=== ultrasonic_sensor_trigger ===
==> ultrasonic_sensor_trigger/met1.png <==
Drawn at 4 px/µm. Supply wires on this layer in grey.
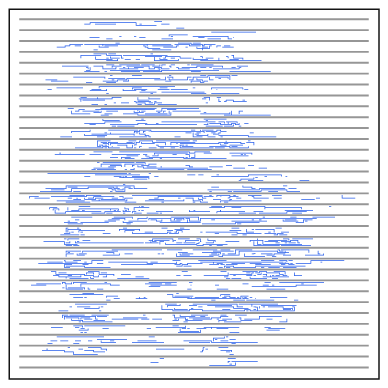

`src/rtl/ultrasonic_sensor_trigger.sv`:
```
// Trigger/echo sequencer for an ultrasonic range sensor: fires a fixed-width trigger,
// waits for a complete echo pulse within a time limit, then holds off until the period ends.
module ultrasonic_sensor_trigger #(
  parameter int TRIG_CYCLES_P    = 500,
  parameter int TIMEOUT_CYCLES_P = 1900000,
  parameter int PERIOD_CYCLES_P  = 3000000
) (
  input  logic Clk_i,
  input  logic Reset_i,
  input  logic Start_i,
  input  logic Continuous_i,
  input  logic Echo_i,
  output logic Trigger_o,
  output logic Busy_o,
  output logic Done_o,
  output logic Timeout_o
);

  // state     | meaning
  // IDLE      | waiting for Start_i or Continuous_i
  // TRIG      | driving the trigger pulse
  // WAIT_RISE | waiting for the echo leading edge
  // WAIT_FALL | waiting for the echo trailing edge
  // HOLDOFF   | waiting for the measurement period to expire
  typedef enum logic [2:0] {IDLE, TRIG, WAIT_RISE, WAIT_FALL, HOLDOFF} state_t;

  localparam int TRIG_W = (TRIG_CYCLES_P > 2) ? $clog2(TRIG_CYCLES_P) : 1;
  localparam int TO_W   = (TIMEOUT_CYCLES_P > 2) ? $clog2(TIMEOUT_CYCLES_P) : 1;
  localparam int PER_W  = ($clog2(PERIOD_CYCLES_P) > 22) ? $clog2(PERIOD_CYCLES_P) : 22;

  localparam logic [TRIG_W-1:0] TRIG_LOAD = TRIG_W'(TRIG_CYCLES_P - 1);
  localparam logic [TO_W-1:0]   TO_LOAD   = TO_W'(TIMEOUT_CYCLES_P - 1);
  localparam logic [PER_W-1:0]  PER_LAST  = PER_W'(PERIOD_CYCLES_P - 1);
  localparam logic [PER_W-1:0]  PER_MAX   = {PER_W{1'b1}};

  state_t              state_q, state_d;
  logic [TRIG_W-1:0]   trig_cnt_q, trig_cnt_d;
  logic [TO_W-1:0]     to_cnt_q, to_cnt_d;
  logic [PER_W-1:0]    per_cnt_q, per_cnt_d;
  logic                trigger_q, trigger_d;
  logic                done_q, done_d;
  logic                timeout_q, timeout_d;
  logic                echo_s1_q, echo_s1_d;
  logic                echo_s2_q, echo_s2_d;
  logic                echo_prev_q, echo_prev_d;
  logic                echo_rise, echo_fall;

  assign echo_rise = echo_s2_q & ~echo_prev_q;
  assign echo_fall = ~echo_s2_q & echo_prev_q;

  always_comb begin
    state_d     = state_q;
    trig_cnt_d  = trig_cnt_q;
    // Timeout counter saturates at zero so a late rise still times out in WAIT_FALL.
    to_cnt_d    = (to_cnt_q != '0) ? to_cnt_q - TO_W'(1) : to_cnt_q;
    per_cnt_d   = (state_q != IDLE && per_cnt_q != PER_MAX) ? per_cnt_q + PER_W'(1) : per_cnt_q;
    done_d      = 1'b0;
    timeout_d   = 1'b0;
    echo_s1_d   = Echo_i;
    echo_s2_d   = echo_s1_q;
    echo_prev_d = echo_s2_q;

    case (state_q)
      IDLE: begin
        if (Start_i || Continuous_i) begin
          state_d    = TRIG;
          trig_cnt_d = TRIG_LOAD;
          per_cnt_d  = '0;
        end
      end
      TRIG: begin
        if (trig_cnt_q == '0) begin
          state_d  = WAIT_RISE;
          to_cnt_d = TO_LOAD;
        end else begin
          trig_cnt_d = trig_cnt_q - TRIG_W'(1);
        end
      end
      WAIT_RISE: begin
        if (echo_rise) begin
          state_d = WAIT_FALL;
        end else if (to_cnt_q == '0) begin
          state_d   = HOLDOFF;
          timeout_d = 1'b1;
        end
      end
      WAIT_FALL: begin
        if (echo_fall) begin
          state_d = HOLDOFF;
          done_d  = 1'b1;
        end else if (to_cnt_q == '0) begin
          state_d   = HOLDOFF;
          timeout_d = 1'b1;
        end
      end
      HOLDOFF: begin
        if (per_cnt_q == PER_LAST) begin
          if (Continuous_i) begin
            state_d    = TRIG;
            trig_cnt_d = TRIG_LOAD;
            per_cnt_d  = '0;
          end else begin
            state_d = IDLE;
          end
        end
      end
      default: state_d = IDLE;
    endcase

    trigger_d = (state_d == TRIG);
  end

  always_ff @(posedge Clk_i) begin
    if (!Reset_i) begin
      state_q     <= IDLE;
      trig_cnt_q  <= '0;
      to_cnt_q    <= '0;
      per_cnt_q   <= '0;
      trigger_q   <= 1'b0;
      done_q      <= 1'b0;
      timeout_q   <= 1'b0;
      echo_s1_q   <= 1'b0;
      echo_s2_q   <= 1'b0;
      echo_prev_q <= 1'b0;
    end else begin
      state_q     <= state_d;
      trig_cnt_q  <= trig_cnt_d;
      to_cnt_q    <= to_cnt_d;
      per_cnt_q   <= per_cnt_d;
      trigger_q   <= trigger_d;
      done_q      <= done_d;
      timeout_q   <= timeout_d;
      echo_s1_q   <= echo_s1_d;
      echo_s2_q   <= echo_s2_d;
      echo_prev_q <= echo_prev_d;
    end
  end

  assign Trigger_o = trigger_q;
  assign Busy_o    = (state_q != IDLE);
  assign Done_o    = done_q;
  assign Timeout_o = timeout_q;

endmodule

```
`config.mk`:
```
export PLATFORM = sky130hd
export DESIGN_NAME = ultrasonic_sensor_trigger
export DESIGN_NICKNAME = d
export VERILOG_FILES = /design/src/rtl/ultrasonic_sensor_trigger.sv
export SDC_FILE = /design/constraint.sdc
export NUM_CORES = 1
export LEC_CHECK = 0
export ABC_CLOCK_PERIOD_IN_PS = 3600
export CORE_MARGIN = 2
export CORE_UTILIZATION = 40
export DETAILED_ROUTE_END_ITERATION = 8
export GPL_ROUTABILITY_DRIVEN = 0
export PLACE_DENSITY = 0.68
export SYNTH_ARGS = -nofsm -noshare
export SYNTH_HDL_FRONTEND = slang
export SYNTH_SLANG_ARGS = --single-unit
```
`constraint.sdc`:
```
create_clock -name Clk_i -period 3.6 [get_ports Clk_i]
set_input_delay 0.54 -clock Clk_i [delete_from_list [all_inputs] [get_ports Clk_i]]
set_output_delay 0.54 -clock Clk_i [all_outputs]
set_load 0.02 [all_outputs]
```
=== fifo_stream_reader ===
**src/rtl/fifo_stream_reader_pkg.sv**
```systemverilog
// Shared width helpers for the FIFO read-side width adapters.
// Use these helpers so that every adapter derives its slice count and
// slice index width the same way.
package fifo_stream_reader_pkg;

  // Returns ceil(log2(value)). Returns 0 for value <= 1.
  function automatic int unsigned clog2(input int unsigned value);
    int unsigned result;
    int unsigned span;
    result = 0;
    span   = 1;
    while (span < value) begin
      span   = span << 1;
      result = result + 1;
    end
    return result;
  endfunction

  // Returns the number of narrow beats per wide word.
  // A zero OUT_WIDTH is caught by the width check in the adapter, so here it
  // maps to 1 only to keep elaboration going until that check reports it.
  function automatic int unsigned calc_num_slices(input int unsigned data_width,
                                                  input int unsigned out_width);
    return (out_width == 0) ? 1 : data_width / out_width;
  endfunction

  // Returns the slice index width. It is at least 1 bit, so that a
  // single-slice adapter still has a legal index.
  function automatic int unsigned calc_slice_w(input int unsigned num_slices);
    return (num_slices <= 1) ? 1 : clog2(num_slices);
  endfunction

endpackage

```
**src/rtl/fifo_stream_reader_skid_buffer2.sv**
```systemverilog
// Two-entry circular register buffer used as a skid stage behind a
// registered-read FIFO. The owner guarantees that push never lands on a
// full buffer and that pop never hits an empty one.
module skid_buffer2 #(
  parameter int unsigned WIDTH = 64
) (
  input  logic             clk,
  input  logic             reset,
  input  logic             push,
  input  logic [WIDTH-1:0] push_data,
  input  logic             pop,
  output logic [WIDTH-1:0] head_data,
  output logic [1:0]       occupancy
);

  logic [WIDTH-1:0] mem_q [2];
  logic             wr_idx_q;
  logic             rd_idx_q;
  logic [1:0]       occ_q;
  logic [1:0]       occ_d;

  // Occupancy moves by +push -pop. When both happen together it is unchanged.
  always_comb begin
    occ_d = occ_q;
    if (push && !pop) begin
      occ_d = occ_q + 2'd1;
    end else if (!push && pop) begin
      occ_d = occ_q - 2'd1;
    end
  end

  // Storage and pointers. Reset discards every buffered word.
  always_ff @(posedge clk) begin
    if (reset) begin
      mem_q[0] <= '0;
      mem_q[1] <= '0;
      wr_idx_q <= 1'b0;
      rd_idx_q <= 1'b0;
      occ_q    <= 2'd0;
    end else begin
      if (push) begin
        mem_q[wr_idx_q] <= push_data;
        wr_idx_q        <= ~wr_idx_q;
      end
      if (pop) begin
        rd_idx_q <= ~rd_idx_q;
      end
      occ_q <= occ_d;
    end
  end

  assign head_data = mem_q[rd_idx_q];
  assign occupancy = occ_q;

endmodule

```
**src/rtl/fifo_stream_reader.sv**
```systemverilog
// Read-side consumer for the synchronous FIFO. It pops words, parks them in
// a 2-entry skid buffer and streams each word as NUM_SLICES narrow beats,
// LSB slice first, on a valid/ready interface at one beat per cycle.
module fifo_stream_reader
  import fifo_stream_reader_pkg::*;
#(
  parameter int unsigned DATA_WIDTH = 64,
  parameter int unsigned OUT_WIDTH  = 16
) (
  input  logic                  clk,
  input  logic                  reset,
  input  logic                  fifo_empty,
  input  logic [DATA_WIDTH-1:0] fifo_data_out,
  output logic                  fifo_pop,
  output logic                  m_valid,
  input  logic                  m_ready,
  output logic [OUT_WIDTH-1:0]  m_data,
  output logic                  m_last,
  output logic                  busy
);

  localparam int unsigned NUM_SLICES = calc_num_slices(DATA_WIDTH, OUT_WIDTH);
  localparam int unsigned SLICE_W    = calc_slice_w(NUM_SLICES);

  if (OUT_WIDTH == 0 || (DATA_WIDTH % OUT_WIDTH) != 0) begin : g_width_check
    $error("fifo_stream_reader: OUT_WIDTH must divide DATA_WIDTH exactly");
  end

  logic                  inflight_q;
  logic [SLICE_W-1:0]    slice_q;
  logic [SLICE_W-1:0]    slice_d;
  logic [1:0]            occupancy;
  logic [DATA_WIDTH-1:0] head_data;
  logic                  last_slice;
  logic                  fire;
  logic                  deq;
  logic [2:0]            credit_sum;

  // The skid buffer captures a word one cycle after its pop (registered FIFO
  // read). It releases the word once the final slice of that word is accepted.
  skid_buffer2 #(
    .WIDTH (DATA_WIDTH)
  ) u_buf (
    .clk       (clk),
    .reset     (reset),
    .push      (inflight_q),
    .push_data (fifo_data_out),
    .pop       (deq),
    .head_data (head_data),
    .occupancy (occupancy)
  );

  // Beat handshake, dequeue and pop credit.
  always_comb begin
    last_slice = (slice_q == SLICE_W'(NUM_SLICES - 1));
    m_valid    = (occupancy != 2'd0);
    fire       = m_valid & m_ready;
    deq        = fire & last_slice;
    // Words held or in flight after this edge. deq implies occupancy >= 1,
    // so the subtraction cannot wrap.
    credit_sum = {1'b0, occupancy} + {2'b00, inflight_q} - {2'b00, deq};
    // Combinational pop. A word can leave and a new one be requested in the
    // same cycle, which keeps full rate.
    fifo_pop   = !reset & !fifo_empty & (credit_sum < 3'd2);
    m_last     = m_valid & last_slice;
    m_data     = head_data[int'(slice_q) * OUT_WIDTH +: OUT_WIDTH];
    busy       = (occupancy != 2'd0) | inflight_q;
  end

  // Slice index: step on every accepted beat, and wrap after the last slice.
  always_comb begin
    slice_d = slice_q;
    if (fire) begin
      slice_d = last_slice ? '0 : slice_q + 1'b1;
    end
  end

  // In-flight flag and slice index. Reset drops any outstanding pop.
  always_ff @(posedge clk) begin
    if (reset) begin
      inflight_q <= 1'b0;
      slice_q    <= '0;
    end else begin
      inflight_q <= fifo_pop;
      slice_q    <= slice_d;
    end
  end

endmodule

```
**config.mk**
```make
export PLATFORM = sky130hd
export DESIGN_NAME = fifo_stream_reader
export DESIGN_NICKNAME = d
export VERILOG_FILES = /design/src/rtl/fifo_stream_reader_pkg.sv /design/src/rtl/fifo_stream_reader_skid_buffer2.sv /design/src/rtl/fifo_stream_reader.sv
export SDC_FILE = /design/constraint.sdc
export NUM_CORES = 1
export LEC_CHECK = 0
export ABC_AREA = 1
export CAP_MARGIN = 25
export CORE_ASPECT_RATIO = 0.6
export CORE_MARGIN = 2
export CORE_UTILIZATION = 50
export CTS_CLUSTER_SIZE = 28
export DETAILED_ROUTE_END_ITERATION = 16
export PLACE_DENSITY_LB_ADDON = 0.1
export SYNTH_ARGS = -nofsm -noshare
export SYNTH_HDL_FRONTEND = slang
export SYNTH_SLANG_ARGS = --single-unit
export TNS_END_PERCENT = 20
```
**constraint.sdc**
```tcl
create_clock -name clk -period 2.75 [get_ports clk]
set_input_delay 0.55 -clock clk [delete_from_list [all_inputs] [get_ports clk]]
set_output_delay 0.55 -clock clk [all_outputs]
set_load 0.01 [all_outputs]
```
=== blue_ctrl_flat ===
### config.mk
export PLATFORM = sky130hd
export DESIGN_NAME = blue_ctrl_flat
export DESIGN_NICKNAME = d
export VERILOG_FILES = /design/src/rtl/blue_pkg.sv /design/src/rtl/blue_ctrl_if.sv /design/src/rtl/blue_ctrl.sv /design/src/flat_wrapper.sv
export SDC_FILE = /design/constraint.sdc
export NUM_CORES = 1
export LEC_CHECK = 0
export CAP_MARGIN = 5
export CORE_ASPECT_RATIO = 1.2
export CORE_MARGIN = 8
export CORE_UTILIZATION = 39
export CTS_BUF_LIST = sky130_fd_sc_hd__clkbuf_16
export DETAILED_ROUTE_END_ITERATION = 8
export GPL_TIMING_DRIVEN = 0
export PLACE_DENSITY = 0.86
export SLEW_MARGIN = 40
export SYNTH_ARGS = -nofsm -noshare
export SYNTH_HDL_FRONTEND = slang
export SYNTH_SLANG_ARGS = --single-unit
### constraint.sdc
create_clock -name clk -period 1.85 [get_ports clk]
set_clock_uncertainty 0.05 [all_clocks]
set_input_delay 0.2775 -clock clk [delete_from_list [all_inputs] [get_ports clk]]
set_output_delay 0.2775 -clock clk [all_outputs]
set_load 0.02 [all_outputs]
### src/rtl/blue_pkg.sv
// blue_ctrl shared types: opcodes, instruction field positions, states.
// Also holds the local/ALU instruction classifier used by the sequencer.
package blue_pkg;

  localparam int SEL_HI    = 15;
  localparam int SEL_LO    = 13;
  localparam int LOCAL_BIT = 12;
  localparam int TGT_BIT   = 11;
  localparam int HALT_BIT  = 10;

  typedef enum logic [2:0] {
    OP_ADD,
    OP_SUB,
    OP_OR,
    OP_AND,
    OP_XOR,
    OP_SHR,
    OP_MOV,
    OP_EXCH
  } op_e;

  typedef enum logic [1:0] {
    S_IDLE,
    S_FETCH,
    S_EXEC,
    S_HALT
  } state_e;

  typedef enum logic [1:0] {
    K_ALU,
    K_LDI,
    K_HALT
  } kind_e;

  function automatic kind_e decode(
    input logic [15:0] ins
  );
    kind_e k;
    if (!ins[LOCAL_BIT])
      k = K_ALU;
    else if (ins[HALT_BIT])
      k = K_HALT;
    else
      k = K_LDI;
    return k;
  endfunction

endpackage

### src/rtl/blue_ctrl_if.sv
// Instruction-memory fetch handshake between blue_ctrl and imem.
// master = sequencer side, slave = memory side.
interface blue_ctrl_if #(
  parameter int PC_W   = 8,
  parameter int DATA_W = 16
);

  logic              imem_req;
  logic [PC_W-1:0]   imem_addr;
  logic              imem_ack;
  logic [DATA_W-1:0] imem_data;

  modport master (
    output imem_req,
    output imem_addr,
    input  imem_ack,
    input  imem_data
  );

  modport slave (
    input  imem_req,
    input  imem_addr,
    output imem_ack,
    output imem_data
  );

endinterface

### src/rtl/blue_ctrl.sv
// Sequencer for the blue ALU: fetch, execute, write back RA/RB.
// LDI and HALT are handled here and never reach the datapath.
module blue_ctrl #(
  parameter int PC_W   = 8,
  parameter int DATA_W = 16
) (
  input  logic              clk,
  input  logic              reset,
  input  logic              start,
  blue_ctrl_if.master       imem,
  output logic [DATA_W-1:0] dp_ra,
  output logic [DATA_W-1:0] dp_rb,
  output logic [DATA_W-1:0] dp_ins,
  input  logic [DATA_W-1:0] dp_ra_out,
  input  logic [DATA_W-1:0] dp_rb_out,
  output logic [DATA_W-1:0] ra,
  output logic [DATA_W-1:0] rb,
  output logic              busy,
  output logic              done
);

  import blue_pkg::*;

  state_e            state;
  state_e            state_n;
  kind_e             kind;
  logic [PC_W-1:0]   pc;
  logic [DATA_W-1:0] ir;
  logic [DATA_W-1:0] imm;

  assign kind = decode(ir[15:0]);
  assign imm  = {{(DATA_W-8){1'b0}}, ir[7:0]};

  always_ff @(posedge clk) begin
    if (reset)
      state <= S_IDLE;
    else
      state <= state_n;
  end

  always_comb begin
    state_n = state;
    unique case (state)
      S_IDLE:
        if (start) state_n = S_FETCH;
      S_FETCH:
        if (imem.imem_ack) state_n = S_EXEC;
      S_EXEC:
        state_n = (kind == K_HALT) ? S_HALT
                                   : S_FETCH;
      S_HALT:
        if (start) state_n = S_FETCH;
      default:
        state_n = S_IDLE;
    endcase
  end

  always_comb begin
    imem.imem_req = 1'b0;
    busy          = 1'b0;
    done          = 1'b0;
    unique case (state)
      S_FETCH: begin
        imem.imem_req = 1'b1;
        busy          = 1'b1;
      end
      S_EXEC:  busy = 1'b1;
      S_HALT:  done = 1'b1;
      default: ;
    endcase
  end

  // Only FETCH looks at ack, so an ack without req is dropped.
  always_ff @(posedge clk) begin
    if (reset) begin
      pc <= '0;
      ir <= '0;
      ra <= '0;
      rb <= '0;
    end else begin
      if (state == S_FETCH && imem.imem_ack)
        ir <= imem.imem_data;
      if ((state == S_IDLE || state == S_HALT)
          && start)
        pc <= '0;
      if (state == S_EXEC) begin
        unique case (kind)
          K_ALU: begin
            ra <= dp_ra_out;
            rb <= dp_rb_out;
            pc <= pc + PC_W'(1);
          end
          K_LDI: begin
            if (ir[TGT_BIT])
              rb <= imm;
            else
              ra <= imm;
            pc <= pc + PC_W'(1);
          end
          default: ;
        endcase
      end
    end
  end

  assign imem.imem_addr = pc;
  assign dp_ra          = ra;
  assign dp_rb          = rb;
  assign dp_ins         = ir;

endmodule

### src/flat_wrapper.sv
// flat-port wrapper written by rule: the top's interface ports become plain ports
module blue_ctrl_flat import blue_pkg::*;
#(
  parameter int PC_W   = 8,
  parameter int DATA_W = 16
)
  (clk, reset, start, dp_ra, dp_rb, dp_ins, dp_ra_out, dp_rb_out, ra, rb, busy, done, imem_imem_req, imem_imem_addr, imem_imem_ack, imem_imem_data);
  blue_ctrl_if #(.PC_W(PC_W), .DATA_W(DATA_W)) imem_i ();
  input  logic clk;
  input  logic reset;
  input  logic start;
  output logic [DATA_W-1:0] dp_ra;
  output logic [DATA_W-1:0] dp_rb;
  output logic [DATA_W-1:0] dp_ins;
  input  logic [DATA_W-1:0] dp_ra_out;
  input  logic [DATA_W-1:0] dp_rb_out;
  output logic [DATA_W-1:0] ra;
  output logic [DATA_W-1:0] rb;
  output logic busy;
  output logic done;
  output wire logic [$bits(imem_i.imem_req)-1:0] imem_imem_req;
  output wire logic [$bits(imem_i.imem_addr)-1:0] imem_imem_addr;
  input wire logic [$bits(imem_i.imem_ack)-1:0] imem_imem_ack;
  input wire logic [$bits(imem_i.imem_data)-1:0] imem_imem_data;
  assign imem_imem_req = imem_i.imem_req;
  assign imem_imem_addr = imem_i.imem_addr;
  assign imem_i.imem_ack = imem_imem_ack;
  assign imem_i.imem_data = imem_imem_data;
  blue_ctrl #(.PC_W(PC_W), .DATA_W(DATA_W)) u_core (.clk(clk), .reset(reset), .start(start), .imem(imem_i), .dp_ra(dp_ra), .dp_rb(dp_rb), .dp_ins(dp_ins), .dp_ra_out(dp_ra_out), .dp_rb_out(dp_rb_out), .ra(ra), .rb(rb), .busy(busy), .done(done));
endmodule
=== bvh_update_engine_flat ===
## config.mk

```make
export PLATFORM = sky130hd
export DESIGN_NAME = bvh_update_engine_flat
export DESIGN_NICKNAME = d
export VERILOG_FILES = /design/src/rtl/bvh_update_engine_if.sv /design/src/rtl/bvh_update_engine.sv /design/src/flat_wrapper.sv
export SDC_FILE = /design/constraint.sdc
export NUM_CORES = 1
export LEC_CHECK = 0
export ABC_AREA = 1
export CORE_ASPECT_RATIO = 1.2
export CORE_MARGIN = 3
export CORE_UTILIZATION = 54
export CTS_CLUSTER_SIZE = 30
export DETAILED_ROUTE_END_ITERATION = 10
export PLACE_DENSITY = 0.8
export SLEW_MARGIN = 5
export SYNTH_ARGS = -nofsm -noshare
export SYNTH_HDL_FRONTEND = slang
export SYNTH_SLANG_ARGS = --single-unit
```

## constraint.sdc

```tcl
create_clock -name clk -period 2.5 [get_ports clk]
set_input_delay 0.5 -clock clk [delete_from_list [all_inputs] [get_ports clk]]
set_output_delay 0.5 -clock clk [all_outputs]
set_load 0.05 [all_outputs]
```

## src/rtl/bvh_update_engine_if.sv

```systemverilog
// Node-memory bus between the BVH update engine (master) and node storage (slave).
// Reads are in-order with one response per accepted request; writes are valid/ready.
interface bvh_update_engine_if #(
    parameter int ADDR_W  = 13,
    parameter int COORD_W = 16
);
    logic                   rd_req;
    logic [ADDR_W-1:0]      rd_addr;
    logic                   rd_ready;
    logic                   rd_valid;
    logic [6*COORD_W-1:0]   rd_data;
    logic                   wr_valid;
    logic [ADDR_W-1:0]      wr_addr;
    logic [6*COORD_W-1:0]   wr_data;
    logic                   wr_ready;

    modport master (
        output rd_req, rd_addr, wr_valid, wr_addr, wr_data,
        input  rd_ready, rd_valid, rd_data, wr_ready
    );

    modport slave (
        input  rd_req, rd_addr, wr_valid, wr_addr, wr_data,
        output rd_ready, rd_valid, rd_data, wr_ready
    );
endinterface

```

## src/rtl/bvh_update_engine.sv

```systemverilog
// BVH maintenance engine: optional builder handoff followed by a bottom-up refit
// of internal-node bounds over an implicit complete binary tree.
module bvh_update_engine #(
    parameter int NODE_W  = 12,
    parameter int ADDR_W  = 13,
    parameter int COORD_W = 16
) (
    input  logic              clk,
    input  logic              rst_n,
    input  logic              start_rebuild,
    input  logic              start_refit,
    input  logic [NODE_W-1:0] num_internal,
    output logic              build_req,
    input  logic              build_ack,
    input  logic              build_done,
    bvh_update_engine_if.master mem,
    output logic              busy,
    output logic              done,
    output logic              job_was_rebuild,
    output logic [NODE_W-1:0] nodes_refit
);
    localparam int BW = 6 * COORD_W;

    typedef enum logic [3:0] {
        IDLE, BREQ, BWAIT, RINIT, RDL, WTL, RDR, WTR, WR, DONE
    } state_t;

    state_t            state;
    logic              mode_rebuild;
    logic              pend_rebuild;
    logic              pend_refit;
    logic [NODE_W-1:0] idx;
    logic [NODE_W-1:0] cnt;
    logic [BW-1:0]     left;
    logic [NODE_W-1:0] idx_m1;
    logic [NODE_W-1:0] n_m1;

    assign idx_m1 = idx - NODE_W'(1);
    assign n_m1   = num_internal - NODE_W'(1);

    // Components 0..2 are minima, 3..5 maxima; all compared as signed values.
    function automatic logic [BW-1:0] merge(input logic [BW-1:0] a, input logic [BW-1:0] b);
        logic [BW-1:0] m;
        m = '0;
        for (int unsigned k = 0; k < 6; k++) begin
            logic signed [COORD_W-1:0] ca;
            logic signed [COORD_W-1:0] cb;
            ca = $signed(a[k*COORD_W +: COORD_W]);
            cb = $signed(b[k*COORD_W +: COORD_W]);
            if (k < 3) m[k*COORD_W +: COORD_W] = (ca < cb) ? ca : cb;
            else       m[k*COORD_W +: COORD_W] = (ca > cb) ? ca : cb;
        end
        return m;
    endfunction

    always_ff @(posedge clk or negedge rst_n) begin
        if (!rst_n) begin
            state           <= IDLE;
            mode_rebuild    <= 1'b0;
            pend_rebuild    <= 1'b0;
            pend_refit      <= 1'b0;
            idx             <= '0;
            cnt             <= '0;
            left            <= '0;
            build_req       <= 1'b0;
            mem.rd_req      <= 1'b0;
            mem.rd_addr     <= '0;
            mem.wr_valid    <= 1'b0;
            mem.wr_addr     <= '0;
            mem.wr_data     <= '0;
            busy            <= 1'b0;
            done            <= 1'b0;
            job_was_rebuild <= 1'b0;
            nodes_refit     <= '0;
        end else begin
            done <= 1'b0;

            // One-deep pending per kind; a pending rebuild subsumes any refit.
            if (state != IDLE) begin
                if (start_rebuild) begin
                    pend_rebuild <= 1'b1;
                    pend_refit   <= 1'b0;
                end else if (start_refit && !pend_rebuild) begin
                    pend_refit <= 1'b1;
                end
            end

            case (state)
                IDLE: begin
                    if (start_rebuild || pend_rebuild) begin
                        state        <= BREQ;
                        mode_rebuild <= 1'b1;
                        build_req    <= 1'b1;
                        busy         <= 1'b1;
                        pend_rebuild <= 1'b0;
                        pend_refit   <= 1'b0;
                    end else if (start_refit || pend_refit) begin
                        state        <= RINIT;
                        mode_rebuild <= 1'b0;
                        busy         <= 1'b1;
                        pend_refit   <= 1'b0;
                    end
                end
                BREQ: begin
                    if (build_ack) begin
                        build_req <= 1'b0;
                        state     <= BWAIT;
                    end
                end
                BWAIT: begin
                    if (build_done) state <= RINIT;
                end
                RINIT: begin
                    cnt <= '0;
                    if (num_internal == '0) begin
                        state <= DONE;
                    end else begin
                        idx         <= n_m1;
                        mem.rd_req  <= 1'b1;
                        mem.rd_addr <= {n_m1, 1'b1};
                        state       <= RDL;
                    end
                end
                RDL: begin
                    if (mem.rd_ready) begin
                        mem.rd_req <= 1'b0;
                        state      <= WTL;
                    end
                end
                WTL: begin
                    if (mem.rd_valid) begin
                        left        <= mem.rd_data;
                        mem.rd_req  <= 1'b1;
                        mem.rd_addr <= {idx, 1'b0} + ADDR_W'(2);
                        state       <= RDR;
                    end
                end
                RDR: begin
                    if (mem.rd_ready) begin
                        mem.rd_req <= 1'b0;
                        state      <= WTR;
                    end
                end
                WTR: begin
                    // Right child is merged straight off the read bus.
                    if (mem.rd_valid) begin
                        mem.wr_valid <= 1'b1;
                        mem.wr_addr  <= ADDR_W'(idx);
                        mem.wr_data  <= merge(left, mem.rd_data);
                        state        <= WR;
                    end
                end
                WR: begin
                    if (mem.wr_ready) begin
                        mem.wr_valid <= 1'b0;
                        cnt          <= cnt + NODE_W'(1);
                        if (idx == '0) begin
                            state <= DONE;
                        end else begin
                            idx         <= idx_m1;
                            mem.rd_req  <= 1'b1;
                            mem.rd_addr <= {idx_m1, 1'b1};
                            state       <= RDL;
                        end
                    end
                end
                DONE: begin
                    done            <= 1'b1;
                    busy            <= 1'b0;
                    nodes_refit     <= cnt;
                    job_was_rebuild <= mode_rebuild;
                    state           <= IDLE;
                end
                default: state <= IDLE;
            endcase
        end
    end
endmodule

```

## src/flat_wrapper.sv

```systemverilog
// flat-port wrapper written by rule: the top's interface ports become plain ports
module bvh_update_engine_flat 
#(
    parameter int NODE_W  = 12,
    parameter int ADDR_W  = 13,
    parameter int COORD_W = 16
)
  (clk, rst_n, start_rebuild, start_refit, num_internal, build_req, build_ack, build_done, busy, done, job_was_rebuild, nodes_refit, mem_rd_req, mem_rd_addr, mem_wr_valid, mem_wr_addr, mem_wr_data, mem_rd_ready, mem_rd_valid, mem_rd_data, mem_wr_ready);
  bvh_update_engine_if #(.ADDR_W(ADDR_W), .COORD_W(COORD_W)) mem_i ();
  input  logic clk;
  input  logic rst_n;
  input  logic start_rebuild;
  input  logic start_refit;
  input  logic [NODE_W-1:0] num_internal;
  output logic build_req;
  input  logic build_ack;
  input  logic build_done;
  output logic busy;
  output logic done;
  output logic job_was_rebuild;
  output logic [NODE_W-1:0] nodes_refit;
  output wire logic [$bits(mem_i.rd_req)-1:0] mem_rd_req;
  output wire logic [$bits(mem_i.rd_addr)-1:0] mem_rd_addr;
  output wire logic [$bits(mem_i.wr_valid)-1:0] mem_wr_valid;
  output wire logic [$bits(mem_i.wr_addr)-1:0] mem_wr_addr;
  output wire logic [$bits(mem_i.wr_data)-1:0] mem_wr_data;
  input wire logic [$bits(mem_i.rd_ready)-1:0] mem_rd_ready;
  input wire logic [$bits(mem_i.rd_valid)-1:0] mem_rd_valid;
  input wire logic [$bits(mem_i.rd_data)-1:0] mem_rd_data;
  input wire logic [$bits(mem_i.wr_ready)-1:0] mem_wr_ready;
  assign mem_rd_req = mem_i.rd_req;
  assign mem_rd_addr = mem_i.rd_addr;
  assign mem_wr_valid = mem_i.wr_valid;
  assign mem_wr_addr = mem_i.wr_addr;
  assign mem_wr_data = mem_i.wr_data;
  assign mem_i.rd_ready = mem_rd_ready;
  assign mem_i.rd_valid = mem_rd_valid;
  assign mem_i.rd_data = mem_rd_data;
  assign mem_i.wr_ready = mem_wr_ready;
  bvh_update_engine #(.NODE_W(NODE_W), .ADDR_W(ADDR_W), .COORD_W(COORD_W)) u_core (.clk(clk), .rst_n(rst_n), .start_rebuild(start_rebuild), .start_refit(start_refit), .num_internal(num_internal), .build_req(build_req), .build_ack(build_ack), .build_done(build_done), .mem(mem_i), .busy(busy), .done(done), .job_was_rebuild(job_was_rebuild), .nodes_refit(nodes_refit));
endmodule
```

==> blue_ctrl_flat/met2.png <==
Drawn at 3 px/µm. Cells faint in the background.
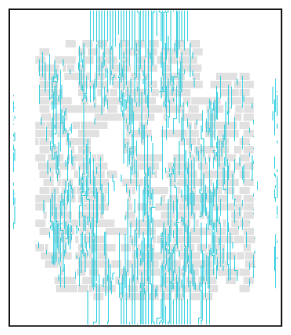
The longest straight run is 48.6 µm. 432 nets have wire on it. The layer carries 4430 µm of wire. The layer holds 51% of the routed length.
global-route met2 utilization: 0.330
number of vias in the routed layout: 2591
wirelength, routed: 8690 µm

==> blue_ctrl_flat/final_placement.png <==
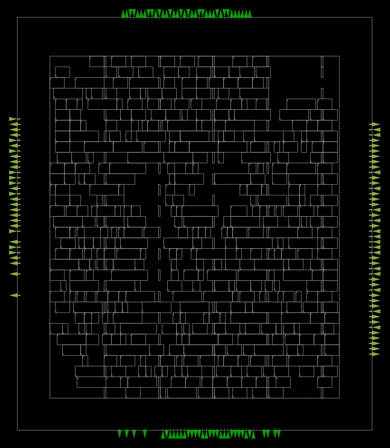
final cell count without fillers: 537
Filler Cell Count: 560

==> flow_summary_export.csv, blue_ctrl_flat <==
group,metric,value,unit
pwr,static-leakage-power,1.81,nW
final_timing,tightestPinTransition,0.628,ns
finish,comb_area_share,0.250,
finish,clock_network_contribution_to_total_cell_area,0.0650,
finish,layout.non_clock_inverters,4,
placement,finalWeightedCongestion,0.732,
global_route,number_of_global_route_vias_before_repair,2764,
yosys,post_synth_fa_ha_maj_area_fraction,0.0194,
route,drcViolationCount,0,
worst_setup_path,worstPathRequired,1.52,ns
worst_setup_path,worstReg2RegEnd,"u_core.imem.imem_addr[5]$_SDFF_PP0_",
worst_setup_path,reg2reg_from,"u_core.state[1]$_SDFFE_PP0P_",
finish,final_layout_top_logic_cell,"clkdlybuf4s50_1",
yosys,syn-cell-area,2580,µm²
clock_tree,clkSlewWorstSetupHoldPaths,0.05,ns
worst_setup_path,cpPeakStageDelay,0.66,ns
status,outcome,"finished, final reports clean",
yosys,yosys.area.top_type,"dfxtp_1",
yosys,synth.top_cell.area_share,0.450,
pwr,switching_share,0.353,
global_route,global_route.usage.total,0.182,
pwr,power.clock.fraction,0.268,
route,routed_wire_length_per_instance,16.2,µm
yosys,yosys-stat-area,2580,µm²
clock_tree,postCtsResizedCells,4,
final_timing,fmax,0.577,GHz
pwr,seq_power_share,0.288,
worst_hold_path,holdCritPathClass,"in -> reg",
yosys,most_frequent_cell_after_synthesis,"dfxtp_1",
worst_setup_path,worst_r2r_path_depth,4,
blue_ctrl_flat: sequential cells by signal, indices dropped and copies added (netlist names):
register,count
u_core.dp_ra,16
u_core.imem.imem_addr,8
u_core.dp_rb,16
u_core.dp_ins,16
u_core.state,2
blue_ctrl_flat: per-layer routing:
metal | global-route usage | wire [µm] | up-vias
met2 | 0.330 | 4430 | 94
met3 | 0.0651 | 565 | 12
met5 | 0 | 0 | -
met4 | 0.0596 | 119 | 0
met1 | 0.191 | 3580 | 1201
li1 | - | - | 1284
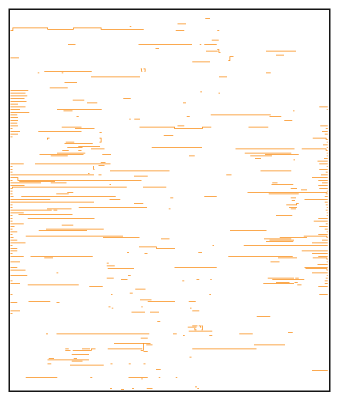
(bvh_update_engine_flat/met3.png)
Drawn at 2 px/µm.
The layer holds 6.1% of the routed length. 252 nets have wire on it.
GR met3 Demand/Resource: 0.0473
number of vias in the routed layout: 14400
wirelength, routed: 41600 µm

==> flow_summary_export.csv, bvh_update_engine_flat <==
group,metric,value,unit
status,outcome,"finished, final reports clean",
yosys,synthDistinctLibCells,47,
route,ant_nets,0,
flow_run,stage_log_warnings,29,
floorplanning,die.size.x,160,µm
finish,finish.net_count,2497,
worst_setup_path,reg2reg_from,"u_core.idx[0]$_DFFE_PN0P_",
clock_tree,postCtsResizedCells,0,
final_timing,finalWorstPathRequiredPeriod,2.32,ns
pwr,power_combinational,15.4,mW
clock_tree,clk_path_buf_depth,3,
yosys,synth-main-ff-cell,"dfrtp_1",
floorplanning,floorplan.initialDensity,0.555,
worst_setup_path,timing.critical_path.max_delay_family,"buffers and inverters",
clock_tree,clkSlewWorstSetupHoldPaths,0.07,ns
yosys,synth.area.mux_share,0,
global_route,antenna_found_initial,7,
pwr,part_of_the_power_in_combinational_logic,0.554,
floorplanning,core-area,27500,µm²
worst_setup_path,crit_buf_inv,1,
worst_setup_path,critPathLaunch,"u_core.mem.wr_data[1]$_DFFE_PN0P_",
route,routed_wire_length_per_instance,15.5,µm
finish,final_layout_top_logic_cell,"nand2_1",
yosys,top_cells_by_area,"dfrtp_1, nand2_1, ha_1",
clock_tree,postCtsHoldBufs,1,
worst_setup_path,crit_slowest_cell,"clkdlybuf4s50_1",
finish,buf_share,0.172,
worst_setup_path,rrSetupSlack,0.44,ns
yosys,synth.comb.largest_family,"simple AND/OR/NAND/NOR gates",
global_route,grt_busiest_layer,"met2",
yosys,yosys-stat-area,15300,µm²
final_timing,final-max-slew-violation-count,0,
worst_setup_path,worstSetupStartpointType,"flop",
route,wl_met1,17100,µm
yosys,netlist_top_cells_count,"nand2_1, inv_1, dfrtp_1",
pwr,total_power,27.9,mW
pwr,power_clock,4.81,mW
worst_setup_path,worstPathRequired,2.00,ns
floorplanning,boundaryPins,257,
final_timing,period_used_share,0.928,
==> bvh_update_engine_flat: registers in the layout, summed over array words and instances, names as in the netlist, 4 cells and up <==
signal and flops:
u_core.cnt 12, u_core.idx 12, u_core.left 96, u_core.mem.rd_addr 13, u_core.mem.wr_addr 12, u_core.mem.wr_data 96, u_core.nodes_refit 12, u_core.state 4
==> bvh_update_engine_flat: per-stage QoR <==
step | hold slack (ns) | worst slack [ns]
floorplan | 0.204 | 0.464
finish | 0.445 | 0.181
detailed placement | 0.421 | -0.131
CTS | 0.446 | 0.167
global route | 0.466 | 0.146
global placement | 0.418 | -0.0767
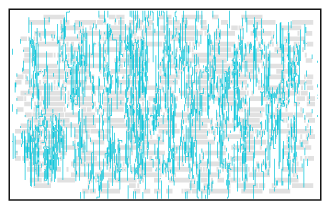
(fifo_stream_reader/met2.png)
Drawn at 2 px/µm. Cells faint in the background.
The longest straight run is 35.4 µm. The wires run mostly vertical. 741 nets have wire on it. The layer holds 47% of the routed length.
wirelength, routed: 16400 µm
number of vias in the routed layout: 5277
global-route met2 utilization: 0.403

==> flow_summary_export.csv, fifo_stream_reader <==
group,metric,value,unit
pwr,part_of_the_power_in_combinational_logic,0.137,
worst_setup_path,crit_path_max_fanout,2,
yosys,top_cells_by_area,"edfxtp_1, nand2_1, inv_1",
final_timing,setup_ws,-0.136,ns
final_timing,finalSetupViolCount,4,
finish,drive_above_1_share,0.0948,
clock_tree,worst_skew_pair.late_latency,0.41,ns
global_route,grt.met1_usage,0.315,
worst_setup_path,critPathCapture,"fifo_pop",
yosys,synth.top_cell.area_share,0.562,
yosys,postSynthAreaPerCell,8.30,µm²
placement,detailed_place.area,7910,µm²
status,violations,"negative setup slack",
finish,n_antenna_cell,0,
finish,finish.instance_area,8700,µm²
yosys,ys.flops,136,
finish,final_layout_top_logic_cell,"nand2_1",
clock_tree,cts_buffers,17,
global_route,antenna_found_initial,0,
yosys,ys_async_sr_fraction,0,
status,outcome,"finished with violations",
-- fifo_stream_reader: registers in the layout, indices dropped and copies added, names as in the netlist, named ones only --
register / count
u_buf.rd_idx_q: 1
slice_q: 2
inflight_q: 1
u_buf.mem_q: 128
u_buf.wr_idx_q: 1
u_buf.occupancy: 2
-- fifo_stream_reader: what timing repair did --
| item | 4_1_cts | 5_1_grt |
|---|---|---|
| gates resized | 35 | 15 |
| hold buffers | 0 | 0 |
| endpoints found under the hold margin | 0 | 0 |
| setup buffers | 14 | 2 |
| setup endpoints to repair | 17 | 10 |
| pin swaps | 7 | 7 |
==> ultrasonic_sensor_trigger/metal_stack.png <==
Drawn at 3 px/µm. Two of the layers only.
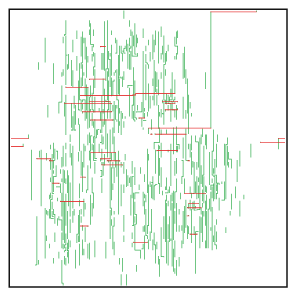
Key: met2 = green [wire length 2950 µm]; met3 = red [wire length 238 µm]
wirelength, routed: 6560 µm
total routing usage reported by global routing: 0.163
number of vias in the routed layout: 2751
Avg WL per Cell: 13.6 µm

==> ultrasonic_sensor_trigger/met3.png <==
Drawn at 4 px/µm.
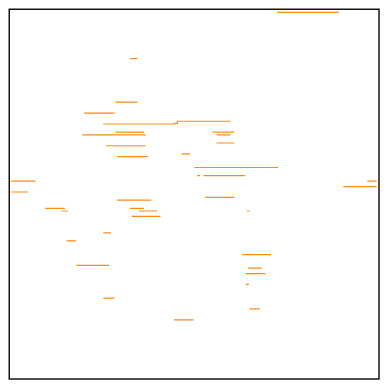
The layer holds 3.6% of the routed length. The wires run mostly horizontal.
GR met3 Demand/Resource: 0.0288

Notes on ultrasonic_sensor_trigger/met1.png above:
368 nets have wire on it. The longest straight run is 29.0 µm. The wires run mostly horizontal. The layer holds 50% of the routed length.
met1 layer usage reported by global route: 0.215

==> flow_summary_export.csv, ultrasonic_sensor_trigger <==
group,metric,value,unit
status,outcome,"finished, final reports clean",
final_timing,fmax,0.343,GHz
floorplanning,floorplan.initialDensity,0.408,
yosys,synth.area.mux_share,0.00685,
finish,finish.instance_area,3500,µm²
finish,layout.area.comb,1770,µm²
final_timing,tightestPinTransition,0.876,ns
global_route,grt_busiest_layer,"met2",
clock_tree,cts.htree.levels,3,
yosys,ys_async_sr_fraction,0,
yosys,postSynthNetCount,377,
clock_tree,clk_path_buf_depth,2,
clock_tree,ctsRootBufferMaster,"clkbuf_8",
yosys,xor_area_frac,0.0847,
floorplanning,die.size.x,92.1,µm
finish,finish.net_count,386,
clock_tree,postCtsHoldBufs,0,
final_timing,clk_skew,0.0100,ns
yosys,edf_count,0,
pwr,power_clock,0.734,mW
finish,syn2layout_area_growth,12.8,%
global_route,global_route.overflow_total,0,
route,drt_pass1_iterations,5,
worst_setup_path,path_cells,"nor3_1, clkinv_1, clkdlybuf4s50_1",
worst_setup_path,critical_path.endpoint_type,"output pin",
worst_setup_path,cpPeakStageDelay,0.64,ns
yosys,synth.cellmix.simpleShare,0.285,
yosys,yosys.area.top_type,"dfxtp_1",
route,drcViolationCount,0,
worst_setup_path,timing.critical_path.max_delay_family,"buffers and inverters",
pwr,power.clock.fraction,0.271,
yosys,top_cells_by_area,"dfxtp_1, xnor2_1, a21oi_1",
route,wl_met1,3280,µm
pwr,internal-power,1.75,mW
pwr,p_sw,0.962,mW
finish,final_layout_top_logic_cell,"dfxtp_1",
clock_tree,postCtsResizedCells,0,
clock_tree,cts.sinks,61,
route,met2WireLength,2950,µm
worst_hold_path,holdCritPathClass,"reg -> reg",
floorplanning,floorplan.die_area,8480,µm²
yosys,netlist_top_cells_count,"dfxtp_1, nor2_1, a21oi_1",
clock_tree,worst_skew_pair.late_latency,0.34,ns
==> ultrasonic_sensor_trigger: layout make-up <==
class                      instances  area share
sequential                        61       0.349
multi-input combinational        283       0.505
clock buffer                      12      0.0415
timing repair buffer              11      0.0293
tap                              102      0.0365
clock inverter                     4      0.0272
inverter                          11      0.0118
==> ultrasonic_sensor_trigger: per-stage QoR <==
stage	hold slack, ns	power [mW]
CTS	0.468	2.73
floorplan	0.412	1.81
detailed placement	0.445	1.98
finish	0.454	2.71
global route	0.485	2.90
global placement	0.449	1.94

=== ifm_fetch_ctrl_flat ===
==> ifm_fetch_ctrl_flat/met4.png <==
Drawn at 1 px/µm. Supply wires on this layer in grey.
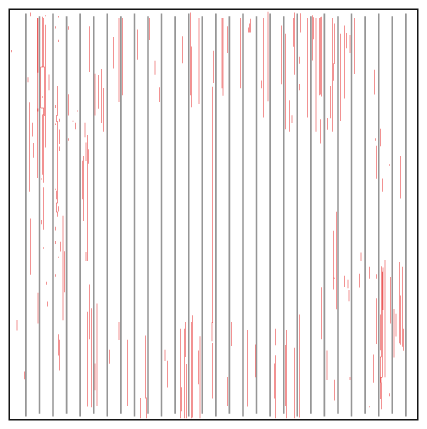

### src/rtl/acc_pkg.sv
// Shared widths, slice-count derivation and FSM encodings for the conv accelerator input path.
// Pure definitions: no logic, no latency, no flow control.
package acc_pkg;

    localparam int INPUT_WIDTH  = 512;
    localparam int OUTPUT_WIDTH = 64;
    localparam int MAX_CNT      = INPUT_WIDTH / OUTPUT_WIDTH;
    localparam int LEN_W        = 16;
    localparam int CNT_W        = (MAX_CNT > 1) ? $clog2(MAX_CNT) : 1;
    localparam int TOT_W        = LEN_W + CNT_W;

    typedef logic [1:0] fsm_state_t;

    localparam fsm_state_t ST_IDLE   = 2'd0;
    localparam fsm_state_t ST_PRIME  = 2'd1;
    localparam fsm_state_t ST_STREAM = 2'd2;
    localparam fsm_state_t ST_DONE   = 2'd3;

    // Sized so a full-length frame of MAX_CNT slices per word cannot overflow.
    function automatic logic [TOT_W-1:0] total_slices(input logic [LEN_W-1:0] len);
        return TOT_W'(len) * TOT_W'(MAX_CNT);
    endfunction

endpackage

### src/rtl/ifm_fetch_ctrl_if.sv
// Bundle between the stream source/parser side (master) and the fetch sequencer (slave).
// Wires only: no latency; s_tready carries the stream backpressure.
interface ifm_fetch_ctrl_if;
    import acc_pkg::*;

    logic                   conv_start;
    logic [LEN_W-1:0]       num_words;
    logic [INPUT_WIDTH-1:0] s_tdata;
    logic                   s_tvalid;
    logic                   s_tready;
    logic                   pe_ready;
    logic [INPUT_WIDTH-1:0] fm;
    logic                   init_word;
    logic                   ifm_read;
    logic                   busy;
    logic                   done;

    modport master (
        output conv_start, num_words, s_tdata, s_tvalid, pe_ready,
        input  s_tready, fm, init_word, ifm_read, busy, done
    );

    modport slave (
        input  conv_start, num_words, s_tdata, s_tvalid, pe_ready,
        output s_tready, fm, init_word, ifm_read, busy, done
    );

endinterface

### src/rtl/ifm_word_buf.sv
// Current-word register feeding the parser plus a one-deep prefetch slot.
// Loads take effect next cycle; caller withholds nxt_ld_i while the slot is full unless advancing.
module ifm_word_buf
    import acc_pkg::*;
(
    input  logic                   clk,
    input  logic                   rst_n,
    input  logic                   clr_i,
    input  logic                   prime_ld_i,
    input  logic                   nxt_ld_i,
    input  logic                   adv_i,
    input  logic [INPUT_WIDTH-1:0] in_dat_i,
    output logic [INPUT_WIDTH-1:0] cur_o,
    output logic                   nxt_v_o
);

    logic [INPUT_WIDTH-1:0] cur_q, cur_d;
    logic [INPUT_WIDTH-1:0] nxt_q, nxt_d;
    logic                   nxt_v_q, nxt_v_d;
    logic                   promote;

    assign promote = adv_i && nxt_v_q;

    always_comb begin
        cur_d   = cur_q;
        nxt_d   = nxt_q;
        nxt_v_d = nxt_v_q;
        if (prime_ld_i) begin
            cur_d = in_dat_i;
        end else if (promote) begin
            cur_d = nxt_q;
        end
        if (nxt_ld_i) begin
            nxt_d = in_dat_i;
        end
        // A refill in the promote cycle keeps the slot occupied.
        if (clr_i) begin
            nxt_v_d = 1'b0;
        end else if (nxt_ld_i) begin
            nxt_v_d = 1'b1;
        end else if (promote) begin
            nxt_v_d = 1'b0;
        end
    end

    always_ff @(posedge clk or negedge rst_n) begin
        if (!rst_n) begin
            cur_q   <= '0;
            nxt_q   <= '0;
            nxt_v_q <= 1'b0;
        end else begin
            cur_q   <= cur_d;
            nxt_q   <= nxt_d;
            nxt_v_q <= nxt_v_d;
        end
    end

    assign cur_o   = cur_q;
    assign nxt_v_o = nxt_v_q;

endmodule

### src/rtl/ifm_fetch_ctrl.sv
// Sequences stream words into the wide-to-narrow parser: init pulse, per-slice reads, one-word prefetch.
// init_word one cycle after the first handshake, reads from the cycle after; pe_ready and a missing next word stall reads.
module ifm_fetch_ctrl
    import acc_pkg::*;
(
    input  logic            clk,
    input  logic            rst_n,
    ifm_fetch_ctrl_if.slave bus
);

    fsm_state_t             state_q, state_d;
    logic [LEN_W-1:0]       len_q, len_d;
    logic [LEN_W-1:0]       words_rx_q, words_rx_d;
    logic [TOT_W-1:0]       slices_rd_q, slices_rd_d;
    logic [CNT_W-1:0]       slice_cnt_q, slice_cnt_d;
    logic                   init_q, init_d;

    logic [TOT_W-1:0]       last_idx;
    logic                   s_tready;
    logic                   hs;
    logic                   nxt_v;
    logic                   last_slice;
    logic                   stall;
    logic                   rd;
    logic                   final_rd;
    logic                   start;
    logic [INPUT_WIDTH-1:0] cur;

    assign last_idx   = total_slices(len_q) - TOT_W'(1);
    assign start      = (state_q == ST_IDLE) && bus.conv_start;
    assign hs         = bus.s_tvalid && s_tready;
    assign last_slice = (slice_cnt_q == CNT_W'(MAX_CNT - 1));

    always_comb begin
        s_tready = 1'b0;
        if (state_q == ST_PRIME) begin
            s_tready = 1'b1;
        end else if (state_q == ST_STREAM) begin
            s_tready = !nxt_v && (words_rx_q < len_q);
        end
    end

    // Hold the last slice of a word until its successor is buffered, so fm never runs dry mid-frame.
    assign stall    = last_slice && !nxt_v && (slices_rd_q < last_idx);
    assign rd       = (state_q == ST_STREAM) && bus.pe_ready && !init_q && !stall;
    assign final_rd = rd && (slices_rd_q == last_idx);

    always_comb begin
        state_d     = state_q;
        len_d       = len_q;
        words_rx_d  = words_rx_q;
        slices_rd_d = slices_rd_q;
        slice_cnt_d = slice_cnt_q;
        init_d      = 1'b0;

        if (hs) begin
            words_rx_d = words_rx_q + LEN_W'(1);
        end
        if (rd) begin
            slice_cnt_d = last_slice ? '0 : slice_cnt_q + CNT_W'(1);
            slices_rd_d = slices_rd_q + TOT_W'(1);
        end

        case (state_q)
            ST_IDLE: begin
                if (bus.conv_start) begin
                    len_d       = bus.num_words;
                    words_rx_d  = '0;
                    slices_rd_d = '0;
                    slice_cnt_d = '0;
                    state_d     = (bus.num_words == '0) ? ST_DONE : ST_PRIME;
                end
            end
            ST_PRIME: begin
                if (hs) begin
                    init_d  = 1'b1;
                    state_d = ST_STREAM;
                end
            end
            ST_STREAM: begin
                if (final_rd) begin
                    state_d = ST_DONE;
                end
            end
            default: begin
                state_d = ST_IDLE;
            end
        endcase
    end

    always_ff @(posedge clk or negedge rst_n) begin
        if (!rst_n) begin
            state_q     <= ST_IDLE;
            len_q       <= '0;
            words_rx_q  <= '0;
            slices_rd_q <= '0;
            slice_cnt_q <= '0;
            init_q      <= 1'b0;
        end else begin
            state_q     <= state_d;
            len_q       <= len_d;
            words_rx_q  <= words_rx_d;
            slices_rd_q <= slices_rd_d;
            slice_cnt_q <= slice_cnt_d;
            init_q      <= init_d;
        end
    end

    ifm_word_buf u_word_buf (
        .clk        (clk),
        .rst_n      (rst_n),
        .clr_i      (start),
        .prime_ld_i ((state_q == ST_PRIME) && hs),
        .nxt_ld_i   ((state_q == ST_STREAM) && hs),
        .adv_i      (rd && last_slice),
        .in_dat_i   (bus.s_tdata),
        .cur_o      (cur),
        .nxt_v_o    (nxt_v)
    );

    assign bus.s_tready  = s_tready;
    assign bus.fm        = cur;
    assign bus.init_word = init_q;
    assign bus.ifm_read  = rd;
    assign bus.busy      = (state_q != ST_IDLE);
    assign bus.done      = (state_q == ST_DONE);

endmodule

### src/flat_wrapper.sv
// flat-port wrapper written by rule: the top's interface ports become plain ports
module ifm_fetch_ctrl_flat import acc_pkg::*;
  (clk, rst_n, bus_conv_start, bus_num_words, bus_s_tdata, bus_s_tvalid, bus_pe_ready, bus_s_tready, bus_fm, bus_init_word, bus_ifm_read, bus_busy, bus_done);
  ifm_fetch_ctrl_if bus_i ();
  input  logic clk;
  input  logic rst_n;
  input wire logic [$bits(bus_i.conv_start)-1:0] bus_conv_start;
  input wire logic [$bits(bus_i.num_words)-1:0] bus_num_words;
  input wire logic [$bits(bus_i.s_tdata)-1:0] bus_s_tdata;
  input wire logic [$bits(bus_i.s_tvalid)-1:0] bus_s_tvalid;
  input wire logic [$bits(bus_i.pe_ready)-1:0] bus_pe_ready;
  output wire logic [$bits(bus_i.s_tready)-1:0] bus_s_tready;
  output wire logic [$bits(bus_i.fm)-1:0] bus_fm;
  output wire logic [$bits(bus_i.init_word)-1:0] bus_init_word;
  output wire logic [$bits(bus_i.ifm_read)-1:0] bus_ifm_read;
  output wire logic [$bits(bus_i.busy)-1:0] bus_busy;
  output wire logic [$bits(bus_i.done)-1:0] bus_done;
  assign bus_i.conv_start = bus_conv_start;
  assign bus_i.num_words = bus_num_words;
  assign bus_i.s_tdata = bus_s_tdata;
  assign bus_i.s_tvalid = bus_s_tvalid;
  assign bus_i.pe_ready = bus_pe_ready;
  assign bus_s_tready = bus_i.s_tready;
  assign bus_fm = bus_i.fm;
  assign bus_init_word = bus_i.init_word;
  assign bus_ifm_read = bus_i.ifm_read;
  assign bus_busy = bus_i.busy;
  assign bus_done = bus_i.done;
  ifm_fetch_ctrl u_core (.clk(clk), .rst_n(rst_n), .bus(bus_i));
endmodule
### config.mk
export PLATFORM = sky130hd
export DESIGN_NAME = ifm_fetch_ctrl_flat
export DESIGN_NICKNAME = d
export VERILOG_FILES = /design/src/rtl/acc_pkg.sv /design/src/rtl/ifm_fetch_ctrl_if.sv /design/src/rtl/ifm_word_buf.sv /design/src/rtl/ifm_fetch_ctrl.sv /design/src/flat_wrapper.sv
export SDC_FILE = /design/constraint.sdc
export NUM_CORES = 2
export LEC_CHECK = 0
export CAP_MARGIN = 40
export CORE_AREA = 2 2 405 407
export CTS_CLUSTER_SIZE = 10
export DETAILED_ROUTE_END_ITERATION = 8
export DIE_AREA = 0 0 407 409
export GPL_TIMING_DRIVEN = 0
export PLACE_DENSITY_LB_ADDON = 0.3
export SYNTH_ARGS = -nofsm -noshare
export SYNTH_HDL_FRONTEND = slang
export SYNTH_HIERARCHICAL = 1
export SYNTH_SLANG_ARGS = --single-unit
### constraint.sdc
create_clock -name clk -period 6.8 [get_ports clk]
set_clock_uncertainty 0.2 [all_clocks]
set_input_delay 1.02 -clock clk [delete_from_list [all_inputs] [get_ports clk]]
set_output_delay 1.02 -clock clk [all_outputs]
set_load 0.02 [all_outputs]
=== adc_sample_fifo ===
$ cat config.mk
export PLATFORM = sky130hd
export DESIGN_NAME = adc_sample_fifo
export DESIGN_NICKNAME = d
export VERILOG_FILES = /design/src/rtl/adc_stream_pkg.sv /design/src/rtl/adc_fifo_mem.sv /design/src/rtl/adc_sample_fifo.sv
export SDC_FILE = /design/constraint.sdc
export NUM_CORES = 1
export LEC_CHECK = 0
export CORE_ASPECT_RATIO = 0.5
export CORE_UTILIZATION = 55
export CTS_CLUSTER_SIZE = 24
export DETAILED_ROUTE_END_ITERATION = 7
export MAX_ROUTING_LAYER = met4
export PLACE_DENSITY_LB_ADDON = 0.1
export SYNTH_ARGS = -nofsm -noshare
export SYNTH_HDL_FRONTEND = slang
export SYNTH_SLANG_ARGS = --single-unit
$ cat constraint.sdc
create_clock -name clk -period 2 [get_ports clk]
set_input_delay 0.2 -clock clk [delete_from_list [all_inputs] [get_ports clk]]
set_output_delay 0.2 -clock clk [all_outputs]
set_load 0.05 [all_outputs]
$ cat src/rtl/adc_stream_pkg.sv
// Shared types, widths and helpers for the ADC sample stream.
// Used by adc_sample_fifo and adc_fifo_mem.
package adc_stream_pkg;

  localparam int ADC_NB_DEF    = 4;
  localparam int ADC_DEPTH_DEF = 8;

  typedef logic [ADC_NB_DEF-1:0] adc_code_t;

  localparam int ADC_PTR_W = $clog2(ADC_DEPTH_DEF);
  localparam int ADC_CNT_W = ADC_PTR_W + 1;

  // An accumulator holding 2^al codes of nb bits never overflows nb+al bits.
  function automatic int acc_width(input int nb, input int al);
    return nb + al;
  endfunction

endpackage

$ cat src/rtl/adc_fifo_mem.sv
// DEPTH x NUM_BITS register array for the sample FIFO.
// One synchronous write port, one combinational read port, no reset.
module adc_fifo_mem
  import adc_stream_pkg::*;
#(
  parameter int NUM_BITS = ADC_NB_DEF,
  parameter int DEPTH    = ADC_DEPTH_DEF
) (
  input  logic                     clk,
  input  logic                     we,
  input  logic [$clog2(DEPTH)-1:0] waddr,
  input  logic [NUM_BITS-1:0]      wdata,
  input  logic [$clog2(DEPTH)-1:0] raddr,
  output logic [NUM_BITS-1:0]      rdata
);

  logic [NUM_BITS-1:0] r_mem [DEPTH];

  always_ff @(posedge clk) begin
    if (we) r_mem[waddr] <= wdata;
  end

  assign rdata = r_mem[raddr];

endmodule

$ cat src/rtl/adc_sample_fifo.sv
// ADC capture front end: eoc edge detect, optional averaging, show-ahead FIFO.
// Define ADC_AVG_EN to average 2^AVG_LOG2 captures per output word.
module adc_sample_fifo
  import adc_stream_pkg::*;
#(
  parameter int NUM_BITS = ADC_NB_DEF,
  parameter int DEPTH    = ADC_DEPTH_DEF,
  parameter int AVG_LOG2 = 2
) (
  input  logic                     clk,
  input  logic                     rst,
  input  logic                     eoc,
  input  logic [NUM_BITS-1:0]      d_in,
  output logic [NUM_BITS-1:0]      out_data,
  output logic                     out_valid,
  input  logic                     out_ready,
  output logic [$clog2(DEPTH):0]   count,
  output logic                     overflow,
  input  logic                     clr_ovf
);

  localparam int PW = $clog2(DEPTH);
  localparam int CW = PW + 1;

  if (DEPTH < 2 || (1 << PW) != DEPTH || AVG_LOG2 < 1) begin : g_bad_cfg
    $error("adc_sample_fifo: bad DEPTH or AVG_LOG2");
  end

  logic                r_eoc_q;
  logic                w_cap;
  logic                w_push;
  logic [NUM_BITS-1:0] w_res;

  // eoc_q resets high so a level held across reset release is ignored.
  always_ff @(posedge clk or posedge rst) begin
    if (rst) r_eoc_q <= 1'b1;
    else     r_eoc_q <= eoc;
  end

  assign w_cap = eoc & ~r_eoc_q;

`ifdef ADC_AVG_EN
  localparam int AW = acc_width(NUM_BITS, AVG_LOG2);

  logic [AW-1:0]       r_acc;
  logic [AVG_LOG2-1:0] r_smp_cnt;
  logic [AW-1:0]       w_sum;
  logic                w_last;

  assign w_sum  = r_acc + {{AVG_LOG2{1'b0}}, d_in};
  assign w_last = &r_smp_cnt;
  assign w_push = w_cap & w_last;
  assign w_res  = w_sum[AW-1:AVG_LOG2];

  always_ff @(posedge clk or posedge rst) begin
    if (rst) begin
      r_acc     <= '0;
      r_smp_cnt <= '0;
    end else if (w_cap) begin
      if (w_last) begin
        r_acc     <= '0;
        r_smp_cnt <= '0;
      end else begin
        r_acc     <= w_sum;
        r_smp_cnt <= r_smp_cnt + 1'b1;
      end
    end
  end
`else
  assign w_push = w_cap;
  assign w_res  = d_in;
`endif

  logic [PW-1:0] r_wr_ptr;
  logic [PW-1:0] r_rd_ptr;
  logic [CW-1:0] r_count;
  logic          r_ovf;
  logic          w_pop;
  logic          w_full;
  logic          w_wr;
  logic          w_drop;

  assign out_valid = (r_count != '0);
  assign w_pop     = out_valid & out_ready;
  assign w_full    = (r_count == CW'(DEPTH));
  // A pop on the same edge frees the slot a full-FIFO push needs.
  assign w_wr      = w_push & (~w_full | w_pop);
  assign w_drop    = w_push & w_full & ~w_pop;

  always_ff @(posedge clk or posedge rst) begin
    if (rst) begin
      r_wr_ptr <= '0;
      r_rd_ptr <= '0;
      r_count  <= '0;
    end else begin
      if (w_wr)  r_wr_ptr <= r_wr_ptr + 1'b1;
      if (w_pop) r_rd_ptr <= r_rd_ptr + 1'b1;
      unique case ({w_wr, w_pop})
        2'b10:   r_count <= r_count + 1'b1;
        2'b01:   r_count <= r_count - 1'b1;
        default: r_count <= r_count;
      endcase
    end
  end

  always_ff @(posedge clk or posedge rst) begin
    if (rst)          r_ovf <= 1'b0;
    else if (w_drop)  r_ovf <= 1'b1;
    else if (clr_ovf) r_ovf <= 1'b0;
  end

  assign count    = r_count;
  assign overflow = r_ovf;

  adc_fifo_mem #(
    .NUM_BITS (NUM_BITS),
    .DEPTH    (DEPTH)
  ) u_mem (
    .clk   (clk),
    .we    (w_wr),
    .waddr (r_wr_ptr),
    .wdata (w_res),
    .raddr (r_rd_ptr),
    .rdata (out_data)
  );

endmodule

=== tlv_encoder ===
`config.mk`:
```
export PLATFORM = sky130hd
export DESIGN_NAME = tlv_encoder
export DESIGN_NICKNAME = d
export VERILOG_FILES = /design/src/rtl/tlv_encoder.sv
export SDC_FILE = /design/constraint.sdc
export NUM_CORES = 1
export LEC_CHECK = 0
export ABC_CLOCK_PERIOD_IN_PS = 11600
export CAP_MARGIN = 20
export CORE_MARGIN = 8
export CORE_UTILIZATION = 44
export DETAILED_ROUTE_END_ITERATION = 8
export SKIP_LAST_GASP = 1
export SYNTH_ARGS = -nofsm -noshare
export SYNTH_HDL_FRONTEND = slang
export SYNTH_SLANG_ARGS = --single-unit
```
`constraint.sdc`:
```
create_clock -name clk -period 11.6 [get_ports clk]
set_input_delay 2.32 -clock clk [delete_from_list [all_inputs] [get_ports clk]]
set_output_delay 2.32 -clock clk [all_outputs]
set_load 0.005 [all_outputs]
```
`src/rtl/tlv_encoder.sv`:
```
// tlv_encoder
// -----------------------------------------------------------------------------
// CPU-programmed TLV frame generator. Software loads TYPE and LENGTH, pushes
// LENGTH value words into a small FIFO, then writes CTRL bit0 to start. The
// encoder emits a header word {TYPE, LENGTH, 32'd0} tagged 0xFF, followed by
// the value words popped from the FIFO (last one tagged 0x80, others 0x00),
// and finally increments the frame counter TXCNT.
//
// Optional feature (macro TLV_ENC_CHECKSUM_EN): after the last value word a
// trailer word equal to the XOR of the header and all value words is emitted
// with tag 0x80; value words are then all tagged 0x00. Frames with LENGTH=0
// carry no trailer. With the macro undefined no checksum logic exists.
//
// Register map (cpu_ain[2:0]; upper address bits ignored):
//   0 CTRL   write bit0=1 starts a frame (reads 0)
//   1 TYPE   [15:0]
//   2 LENGTH [15:0], number of value words
//   3 VALUE  write pushes one word into the FIFO (reads 0)
//   4 STATUS {48'd0, busy, err, ovf, full, empty, 7'd0, count[3:0]}
//   5 TXCNT  {32'd0, frames sent}
//   7 CLEAR  any write clears err and ovf
//   6        reads 0, writes ignored
//
// Ports:
//   clk, rst   single rising-edge clock, synchronous active-high reset
//   cpu_din    CPU write data
//   cpu_ain    CPU register address
//   cpu_wren   CPU write strobe (one write per high cycle)
//   cpu_dout   registered read data for the address presented last cycle
//   out_data   transmitted word
//   out_ctrl   tag of the transmitted word
//   out_wr     transmitted word valid strobe (registered)
//   out_rdy    downstream can accept a word this cycle
//   dbg_state  current FSM state (0 IDLE, 1 HDR, 2 VAL, 3 DONE, 4 TRL)
//
// Output handshake: the encoder only commits a word in a cycle where out_rdy
// is 1; that word appears on out_data/out_ctrl with out_wr=1 for exactly one
// cycle after the edge. When out_rdy is 0 the FSM holds its state and nothing
// is popped, so no word is lost or repeated.
//
// DEPTH must be a power of two and at least 2; the STATUS count field is 4
// bits wide.
// -----------------------------------------------------------------------------
module tlv_encoder #(
    parameter int DATA_WIDTH = 64,
    parameter int CTRL_WIDTH = 8,
    parameter int DEPTH      = 8
) (
    input  logic                  clk,
    input  logic                  rst,
    input  logic [63:0]           cpu_din,
    input  logic [63:0]           cpu_ain,
    input  logic                  cpu_wren,
    output logic [63:0]           cpu_dout,
    output logic [DATA_WIDTH-1:0] out_data,
    output logic [CTRL_WIDTH-1:0] out_ctrl,
    output logic                  out_wr,
    input  logic                  out_rdy,
    output logic [2:0]            dbg_state
);

    localparam int AW = $clog2(DEPTH);
    localparam int CW = $clog2(DEPTH + 1);

    typedef enum logic [2:0] {
        S_IDLE = 3'd0,
        S_HDR  = 3'd1,
        S_VAL  = 3'd2,
        S_DONE = 3'd3
`ifdef TLV_ENC_CHECKSUM_EN
        ,
        S_TRL  = 3'd4
`endif
    } state_t;

    state_t state;

    // Register file
    logic [15:0] type_reg;
    logic [15:0] len_reg;
    logic [31:0] txcnt;
    logic        err;
    logic        ovf;
    logic [15:0] remaining;

    // Value FIFO
    logic [DATA_WIDTH-1:0] buf_mem [DEPTH];
    logic [AW-1:0]         wr_ptr;
    logic [AW-1:0]         rd_ptr;
    logic [CW-1:0]         count;
    logic                  full;
    logic                  empty;

`ifdef TLV_ENC_CHECKSUM_EN
    logic [DATA_WIDTH-1:0] csum;
`endif

    // Address decode
    logic [2:0] addr;
    logic       wr_ctrl;
    logic       wr_type;
    logic       wr_len;
    logic       wr_value;
    logic       wr_clear;
    logic       start_req;
    logic       start_ok;
    logic       pop;
    logic       push_ok;
    logic       busy;
    logic [63:0] hdr64;
    logic [63:0] status;
    logic        unused_ain;

    assign addr       = cpu_ain[2:0];
    assign unused_ain = ^cpu_ain[63:3];

    always_comb begin
        wr_ctrl  = 1'b0;
        wr_type  = 1'b0;
        wr_len   = 1'b0;
        wr_value = 1'b0;
        wr_clear = 1'b0;
        if (cpu_wren) begin
            case (addr)
                3'd0:    wr_ctrl  = 1'b1;
                3'd1:    wr_type  = 1'b1;
                3'd2:    wr_len   = 1'b1;
                3'd3:    wr_value = 1'b1;
                3'd7:    wr_clear = 1'b1;
                default: ;
            endcase
        end
    end

    assign start_req = wr_ctrl && cpu_din[0];
    // A frame may only start when it fits in the FIFO and is fully loaded.
    assign start_ok  = (32'(len_reg) <= 32'(DEPTH)) && (32'(count) >= 32'(len_reg));

    assign full  = (count == CW'(DEPTH));
    assign empty = (count == '0);
    assign busy  = (state != S_IDLE);

    // Pops happen only for accepted value words. A push into a full FIFO
    // still succeeds when a pop frees a slot in the same cycle.
    assign pop     = (state == S_VAL) && out_rdy;
    assign push_ok = wr_value && (!full || pop);

    assign hdr64  = {type_reg, len_reg, 32'd0};
    assign status = {48'd0, busy, err, ovf, full, empty, 7'd0, 4'(count)};

    assign dbg_state = state;

    // FIFO storage (no reset needed; validity is tracked by count)
    always_ff @(posedge clk) begin
        if (push_ok) begin
            buf_mem[wr_ptr] <= DATA_WIDTH'(cpu_din);
        end
    end

    // FIFO pointers and occupancy
    always_ff @(posedge clk) begin
        if (rst) begin
            wr_ptr <= '0;
            rd_ptr <= '0;
            count  <= '0;
        end else begin
            if (push_ok) wr_ptr <= wr_ptr + 1'b1;
            if (pop)     rd_ptr <= rd_ptr + 1'b1;
            case ({push_ok, pop})
                2'b10:   count <= count + 1'b1;
                2'b01:   count <= count - 1'b1;
                default: ;
            endcase
        end
    end

    // Frame FSM, registers and output word
    always_ff @(posedge clk) begin
        if (rst) begin
            state     <= S_IDLE;
            type_reg  <= '0;
            len_reg   <= '0;
            txcnt     <= '0;
            err       <= 1'b0;
            ovf       <= 1'b0;
            remaining <= '0;
            out_wr    <= 1'b0;
            out_data  <= '0;
            out_ctrl  <= '0;
`ifdef TLV_ENC_CHECKSUM_EN
            csum      <= '0;
`endif
        end else begin
            out_wr <= 1'b0;

            if (wr_clear) begin
                err <= 1'b0;
                ovf <= 1'b0;
            end
            // Dropped push; placed after the clear so a same-cycle event wins.
            if (wr_value && full && !pop) begin
                ovf <= 1'b1;
            end

            case (state)
                S_IDLE: begin
                    if (wr_type) type_reg <= cpu_din[15:0];
                    if (wr_len)  len_reg  <= cpu_din[15:0];
                    if (start_req) begin
                        if (start_ok) begin
                            state <= S_HDR;
                        end else begin
                            err <= 1'b1;
                        end
                    end
                end

                S_HDR: begin
                    if (out_rdy) begin
                        out_wr    <= 1'b1;
                        out_data  <= DATA_WIDTH'(hdr64);
                        out_ctrl  <= CTRL_WIDTH'(8'hFF);
                        remaining <= len_reg;
`ifdef TLV_ENC_CHECKSUM_EN
                        csum      <= DATA_WIDTH'(hdr64);
`endif
                        state     <= (len_reg != 16'd0) ? S_VAL : S_DONE;
                    end
                end

                S_VAL: begin
                    if (out_rdy) begin
                        out_wr    <= 1'b1;
                        out_data  <= buf_mem[rd_ptr];
                        remaining <= remaining - 16'd1;
`ifdef TLV_ENC_CHECKSUM_EN
                        out_ctrl  <= CTRL_WIDTH'(8'h00);
                        csum      <= csum ^ buf_mem[rd_ptr];
                        if (remaining == 16'd1) state <= S_TRL;
`else
                        out_ctrl  <= (remaining == 16'd1) ? CTRL_WIDTH'(8'h80)
                                                          : CTRL_WIDTH'(8'h00);
                        if (remaining == 16'd1) state <= S_DONE;
`endif
                    end
                end

`ifdef TLV_ENC_CHECKSUM_EN
                S_TRL: begin
                    if (out_rdy) begin
                        out_wr   <= 1'b1;
                        out_data <= csum;
                        out_ctrl <= CTRL_WIDTH'(8'h80);
                        state    <= S_DONE;
                    end
                end
`endif

                S_DONE: begin
                    txcnt <= txcnt + 32'd1;
                    state <= S_IDLE;
                end

                default: state <= S_IDLE;
            endcase
        end
    end

    // Registered CPU read port
    always_ff @(posedge clk) begin
        if (rst) begin
            cpu_dout <= '0;
        end else begin
            case (addr)
                3'd1:    cpu_dout <= {48'd0, type_reg};
                3'd2:    cpu_dout <= {48'd0, len_reg};
                3'd4:    cpu_dout <= status;
                3'd5:    cpu_dout <= {32'd0, txcnt};
                default: cpu_dout <= '0;
            endcase
        end
    end

endmodule

```
=== bf_run_ctrl ===
## src/rtl/bf_run_ctrl.sv

```systemverilog
// bf_run_ctrl: run-control scheduler for the brainfuck CPU core.
// Issues single-cycle cpu_ce pulses at a programmable rate. It supports
// run, halt, step and set-divider commands, stalls on UART waits and
// stops for good at end of program.
// Optional breakpoint support is enabled by defining BF_RUN_CTRL_BREAK_EN.
module bf_run_ctrl #(
  parameter int unsigned DIV_W       = 8,
  parameter int unsigned DIV_DEFAULT = 31,
  parameter int unsigned COUNT_W     = 24
) (
  input  logic               clk,
  input  logic               rst_n,
  input  logic               cmd_valid,
  input  logic [1:0]         cmd_op,
  input  logic [DIV_W-1:0]   cmd_div,
  input  logic               cpu_wait,
  input  logic               cpu_done,
`ifdef BF_RUN_CTRL_BREAK_EN
  input  logic [COUNT_W-1:0] bp_addr,
  input  logic               bp_en,
  output logic               bp_hit,
`endif
  output logic               cpu_ce,
  output logic [1:0]         state,
  output logic [COUNT_W-1:0] step_count,
  output logic [3:0]         leds_dbg
);

  typedef enum logic [1:0] {
    StHalt = 2'd0,
    StRun  = 2'd1,
    StStep = 2'd2,
    StDone = 2'd3
  } state_e;

  localparam logic [1:0] OpHalt   = 2'd0;
  localparam logic [1:0] OpRun    = 2'd1;
  localparam logic [1:0] OpStep   = 2'd2;
  localparam logic [1:0] OpSetDiv = 2'd3;

  state_e             state_q, state_d;
  logic [DIV_W-1:0]   div_reg_q, div_reg_d;
  logic [DIV_W-1:0]   div_cnt_q, div_cnt_d;
  logic [COUNT_W-1:0] step_count_q, step_count_d;
  logic               cpu_ce_q;
  logic               fire;

  logic cmd_halt, cmd_run, cmd_step, cmd_setdiv;
  assign cmd_halt   = cmd_valid && (cmd_op == OpHalt);
  assign cmd_run    = cmd_valid && (cmd_op == OpRun);
  assign cmd_step   = cmd_valid && (cmd_op == OpStep);
  assign cmd_setdiv = cmd_valid && (cmd_op == OpSetDiv);

`ifdef BF_RUN_CTRL_BREAK_EN
  logic               bp_hit_q, bp_hit_d;
  logic [COUNT_W-1:0] count_after_fire;
  // The pulse already on cpu_ce is not yet in step_count, so add it too.
  assign count_after_fire = step_count_q + COUNT_W'(cpu_ce_q) + COUNT_W'(1);
`endif

  // Next-state, divider and fire decision.
  always_comb begin
    state_d   = state_q;
    div_reg_d = div_reg_q;
    div_cnt_d = div_cnt_q;
    fire      = 1'b0;
`ifdef BF_RUN_CTRL_BREAK_EN
    bp_hit_d  = 1'b0;
`endif
    unique case (state_q)
      StHalt: begin
        div_cnt_d = '0;
        if (cmd_run) begin
          state_d = StRun;
        end else if (cmd_step) begin
          // A step with no wait pending fires right away and stays in HALT.
          if (!cpu_wait) fire = 1'b1;
          else           state_d = StStep;
        end
      end
      StRun: begin
        if (div_cnt_q == div_reg_q) begin
          if (!cpu_wait) begin
            fire      = 1'b1;
            div_cnt_d = '0;
          end
        end else begin
          div_cnt_d = div_cnt_q + DIV_W'(1);
        end
        if (cmd_halt) begin
          state_d   = StHalt;
          div_cnt_d = '0;
        end
      end
      StStep: begin
        if (cmd_halt) begin
          state_d = StHalt;
        end else if (!cpu_wait) begin
          fire    = 1'b1;
          state_d = StHalt;
        end
      end
      StDone: begin
        div_cnt_d = '0;
      end
    endcase

    if (cmd_setdiv) begin
      div_reg_d = cmd_div;
      div_cnt_d = '0;
    end

`ifdef BF_RUN_CTRL_BREAK_EN
    bp_hit_d = fire && bp_en && (count_after_fire == bp_addr);
    if (bp_hit_d) state_d = StHalt;
`endif

    // End of program beats every command and any fire in the same cycle.
    if (cpu_done) begin
      state_d = StDone;
      fire    = 1'b0;
`ifdef BF_RUN_CTRL_BREAK_EN
      bp_hit_d = 1'b0;
`endif
    end
  end

  // Saturating count of issued pulses.
  always_comb begin
    step_count_d = step_count_q;
    if (cpu_ce_q && (step_count_q != '1)) step_count_d = step_count_q + COUNT_W'(1);
  end

  // State registers.
  always_ff @(posedge clk or negedge rst_n) begin
    if (!rst_n) begin
      state_q      <= StHalt;
      div_reg_q    <= DIV_W'(DIV_DEFAULT);
      div_cnt_q    <= '0;
      step_count_q <= '0;
      cpu_ce_q     <= 1'b0;
    end else begin
      state_q      <= state_d;
      div_reg_q    <= div_reg_d;
      div_cnt_q    <= div_cnt_d;
      step_count_q <= step_count_d;
      cpu_ce_q     <= fire;
    end
  end

`ifdef BF_RUN_CTRL_BREAK_EN
  // Breakpoint flag, aligned with the pulse that triggered it.
  always_ff @(posedge clk or negedge rst_n) begin
    if (!rst_n) bp_hit_q <= 1'b0;
    else        bp_hit_q <= bp_hit_d;
  end
  assign bp_hit = bp_hit_q;
`endif

  assign cpu_ce     = cpu_ce_q;
  assign state      = state_q;
  assign step_count = step_count_q;
  assign leds_dbg   = {state_q, cpu_wait, cpu_ce_q};

endmodule
```

## config.mk

```make
export PLATFORM = sky130hd
export DESIGN_NAME = bf_run_ctrl
export DESIGN_NICKNAME = d
export VERILOG_FILES = /design/src/rtl/bf_run_ctrl.sv
export SDC_FILE = /design/constraint.sdc
export NUM_CORES = 1
export LEC_CHECK = 0
export ABC_CLOCK_PERIOD_IN_PS = 1850
export CELL_PAD_IN_SITES_DETAIL_PLACEMENT = 1
export CELL_PAD_IN_SITES_GLOBAL_PLACEMENT = 2
export CORE_ASPECT_RATIO = 0.7
export CORE_MARGIN = 4
export CORE_UTILIZATION = 33
export DETAILED_ROUTE_END_ITERATION = 10
export HOLD_SLACK_MARGIN = 0.02
export PLACE_DENSITY_LB_ADDON = 0.3
export SYNTH_ARGS = -nofsm -noshare
export SYNTH_HDL_FRONTEND = slang
export SYNTH_SLANG_ARGS = --single-unit
```

## constraint.sdc

```tcl
create_clock -name clk -period 1.85 [get_ports clk]
set_input_delay 0.37 -clock clk [delete_from_list [all_inputs] [get_ports clk]]
set_output_delay 0.37 -clock clk [all_outputs]
set_load 0.05 [all_outputs]
```


## Gallery

Met1 routing.
panel A
Drawn at 3 px/µm. Supply wires on this layer in grey.
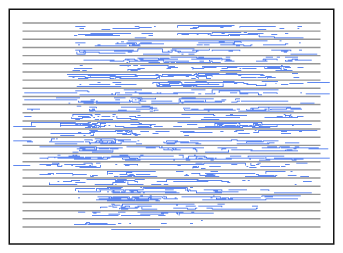
panel B
Drawn at 1.5 px/µm. Supply wires on this layer in grey.
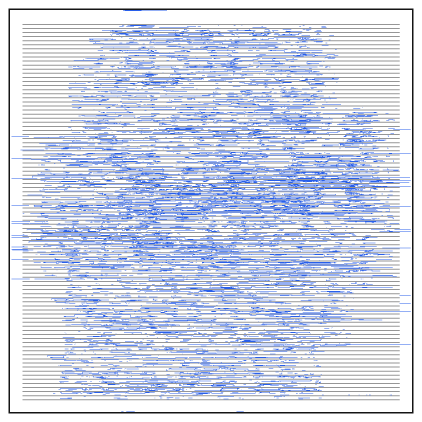
panel C
Drawn at 1 px/µm. Supply wires on this layer in grey.
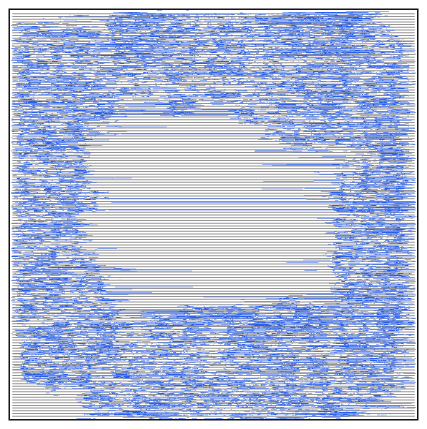
panel D
Drawn at 6 px/µm. Supply wires on this layer in grey.
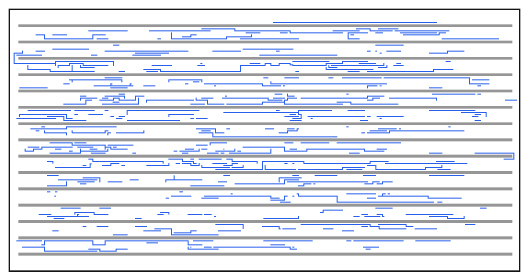
- smallest die: panel D
- largest die: panel C
Panel B comes from tlv_encoder.
Panel D comes from adc_sample_fifo.
Panel C comes from ifm_fetch_ctrl_flat.
Panel A comes from bf_run_ctrl.

==> tlv_encoder/final_placement.png <==
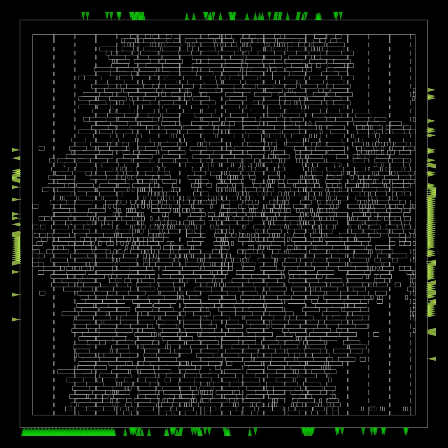
number of placement rows: 92
Final Core Density: 0.522
placeable core region: 63000 µm²
Filler Cell Count: 5182

==> flow_summary_export.csv, tlv_encoder <==
group,metric,value,unit
status,outcome,"finished, final reports clean",
yosys,edf_count,512,
pwr,total_power,5.51,mW
clock_tree,setup_fix_buffers_added_after_clock_tree_synthesis,0,
final_timing,timing_hold_violations_final,0,
global_route,global_route.overflow_total,0,
yosys,ys_async_sr_fraction,0,
clock_tree,cts.sinks,708,
finish,regArea,19300,µm²
finish,nonClockBufferCount,206,
global_route,grt_max_degree,121,
yosys,netlist_top_cells_count,"edfxtp_1, nor2_1, dfxtp_1",
clock_tree,tritoncts,"yes",
worst_setup_path,crit_path_max_fanout,36,
final_timing,slew-limit-headroom,0.263,
placement,dpl_ws,5.52,ns
worst_hold_path,hp-start,"type_reg[4]$_SDFFE_PP0P_",
worst_setup_path,critPathArrivalTime,5.70,ns
finish,seq_cells,708,
finish,finish.instance_area,32800,µm²
worst_setup_path,worstPathRequired,11.82,ns
finish,layout.non_clock_inverters,18,
floorplanning,boundaryPins,272,
-- tlv_encoder: power by group --
group	leakage (nW)	internal (mW)	switching [mW]
logic	2.98	0.146	0.255
registers	6.19	2.73	0.0300
clock network	1.19	1.40	0.948
-- tlv_encoder: critical path, stage by stage --
cell and delay (ns):
clkdlybuf4s50_1 0.93, nand3_1 0.19, a311oi_2 0.53, nand2_1 0.26
nor2_4 0.61, buf_16 0.24, buf_4 0.54
-- tlv_encoder: per-layer routing --
layer	GRT usage	wire, µm	vias up
met2	0.297	32000	484
met5	0	66	-
li1	-	-	7180
met1	0.242	28500	8101
met4	0.0541	1300	10
met3	0.0379	4380	93
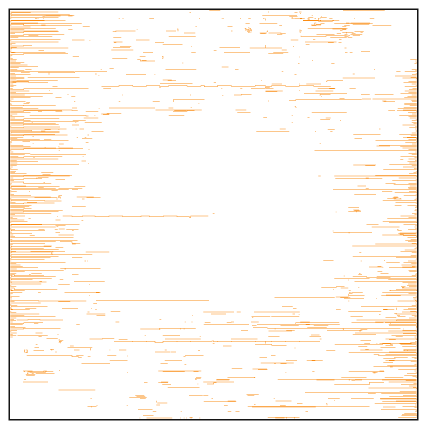
(ifm_fetch_ctrl_flat/met3.png)
Drawn at 1 px/µm.
882 nets have wire on it. The layer carries 16900 µm of wire. The longest straight run is 139 µm. The wires run mostly horizontal.
GR met3 Demand/Resource: 0.0730
wirelength, routed: 207000 µm

Notes on ifm_fetch_ctrl_flat/met4.png above:
The layer holds 3.7% of the routed length. The wires run mostly vertical.
number of vias in the routed layout: 42300

==> flow_summary_export.csv, ifm_fetch_ctrl_flat <==
group,metric,value,unit
status,outcome,"finished, final reports clean",
worst_hold_path,holdCritPathClass,"reg -> reg",
pwr,power_clock,6.73,mW
worst_setup_path,worst_path_most_repeated_cell,"nor4_1",
floorplanning,tapcell.inserted,2175,
finish,buf_share,0.184,
clock_tree,cts_buffers,133,
placement,dpl_ws,0.726,ns
yosys,synth-seq-area-share,0.501,
worst_hold_path,hp-start,"u_core/u_word_buf/nxt_q[227]$_DFFE_PN0P_",
route,met2WireLength,98300,µm
placement,finalWeightedCongestion,0.891,
worst_setup_path,critPathLaunch,"u_core/len_q[3]$_DFFE_PN0P_",
pwr,total_power,32.8,mW
worst_setup_path,critPathArrivalTime,5.00,ns
finish,final_cell_count_without_fillers,7915,
final_timing,tightestPinTransition,0.981,ns
final_timing,timing_hold_violations_final,0,
global_route,global_route.overflow_total,0,
final_timing,setup_ws,0.584,ns
floorplanning,floorplan.die_area,166000,µm²
finish,layout.non_clock_inverters,542,
yosys,postSynthAreaPerCell,12.2,µm²
yosys,netlist_top_cells_count,"dfrtp_1, nand2_1, inv_1",
clock_tree,clk_path_buf_depth,3,
route,routed_wire_length_per_instance,26.1,µm
pwr,cellPowerDensity,457,nW/µm²
==> ifm_fetch_ctrl_flat: sequential cells by signal, summed over array words and instances, names as in the netlist <==
register                   flops
u_core/bus.init_word           1
u_core/len_q                  16
u_core/slice_cnt_q             3
u_core/slices_rd_q            19
u_core/state_q                 2
u_core/u_word_buf/cur_o      512
u_core/u_word_buf/nxt_q      512
u_core/u_word_buf/nxt_v_o      1
u_core/words_rx_q             16
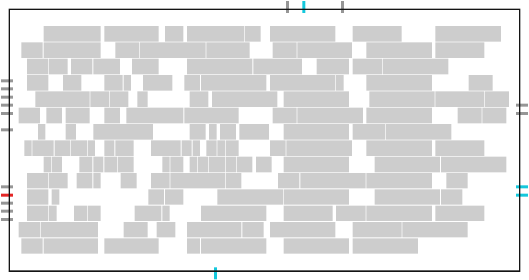
(adc_sample_fifo/pins.png)
Drawn at 6 px/µm. Pins as bars across the die edge, other pins in grey.
Key: d_in = cyan [pins 4, direction input, edge 2 east, 1 south, 1 north]; clr_ovf = red [pins 1, direction input, edge west]
x dimension of the die: 84.8 µm
die y size: 43.4 µm
number of buffer cells added on primary ports: 18

==> flow_summary_export.csv, adc_sample_fifo <==
group,metric,value,unit
final_timing,finalSetupViolCount,1,
yosys,most_frequent_cell_after_synthesis,"edfxtp_1",
clock_tree,clk_path_buf_depth,2,
worst_setup_path,crit_path_max_fanout,4,
route,wl_met1,1530,µm
floorplanning,boundaryPins,19,
yosys,postSynthAreaPerCell,16.8,µm²
route,drt_pass1_iterations,6,
worst_setup_path,worst_r2r_path_depth,5,
status,outcome,"finished with violations",
route,met3_wl_post_dr,197,µm
finish,drive_above_1_share,0.347,
status,violations,"negative setup slack",
flow_run,stage_log_warnings,27,
finish,final_cell_count_without_fillers,190,
worst_setup_path,cpPeakStageDelay,0.50,ns
final_timing,setup_ws,-0.00719,ns
clock_tree,worst_skew_pair.late_latency,0.29,ns
yosys,synth.area.mux_share,0.137,
worst_setup_path,critPathLaunch,"r_rd_ptr[0]$_DFFE_PP0P_",
placement,dp_cells,180,
yosys,yosys.area_share.aoi,0.0464,
==> adc_sample_fifo: final cells by class <==
class | count | area [µm²]
Clock buffer | 5 | 68.8
Multi-Input combinational cell | 61 | 589
Sequential cell | 44 | 1270
Inverter | 3 | 11.3
Clock inverter | 3 | 42.5
Timing Repair Buffer | 34 | 337
Tap cell | 40 | 50.0
Fill cell | 180 | 769
==> adc_sample_fifo: power by group <==
group / internal (mW) / switching, mW
logic: 0.761 / 0.756
registers: 1.14 / 0.243
clock network: 0.370 / 0.287
==> bf_run_ctrl/met3.png <==
Drawn at 3 px/µm.
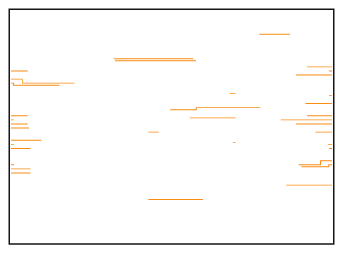
The wires run mostly horizontal. The layer holds 5.1% of the routed length. The layer carries 333 µm of wire. The longest straight run is 26.7 µm. 32 nets have wire on it.
number of vias in the routed layout: 1975
GR met3 Demand/Resource: 0.0366
wirelength, routed: 6520 µm

==> flow_summary_export.csv, bf_run_ctrl <==
group,metric,value,unit
finish,mostFrequentLayoutCells,"buf_4, xnor2_1, dfrtp_1, dfrtp_2",
worst_setup_path,worstPathRequired,2.03,ns
yosys,yosysWarnings,0,
worst_setup_path,worstSetupStartpointType,"flop",
finish,nonClockBufferCount,83,
clock_tree,worst_skew_pair.late_latency,0.29,ns
finish,final_layout_top_logic_cell,"buf_4",
floorplanning,core-area,6760,µm²
route,drt_pass1_iterations,4,
final_timing,setup_ws,0.0259,ns
pwr,switching_share,0.221,
yosys,xor_area_frac,0.115,
clock_tree,postCtsResizedCells,1,
yosys,synthDistinctLibCells,39,
yosys,synth.area.mux_share,0.0442,
floorplanning,tapcell.inserted,94,
route,routed_wire_length_per_instance,16.5,µm
placement,port-buffer-count,45,
placement,detailed_place.area,3030,µm²
global_route,grt.met1_usage,0.255,
status,outcome,"finished, final reports clean",
yosys,post_synth_fa_ha_maj_area_fraction,0.0327,
finish,regArea,1100,µm²
yosys,yosys.area_share.aoi,0.0823,
global_route,grt_busiest_layer,"met1",
pwr,worst_voltage_drop_across_the_vdd_grid,316,µV
global_route,number_of_global_route_vias_before_repair,1974,
pwr,power_clock,0.766,mW
worst_setup_path,critPathArrivalTime,2.00,ns
## bf_run_ctrl: cell usage after synthesis (4+ instances only)
cell type   n
a21o_1      5
a21oi_1    12
and3_1      6
buf_4       4
dfrtp_1    38
dfstp_2     5
ha_1        6
inv_1       7
mux2_2      9
nand2_1    12
nand3_1    11
nand4_1    13
nor2_1     13
nor3_1      4
nor3b_1     5
xnor2_1    24
xor2_1      6
## bf_run_ctrl: per-layer routing
metal  wire [µm]  share of wire
met3         333          0.051
met2        2680           0.41
met1        3470           0.53
met5           0              0
met4          40         0.0061

=== fetch_ctrl ===
==> fetch_ctrl/final_placement.png <==
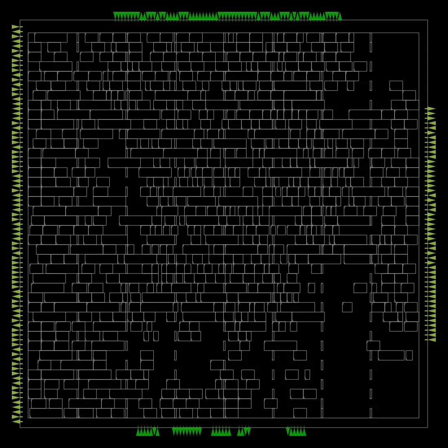

==> src/rtl/fetch_ctrl_pkg.sv <==
// Shared types and constants for the instruction fetch controller.
// Holds the fetch FSM state encoding and the default boot address.
package fetch_ctrl_pkg;

  localparam logic [31:0] RESET_PC_DEFAULT = 32'h0000_3000;
  localparam logic [31:0] PC_STEP          = 32'd4;

  typedef enum logic [1:0] {
    IDLE  = 2'd0,
    WAIT  = 2'd1,
    VALID = 2'd2,
    DROP  = 2'd3
  } fetch_state_e;

endpackage

==> src/rtl/fetch_ctrl_npc_sel.sv <==
// Next-PC redirect selector: jr beats jump beats taken branch.
// Purely combinational; the fetch FSM decides when the result is used.
module npc_sel (
  input  logic        jr,
  input  logic        jump,
  input  logic        pc_src,
  input  logic [31:0] jr_addr,
  input  logic [31:0] pc_jump,
  input  logic [31:0] pc_branch,
  output logic        redirect,
  output logic [31:0] target
);

  always_comb begin
    target = pc_branch;
    if (jr) begin
      target = jr_addr;
    end else if (jump) begin
      target = pc_jump;
    end
  end

  assign redirect = jr | jump | pc_src;

endmodule

==> src/rtl/fetch_ctrl.sv <==
// Instruction fetch controller: one outstanding imem request, redirect
// handling with stale-response dropping, and stall hold of the delivered word.
//
// state | meaning
// IDLE  | issuing imem_req at pc_f
// WAIT  | request outstanding, response will be delivered
// VALID | instr_f/pc_f presented to decode, held while stalled
// DROP  | request outstanding, response will be discarded
module fetch_ctrl
  import fetch_ctrl_pkg::*;
#(
  parameter logic [31:0] RESET_PC = RESET_PC_DEFAULT
) (
  input  logic        clk,
  input  logic        reset,
  input  logic        stall_f,
  input  logic        jr,
  input  logic [31:0] jr_addr,
  input  logic        jump,
  input  logic [31:0] pc_jump,
  input  logic        pc_src,
  input  logic [31:0] pc_branch,
  output logic        imem_req,
  output logic [31:0] imem_addr,
  input  logic        imem_rvalid,
  input  logic [31:0] imem_rdata,
  output logic [31:0] pc_f,
  output logic [31:0] instr_f,
  output logic        instr_valid,
  output logic        adel_f
);

  fetch_state_e state, state_nxt;
  logic [31:0]  pc_nxt, instr_nxt;
  logic         valid_nxt;
  logic         redirect;
  logic [31:0]  target;

  npc_sel u_npc_sel (
    .jr        (jr),
    .jump      (jump),
    .pc_src    (pc_src),
    .jr_addr   (jr_addr),
    .pc_jump   (pc_jump),
    .pc_branch (pc_branch),
    .redirect  (redirect),
    .target    (target)
  );

  always_ff @(posedge clk or negedge reset) begin
    if (!reset) begin
      state       <= IDLE;
      pc_f        <= RESET_PC;
      instr_f     <= '0;
      instr_valid <= 1'b0;
    end else begin
      state       <= state_nxt;
      pc_f        <= pc_nxt;
      instr_f     <= instr_nxt;
      instr_valid <= valid_nxt;
    end
  end

  always_comb begin
    state_nxt = state;
    pc_nxt    = pc_f;
    instr_nxt = instr_f;
    valid_nxt = instr_valid;
    case (state)
      IDLE: begin
        // the request already left at the old pc, so its reply must be dropped
        if (redirect) begin
          pc_nxt    = target;
          state_nxt = DROP;
        end else begin
          state_nxt = WAIT;
        end
      end
      WAIT: begin
        if (imem_rvalid && !redirect) begin
          instr_nxt = imem_rdata;
          valid_nxt = 1'b1;
          state_nxt = VALID;
        end else if (imem_rvalid) begin
          pc_nxt    = target;
          state_nxt = IDLE;
        end else if (redirect) begin
          pc_nxt    = target;
          state_nxt = DROP;
        end
      end
      VALID: begin
        if (!stall_f) begin
          pc_nxt    = redirect ? target : pc_f + PC_STEP;
          valid_nxt = 1'b0;
          state_nxt = IDLE;
        end
      end
      DROP: begin
        if (redirect) begin
          pc_nxt = target;
        end
        if (imem_rvalid) begin
          state_nxt = IDLE;
        end
      end
      default: state_nxt = IDLE;
    endcase
  end

  assign imem_req  = (state == IDLE);
  assign imem_addr = pc_f;
  assign adel_f    = instr_valid && (pc_f[1:0] != 2'b00);

endmodule

==> config.mk <==
export PLATFORM = sky130hd
export DESIGN_NAME = fetch_ctrl
export DESIGN_NICKNAME = d
export VERILOG_FILES = /design/src/rtl/fetch_ctrl_pkg.sv /design/src/rtl/fetch_ctrl_npc_sel.sv /design/src/rtl/fetch_ctrl.sv
export SDC_FILE = /design/constraint.sdc
export NUM_CORES = 1
export LEC_CHECK = 0
export CORE_MARGIN = 2
export CORE_UTILIZATION = 37
export DETAILED_ROUTE_END_ITERATION = 16
export GPL_ROUTABILITY_DRIVEN = 0
export PLACE_DENSITY = 0.78
export SLEW_MARGIN = 10
export SYNTH_ARGS = -nofsm -noshare
export SYNTH_HDL_FRONTEND = slang
export SYNTH_SLANG_ARGS = --single-unit
==> constraint.sdc <==
create_clock -name clk -period 2 [get_ports clk]
set_input_delay 0.4 -clock clk [delete_from_list [all_inputs] [get_ports clk]]
set_output_delay 0.4 -clock clk [all_outputs]
set_load 0.005 [all_outputs]
=== f0_sbox_stage ===
<file path="src/rtl/f0_sbox_stage.sv">
// f0_sbox_stage: CLEFIA F-function S-box stage. Latches X = data ^ rk and
// substitutes its four bytes as {S0, S1, S0, S1}. The result is held until the
// downstream stage takes it.
// Build option: define F0_PARALLEL_EN for the four-S-box datapath, which
// substitutes all bytes in SUB0. The default build is the serial datapath,
// which uses two S-boxes over SUB0 and SUB1.

// CLEFIA S0: 256-entry lookup
module f0_sbox_s0 (
  input  logic [7:0] a,
  output logic [7:0] y
);
  localparam logic [7:0] TAB [256] = '{
    8'h57,8'h49,8'hd1,8'hc6,8'h2f,8'h33,8'h74,8'hfb,8'h95,8'h6d,8'h82,8'hea,8'h0e,8'hb0,8'ha8,8'h1c,
    8'h28,8'hd0,8'h4b,8'h92,8'h5c,8'hee,8'h85,8'hb1,8'hc4,8'h0a,8'h76,8'h3d,8'h63,8'hf9,8'h17,8'haf,
    8'hbf,8'ha1,8'h19,8'h65,8'hf7,8'h7a,8'h32,8'h20,8'h06,8'hce,8'he4,8'h83,8'h9d,8'h5b,8'h4c,8'hd8,
    8'h42,8'h5d,8'h2e,8'he8,8'hd4,8'h9b,8'h0f,8'h13,8'h3c,8'h89,8'h67,8'hc0,8'h71,8'haa,8'hb6,8'hf5,
    8'ha4,8'hbe,8'hfd,8'h8c,8'h12,8'h00,8'h97,8'hda,8'h78,8'he1,8'hcf,8'h6b,8'h39,8'h43,8'h55,8'h26,
    8'h30,8'h98,8'hcc,8'hdd,8'heb,8'h54,8'hb3,8'h8f,8'h4e,8'h16,8'hfa,8'h22,8'ha5,8'h77,8'h09,8'h61,
    8'hd6,8'h2a,8'h53,8'h37,8'h45,8'hc1,8'h6c,8'hae,8'hef,8'h70,8'h08,8'h99,8'h8b,8'h1d,8'hf2,8'hb4,
    8'he9,8'hc7,8'h9f,8'h4a,8'h31,8'h25,8'hfe,8'h7c,8'hd3,8'ha2,8'hbd,8'h56,8'h14,8'h88,8'h60,8'h0b,
    8'hcd,8'he2,8'h34,8'h50,8'h9e,8'hdc,8'h11,8'h05,8'h2b,8'hb7,8'ha9,8'h48,8'hff,8'h66,8'h8a,8'h73,
    8'h03,8'h75,8'h86,8'hf1,8'h6a,8'ha7,8'h40,8'hc2,8'hb9,8'h2c,8'hdb,8'h1f,8'h58,8'h94,8'h3e,8'hed,
    8'hfc,8'h1b,8'ha0,8'h04,8'hb8,8'h8d,8'he6,8'h59,8'h62,8'h93,8'h35,8'h7e,8'hca,8'h21,8'hdf,8'h47,
    8'h15,8'hf3,8'hba,8'h7f,8'ha6,8'h69,8'hc8,8'h4d,8'h87,8'h3b,8'h9c,8'h01,8'he0,8'hde,8'h24,8'h52,
    8'h7b,8'h0c,8'h68,8'h1e,8'h80,8'hb2,8'h5a,8'he7,8'had,8'hd5,8'h23,8'hf4,8'h46,8'h3f,8'h91,8'hc9,
    8'h6e,8'h84,8'h72,8'hbb,8'h0d,8'h18,8'hd9,8'h96,8'hf0,8'h5f,8'h41,8'hac,8'h27,8'hc5,8'he3,8'h3a,
    8'h81,8'h6f,8'h07,8'ha3,8'h79,8'hf6,8'h2d,8'h38,8'h1a,8'h44,8'h5e,8'hb5,8'hd2,8'hec,8'hcb,8'h90,
    8'h9a,8'h36,8'he5,8'h29,8'hc3,8'h4f,8'hab,8'h64,8'h51,8'hf8,8'h10,8'hd7,8'hbc,8'h02,8'h7d,8'h8e
  };
  assign y = TAB[a];
endmodule

// CLEFIA S1: 256-entry lookup
module f0_sbox_s1 (
  input  logic [7:0] a,
  output logic [7:0] y
);
  localparam logic [7:0] TAB [256] = '{
    8'h6c,8'hda,8'hc3,8'he9,8'h4e,8'h9d,8'h0a,8'h3d,8'hb8,8'h36,8'hb4,8'h38,8'h13,8'h34,8'h0c,8'hd9,
    8'hbf,8'h74,8'h94,8'h8f,8'hb7,8'h9c,8'he5,8'hdc,8'h9e,8'h07,8'h49,8'h4f,8'h98,8'h2c,8'hb0,8'h93,
    8'h12,8'heb,8'hcd,8'hb3,8'h92,8'he7,8'h41,8'h60,8'he3,8'h21,8'h27,8'h3b,8'he6,8'h19,8'hd2,8'h0e,
    8'h91,8'h11,8'hc7,8'h3f,8'h2a,8'h8e,8'ha1,8'hbc,8'h2b,8'hc8,8'hc5,8'h0f,8'h5b,8'hf3,8'h87,8'h8b,
    8'hfb,8'hf5,8'hde,8'h20,8'hc6,8'ha7,8'h84,8'hce,8'hd8,8'h65,8'h51,8'hc9,8'ha4,8'hef,8'h43,8'h53,
    8'h25,8'h5d,8'h9b,8'h31,8'he8,8'h3e,8'h0d,8'hd7,8'h80,8'hff,8'h69,8'h8a,8'hba,8'h0b,8'h73,8'h5c,
    8'h6e,8'h54,8'h15,8'h62,8'hf6,8'h35,8'h30,8'h52,8'ha3,8'h16,8'hd3,8'h28,8'h32,8'hfa,8'haa,8'h5e,
    8'hcf,8'hea,8'hed,8'h78,8'h33,8'h58,8'h09,8'h7b,8'h63,8'hc0,8'hc1,8'h46,8'h1e,8'hdf,8'ha9,8'h99,
    8'h55,8'h04,8'hc4,8'h86,8'h39,8'h77,8'h82,8'hec,8'h40,8'h18,8'h90,8'h97,8'h59,8'hdd,8'h83,8'h1f,
    8'h9a,8'h37,8'h06,8'h24,8'h64,8'h7c,8'ha5,8'h56,8'h48,8'h08,8'h85,8'hd0,8'h61,8'h26,8'hca,8'h6f,
    8'h7e,8'h6a,8'hb6,8'h71,8'ha0,8'h70,8'h05,8'hd1,8'h45,8'h8c,8'h23,8'h1c,8'hf0,8'hee,8'h89,8'had,
    8'h7a,8'h4b,8'hc2,8'h2f,8'hdb,8'h5a,8'h4d,8'h76,8'h67,8'h17,8'h2d,8'hf4,8'hcb,8'hb1,8'h4a,8'ha8,
    8'hb5,8'h22,8'h47,8'h3a,8'hd5,8'h10,8'h4c,8'h72,8'hcc,8'h00,8'hf9,8'he0,8'hfd,8'he2,8'hfe,8'hae,
    8'hf8,8'h5f,8'hab,8'hf1,8'h1b,8'h42,8'h81,8'hd6,8'hbe,8'h44,8'h29,8'ha6,8'h57,8'hb9,8'haf,8'hf2,
    8'hd4,8'h75,8'h66,8'hbb,8'h68,8'h9f,8'h50,8'h02,8'h01,8'h3c,8'h7f,8'h8d,8'h1a,8'h88,8'hbd,8'hac,
    8'hf7,8'he4,8'h79,8'h96,8'ha2,8'hfc,8'h6d,8'hb2,8'h6b,8'h03,8'he1,8'h2e,8'h7d,8'h14,8'h95,8'h1d
  };
  assign y = TAB[a];
endmodule

module f0_sbox_stage (
  input  logic        clk,
  input  logic        rst,
  input  logic        in_valid,
  output logic        in_ready,
  input  logic [31:0] in_data,
  input  logic [31:0] in_rk,
  output logic        out_valid,
  input  logic        out_ready,
  output logic [7:0]  y0,
  output logic [7:0]  y1,
  output logic [7:0]  y2,
  output logic [7:0]  y3
);
  typedef enum logic [1:0] {IDLE = 2'd0, SUB0 = 2'd1, SUB1 = 2'd2, DONE = 2'd3} state_t;

  state_t      state_q, state_d;
  logic [31:0] x_q, x_d;
  logic [31:0] y_q, y_d;
  logic        in_ready_q, in_ready_d;
  logic        out_valid_q, out_valid_d;

`ifdef F0_PARALLEL_EN
  logic [7:0] sb0_out, sb1_out, sb2_out, sb3_out;

  f0_sbox_s0 u_sb0 (.a(x_q[31:24]), .y(sb0_out));
  f0_sbox_s1 u_sb1 (.a(x_q[23:16]), .y(sb1_out));
  f0_sbox_s0 u_sb2 (.a(x_q[15:8]),  .y(sb2_out));
  f0_sbox_s1 u_sb3 (.a(x_q[7:0]),   .y(sb3_out));
`else
  logic [7:0] s0_in, s1_in, s0_out, s1_out;

  // one S0/S1 pair is shared: high half in SUB0, low half in SUB1
  always_comb begin
    s0_in = x_q[31:24];
    s1_in = x_q[23:16];
    if (state_q == SUB1) begin
      s0_in = x_q[15:8];
      s1_in = x_q[7:0];
    end
  end

  f0_sbox_s0 u_s0 (.a(s0_in), .y(s0_out));
  f0_sbox_s1 u_s1 (.a(s1_in), .y(s1_out));
`endif

  // next state, latched key-mixed word and substituted bytes
  always_comb begin
    state_d = state_q;
    x_d     = x_q;
    y_d     = y_q;
    case (state_q)
      IDLE: if (in_valid) begin
        x_d     = in_data ^ in_rk;
        state_d = SUB0;
      end
`ifdef F0_PARALLEL_EN
      SUB0: begin
        y_d     = {sb0_out, sb1_out, sb2_out, sb3_out};
        state_d = DONE;
      end
      SUB1: state_d = IDLE;   // not entered in this build; drain safely
`else
      SUB0: begin
        y_d[31:16] = {s0_out, s1_out};
        state_d    = SUB1;
      end
      SUB1: begin
        y_d[15:0] = {s0_out, s1_out};
        state_d   = DONE;
      end
`endif
      DONE: if (out_ready) state_d = IDLE;
      default: state_d = IDLE;
    endcase
    // handshake outputs are decoded from the next state so they leave a flop
    in_ready_d  = (state_d == IDLE);
    out_valid_d = (state_d == DONE);
  end

  // state register; reset wins over any handshake in the same cycle
  always_ff @(posedge clk) begin
    if (rst) begin
      state_q     <= IDLE;
      x_q         <= 32'h0;
      y_q         <= 32'h0;
      in_ready_q  <= 1'b1;
      out_valid_q <= 1'b0;
    end else begin
      state_q     <= state_d;
      x_q         <= x_d;
      y_q         <= y_d;
      in_ready_q  <= in_ready_d;
      out_valid_q <= out_valid_d;
    end
  end

  assign in_ready  = in_ready_q;
  assign out_valid = out_valid_q;
  assign y0 = y_q[31:24];
  assign y1 = y_q[23:16];
  assign y2 = y_q[15:8];
  assign y3 = y_q[7:0];
endmodule

</file>
<file path="config.mk">
export PLATFORM = sky130hd
export DESIGN_NAME = f0_sbox_stage
export DESIGN_NICKNAME = d
export VERILOG_FILES = /design/src/rtl/f0_sbox_stage.sv
export SDC_FILE = /design/constraint.sdc
export NUM_CORES = 1
export LEC_CHECK = 0
export ABC_AREA = 1
export ABC_CLOCK_PERIOD_IN_PS = 4350
export CAP_MARGIN = 20
export CORE_ASPECT_RATIO = 1.1
export CORE_MARGIN = 5
export CORE_UTILIZATION = 40
export CTS_CLUSTER_DIAMETER = 120
export DETAILED_ROUTE_END_ITERATION = 7
export GPL_ROUTABILITY_DRIVEN = 1
export PLACE_DENSITY_LB_ADDON = 0.12
export SLEW_MARGIN = 25
export SYNTH_ARGS = -nofsm -noshare
export SYNTH_HDL_FRONTEND = slang
export SYNTH_SLANG_ARGS = --single-unit
export TNS_END_PERCENT = 10
</file>
<file path="constraint.sdc">
create_clock -name clk -period 4.35 [get_ports clk]
set_input_delay 0.87 -clock clk [delete_from_list [all_inputs] [get_ports clk]]
set_output_delay 0.87 -clock clk [all_outputs]
set_load 0.02 [all_outputs]
</file>
=== bit_serial_adder ===
### config.mk
export PLATFORM = sky130hd
export DESIGN_NAME = bit_serial_adder
export DESIGN_NICKNAME = d
export VERILOG_FILES = /design/src/rtl/bsa_pkg.sv /design/src/rtl/fa_cell.sv /design/src/rtl/bit_serial_adder.sv
export SDC_FILE = /design/constraint.sdc
export NUM_CORES = 1
export LEC_CHECK = 0
export CAP_MARGIN = 20
export CORE_ASPECT_RATIO = 1.75
export CORE_MARGIN = 2
export CORE_UTILIZATION = 45
export DETAILED_ROUTE_END_ITERATION = 7
export PLACE_DENSITY = 0.76
export SYNTH_ARGS = -nofsm -noshare
export SYNTH_HDL_FRONTEND = slang
export SYNTH_SLANG_ARGS = --single-unit
### constraint.sdc
create_clock -name clk -period 1.5 [get_ports clk]
set_input_delay 0.3 -clock clk [delete_from_list [all_inputs] [get_ports clk]]
set_output_delay 0.3 -clock clk [all_outputs]
set_load 0.005 [all_outputs]
### src/rtl/bsa_pkg.sv
// Shared definitions for the bit-serial adder: FSM encoding and default width.
package bsa_pkg;
  localparam int BSA_WIDTH = 8;

  typedef enum logic [1:0] {
    IDLE  = 2'd0,
    SHIFT = 2'd1,
    DONE  = 2'd2
  } bsa_state_e;
endpackage

### src/rtl/fa_cell.sv
// Single-bit full adder built from discrete XOR/AND/OR terms.
module fa_cell (
  input  logic a,
  input  logic b,
  input  logic cin,
  output logic s,
  output logic cout
);
  logic axb;

  assign axb  = a ^ b;
  assign s    = axb ^ cin;
  assign cout = (a & b) | (cin & axb);
endmodule

### src/rtl/bit_serial_adder.sv
// WIDTH-bit adder processing one bit pair per clock, LSB first, through one fa_cell.
// Optional signed-overflow flag enabled by defining BSA_OVF_EN.
module bit_serial_adder
  import bsa_pkg::*;
#(
  parameter int WIDTH = BSA_WIDTH
) (
  input  logic             clk,
  input  logic             rst_n,
  input  logic             start,
  input  logic [WIDTH-1:0] a,
  input  logic [WIDTH-1:0] b,
  input  logic             cin,
  output logic             busy,
  output logic             done,
  output logic [WIDTH-1:0] sum,
  output logic             cout,
  output logic             ovf
);
  localparam int CNT_W = $clog2(WIDTH + 1);

  bsa_state_e       state_q, state_d;
  logic [WIDTH-1:0] a_q, a_d, b_q, b_d, sum_q, sum_d;
  logic [CNT_W-1:0] cnt_q, cnt_d;
  logic             carry_q, carry_d;
  logic             cout_q, cout_d;
  logic             fa_s, fa_c, last_bit;
`ifdef BSA_OVF_EN
  logic             ovf_q, ovf_d;
`endif

  fa_cell u_fa (
    .a   (a_q[0]),
    .b   (b_q[0]),
    .cin (carry_q),
    .s   (fa_s),
    .cout(fa_c)
  );

  assign last_bit = (cnt_q == CNT_W'(WIDTH - 1));

  always_comb begin
    state_d = state_q;
    a_d     = a_q;
    b_d     = b_q;
    sum_d   = sum_q;
    cnt_d   = cnt_q;
    carry_d = carry_q;
    cout_d  = cout_q;
`ifdef BSA_OVF_EN
    ovf_d   = ovf_q;
`endif
    busy    = 1'b0;
    done    = 1'b0;
    case (state_q)
      IDLE, DONE: begin
        done    = (state_q == DONE);
        state_d = IDLE;
        if (start) begin
          state_d = SHIFT;
          a_d     = a;
          b_d     = b;
          carry_d = cin;
          cnt_d   = '0;
        end
      end
      SHIFT: begin
        busy           = 1'b1;
        a_d            = a_q >> 1;
        b_d            = b_q >> 1;
        sum_d          = sum_q >> 1;
        sum_d[WIDTH-1] = fa_s;
        carry_d        = fa_c;
        cnt_d          = cnt_q + CNT_W'(1);
        if (last_bit) begin
          state_d = DONE;
          cout_d  = fa_c;
`ifdef BSA_OVF_EN
          // carry_q here is the carry into the MSB
          ovf_d   = carry_q ^ fa_c;
`endif
        end
      end
      default: state_d = IDLE;
    endcase
  end

  always_ff @(posedge clk) begin
    if (!rst_n) begin
      state_q <= IDLE;
      a_q     <= '0;
      b_q     <= '0;
      sum_q   <= '0;
      cnt_q   <= '0;
      carry_q <= 1'b0;
      cout_q  <= 1'b0;
    end else begin
      state_q <= state_d;
      a_q     <= a_d;
      b_q     <= b_d;
      sum_q   <= sum_d;
      cnt_q   <= cnt_d;
      carry_q <= carry_d;
      cout_q  <= cout_d;
    end
  end

`ifdef BSA_OVF_EN
  always_ff @(posedge clk) begin
    if (!rst_n) ovf_q <= 1'b0;
    else        ovf_q <= ovf_d;
  end
  assign ovf = ovf_q;
`else
  assign ovf = 1'b0;
`endif

  assign sum  = sum_q;
  assign cout = cout_q;
endmodule
==> fetch_ctrl/met1.png <==
Drawn at 3 px/µm. Supply wires on this layer in grey.
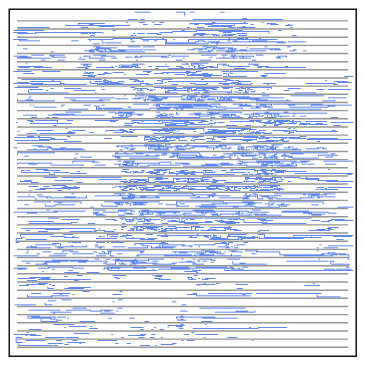
The longest straight run is 42.8 µm. The layer holds 39% of the routed length. 769 nets have wire on it. The wires run mostly horizontal.
number of vias in the routed layout: 5060
wirelength, routed: 17400 µm
met1 layer usage reported by global route: 0.315

==> fetch_ctrl/met4.png <==
Drawn at 3 px/µm. Supply wires on this layer in grey.
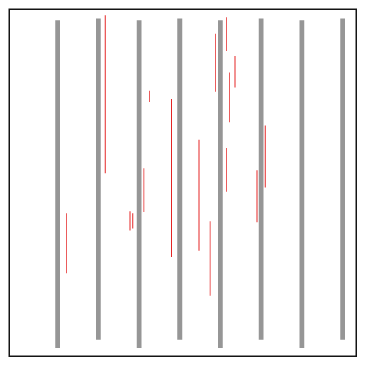
14 nets have wire on it. The wires run mostly vertical. The layer holds 1.8% of the routed length.

Notes on fetch_ctrl/final_placement.png above:
Final Core Density: 0.637
sequential share of cell area: 0.220
Seq cells: 67
tap cell instance count: 147

==> flow_summary_export.csv, fetch_ctrl <==
group,metric,value,unit
pwr,power_leader,"combinational cells",
pwr,power_clock,1.60,mW
pwr,part_of_the_power_in_combinational_logic,0.564,
yosys,synth.top_cell.area_share,0.356,
floorplanning,boundaryPins,234,
placement,detailed_place.area,7240,µm²
worst_setup_path,critPathArrivalTime,1.56,ns
clock_tree,clkSlewWorstSetupHoldPaths,0.06,ns
yosys,yosys-stat-area,4570,µm²
status,outcome,"finished, final reports clean",
yosys,synth.area.mux_share,0.162,
yosys,xor_area_frac,0.00383,
worst_setup_path,worstReg2RegEnd,"imem_addr[31]$_DFFE_PN0P_",
clock_tree,tritoncts,"yes",
worst_setup_path,critPathCapture,"pc_f[12]",
-- fetch_ctrl: routing by layer --
| layer | wire length, µm | track usage | share of wire |
|---|---|---|---|
| met5 | 0 | 0 | 0 |
| met3 | 1960 | 0.0907 | 0.11 |
| met4 | 322 | 0.0819 | 0.018 |
| met1 | 6730 | 0.315 | 0.39 |
| met2 | 8400 | 0.420 | 0.48 |
-- fetch_ctrl: final cells by class --
class                   count  area share
repair buffers            301       0.378
multi-input cells         350       0.333
flip-flops and latches     67       0.220
clock buffers               9      0.0294
well taps                 147      0.0240
clock inverters             7     0.00900
inverters                  14     0.00687
==> f0_sbox_stage/met3.png <==
Drawn at 2 px/µm.
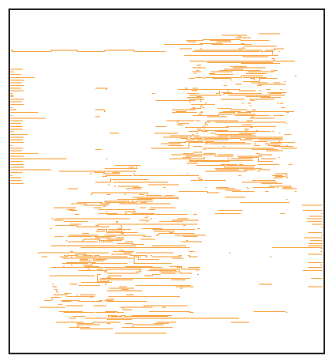
The layer carries 5340 µm of wire. The layer holds 12% of the routed length. The wires run mostly horizontal.
wirelength, routed: 43100 µm
number of vias in the routed layout: 12300
GR met3 Demand/Resource: 0.0669

==> flow_summary_export.csv, f0_sbox_stage <==
group,metric,value,unit
route,drcViolationCount,0,
clock_tree,setup_fix_buffers_added_after_clock_tree_synthesis,0,
yosys,yosysWarnings,0,
finish,layout_clock_buffer_count,10,
route,drtIter0Drc,2242,
yosys,synth.area.mux_share,0,
yosys,syn-cell-area,9470,µm²
flow_run,stage_log_warnings,51,
status,outcome,"finished, final reports clean",
finish,buf_share,0.118,
placement,port-buffer-count,101,
floorplanning,core-area,23500,µm²
worst_setup_path,critPathCapture,"y_q[28]$_SDFFE_PP0N_",
yosys,synth.top_cell.area_share,0.317,
clock_tree,worst_skew_pair.late_latency,0.34,ns
worst_setup_path,critPathLaunch,"state_q[0]$_SDFF_PP0_",
route,ant_nets,0,
worst_setup_path,worstSetupPathDepth,14,
global_route,groute.layer.met2.usage,0.450,
final_timing,finalSetupViolCount,0,
clock_tree,postCtsHoldBufs,0,
worst_setup_path,timing.critical_path.max_delay_family,"simple AND/OR/NAND/NOR gates",
yosys,postSynthAreaPerCell,5.58,µm²
global_route,number_of_global_route_vias_before_repair,11000,
worst_hold_path,worst_hold_path_stage_count,2,
floorplanning,chipHeight,171,µm
f0_sbox_stage: metrics by stage:
step / hold slack, ns / util / power (mW) / std cells
5_1_grt: 0.501 / 0.456 / 5.01 / 2025
6_report: 0.476 / 0.456 / 4.73 / 2025
3_3_place_gp: 0.458 / 0.443 / 3.88 / 2009
4_1_cts: 0.474 / 0.456 / 4.63 / 2025
2_1_floorplan: 0.425 / - / 2.94 / 1697
3_5_place_dp: 0.464 / 0.443 / 3.82 / 2009
f0_sbox_stage: power breakdown:
part | switching (mW) | internal (mW)
Clock | 0.293 | 0.502
Sequential | 0.0418 | 0.700
Combinational | 2.23 | 0.966
==> bit_serial_adder/final_placement.png <==
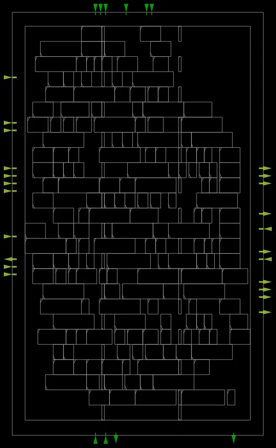
Filler Cell Count: 273
number of placement rows: 26

==> bit_serial_adder/met1.png <==
Drawn at 6 px/µm. Supply wires on this layer in grey.
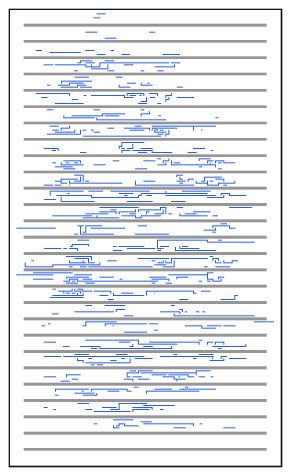
The wires run mostly horizontal. 172 nets have wire on it. The longest straight run is 13.3 µm.
wirelength, routed: 2890 µm
met1 layer usage reported by global route: 0.192
number of vias in the routed layout: 1203

==> flow_summary_export.csv, bit_serial_adder <==
group,metric,value,unit
clock_tree,cts.htree.levels,2,
route,routed_wire_length_per_instance,13.8,µm
finish,comb_area_share,0.337,
clock_tree,ctsRootBufferMaster,"clkbuf_8",
finish,n_antenna_cell,0,
worst_setup_path,cpPeakStageDelay,0.51,ns
yosys,syn-cell-area,1330,µm²
yosys,synth.area.mux_share,0.0263,
pwr,pg_seq,0.916,mW
yosys,synth-main-ff-cell,"dfxtp_1",
yosys,ys_async_sr_fraction,0,
placement,finalWeightedCongestion,0.736,
pwr,power_clock,0.680,mW
global_route,groute.layer.met2.usage,0.327,
final_timing,timing.hold.ws,0.452,ns
clock_tree,cts.sinks,32,
route,via_per_inst,5.73,
worst_setup_path,critPathCapture,"sum[7]",
finish,nonClockBufferCount,37,
status,outcome,"finished, final reports clean",
yosys,synth.top_cell.area_share,0.481,
finish,layout.area.comb,588,µm²
finish,layout.non_clock_inverters,2,
global_route,global_route.usage.total,0.193,
route,drtIter0Drc,45,
yosys,yosys-stat-area,1330,µm²
pwr,power_combinational,0.247,mW
final_timing,setup_tns,0,ns
finish,syn2layout_area_growth,31.0,%
route,wl_met1,1070,µm
yosys,yosys.area_share.aoi,0.203,
floorplanning,chipHeight,76.0,µm
clock_tree,postCtsHoldBufs,0,
yosys,postSynthAreaPerCell,8.82,µm²
global_route,grt_busiest_layer,"met2",
final_timing,finalWorstPathRequiredPeriod,1.45,ns
yosys,synth-seq-area-share,0.481,
placement,dp_cells,202,
clock_tree,worst_skew_pair.late_latency,0.29,ns
[bit_serial_adder: layout by cell type (no fill, tap or decap), drive strengths merged]
cell type,n
nand2,21
nand2b,4
nor2,2
nor3,1
mux2,1
dlymetal6s2s,1
buf,7
fa,1
dfxtp,32
nand3b,1
a21oi,29
and2b,1
a211oi,1
ha,1
nand4,1
a22oi,15
conb,1
nand3,20
mux2i,2
clkdlybuf4s50,27
nor2b,1
clkinv,2
dlygate4sd2,2
inv,2
clkbuf,6

==> gallery <==
The metal 2 layer.
shot_01.png
Drawn at 4 px/µm. Cells faint in the background.
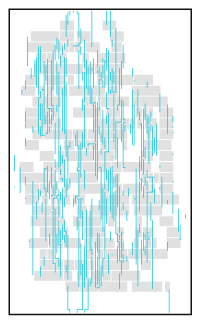
shot_02.png
Drawn at 2 px/µm. Cells faint in the background.
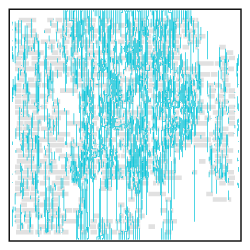
shot_03.png
Drawn at 1.5 px/µm. Cells faint in the background.
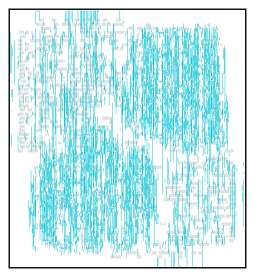
| from | picture |
|---|---|
| f0_sbox_stage | shot_03.png |
| bit_serial_adder | shot_01.png |
| fetch_ctrl | shot_02.png |



==> notes/layouts.md <==
Pictures saved along the way, in no particular order.

Placed standard cells.
(a)
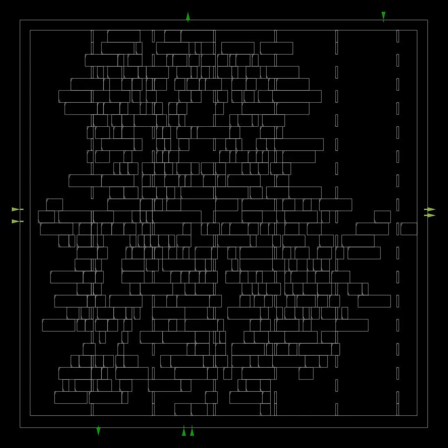
(b)
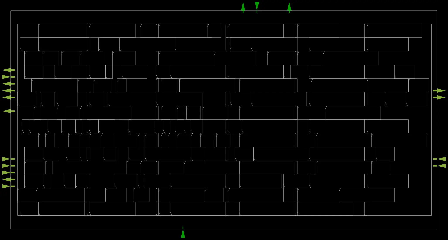
(c)
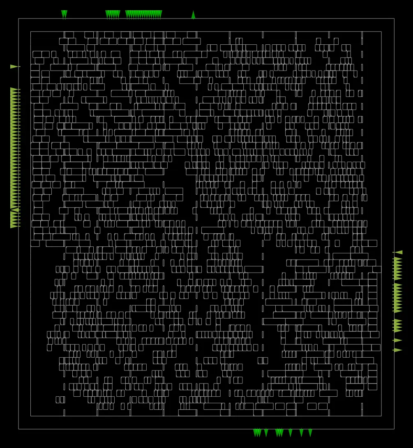
(d)
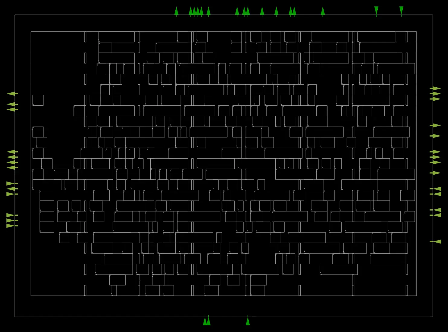
(e)
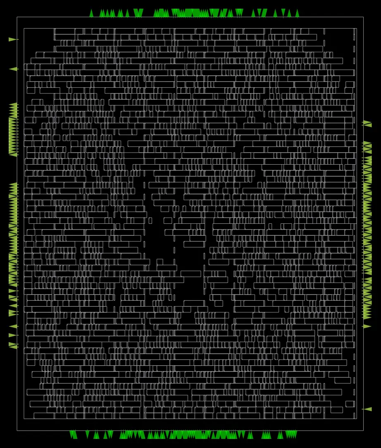
(f)
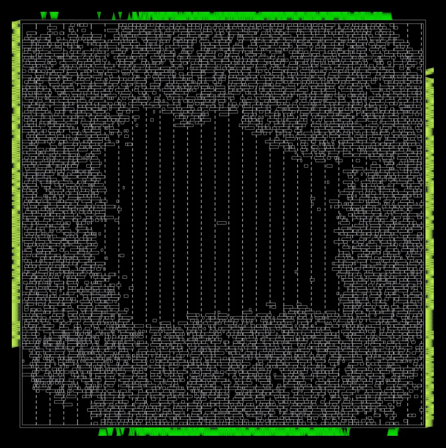
Of these, most sequential cells: (f)
(b) -> adc_sample_fifo
(a) -> ultrasonic_sensor_trigger
(d) -> bf_run_ctrl
(e) -> bvh_update_engine_flat
(f) -> ifm_fetch_ctrl_flat
(c) -> f0_sbox_stage


==> notes/layouts.md <==
Pictures saved along the way, in no particular order.

The metal 2 layer.
image #1
Drawn at 2 px/µm. Cells faint in the background.
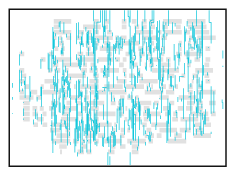
image #2
Drawn at 1 px/µm. Cells faint in the background.
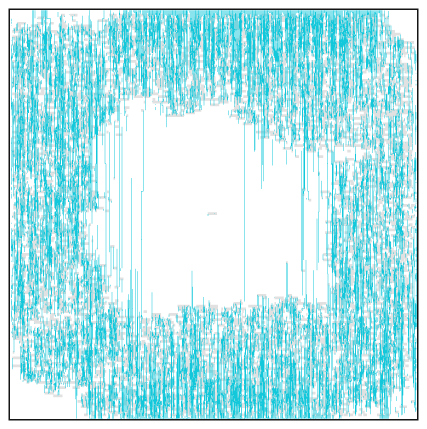
image #3
Drawn at 3 px/µm. Cells faint in the background.
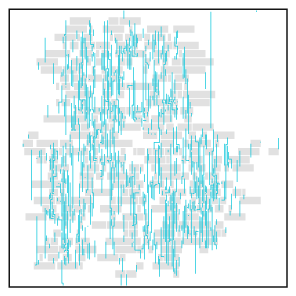
image #4
Drawn at 1.5 px/µm. Cells faint in the background.
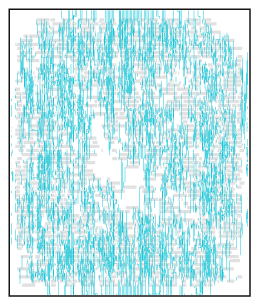
image #5
Drawn at 4 px/µm. Cells faint in the background.
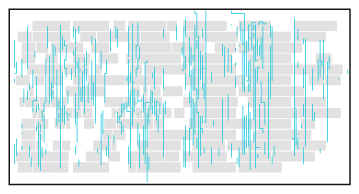
image #6
Drawn at 1 px/µm. Cells faint in the background.
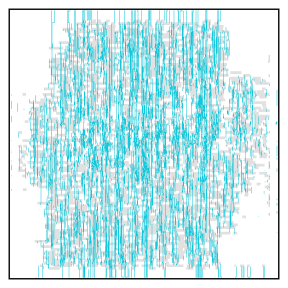
image #6 -> tlv_encoder
image #2 -> ifm_fetch_ctrl_flat
image #1 -> bf_run_ctrl
image #3 -> ultrasonic_sensor_trigger
image #5 -> adc_sample_fifo
image #4 -> bvh_update_engine_flat

Power figures rest on the tool's default switching activity, not on a simulated workload.
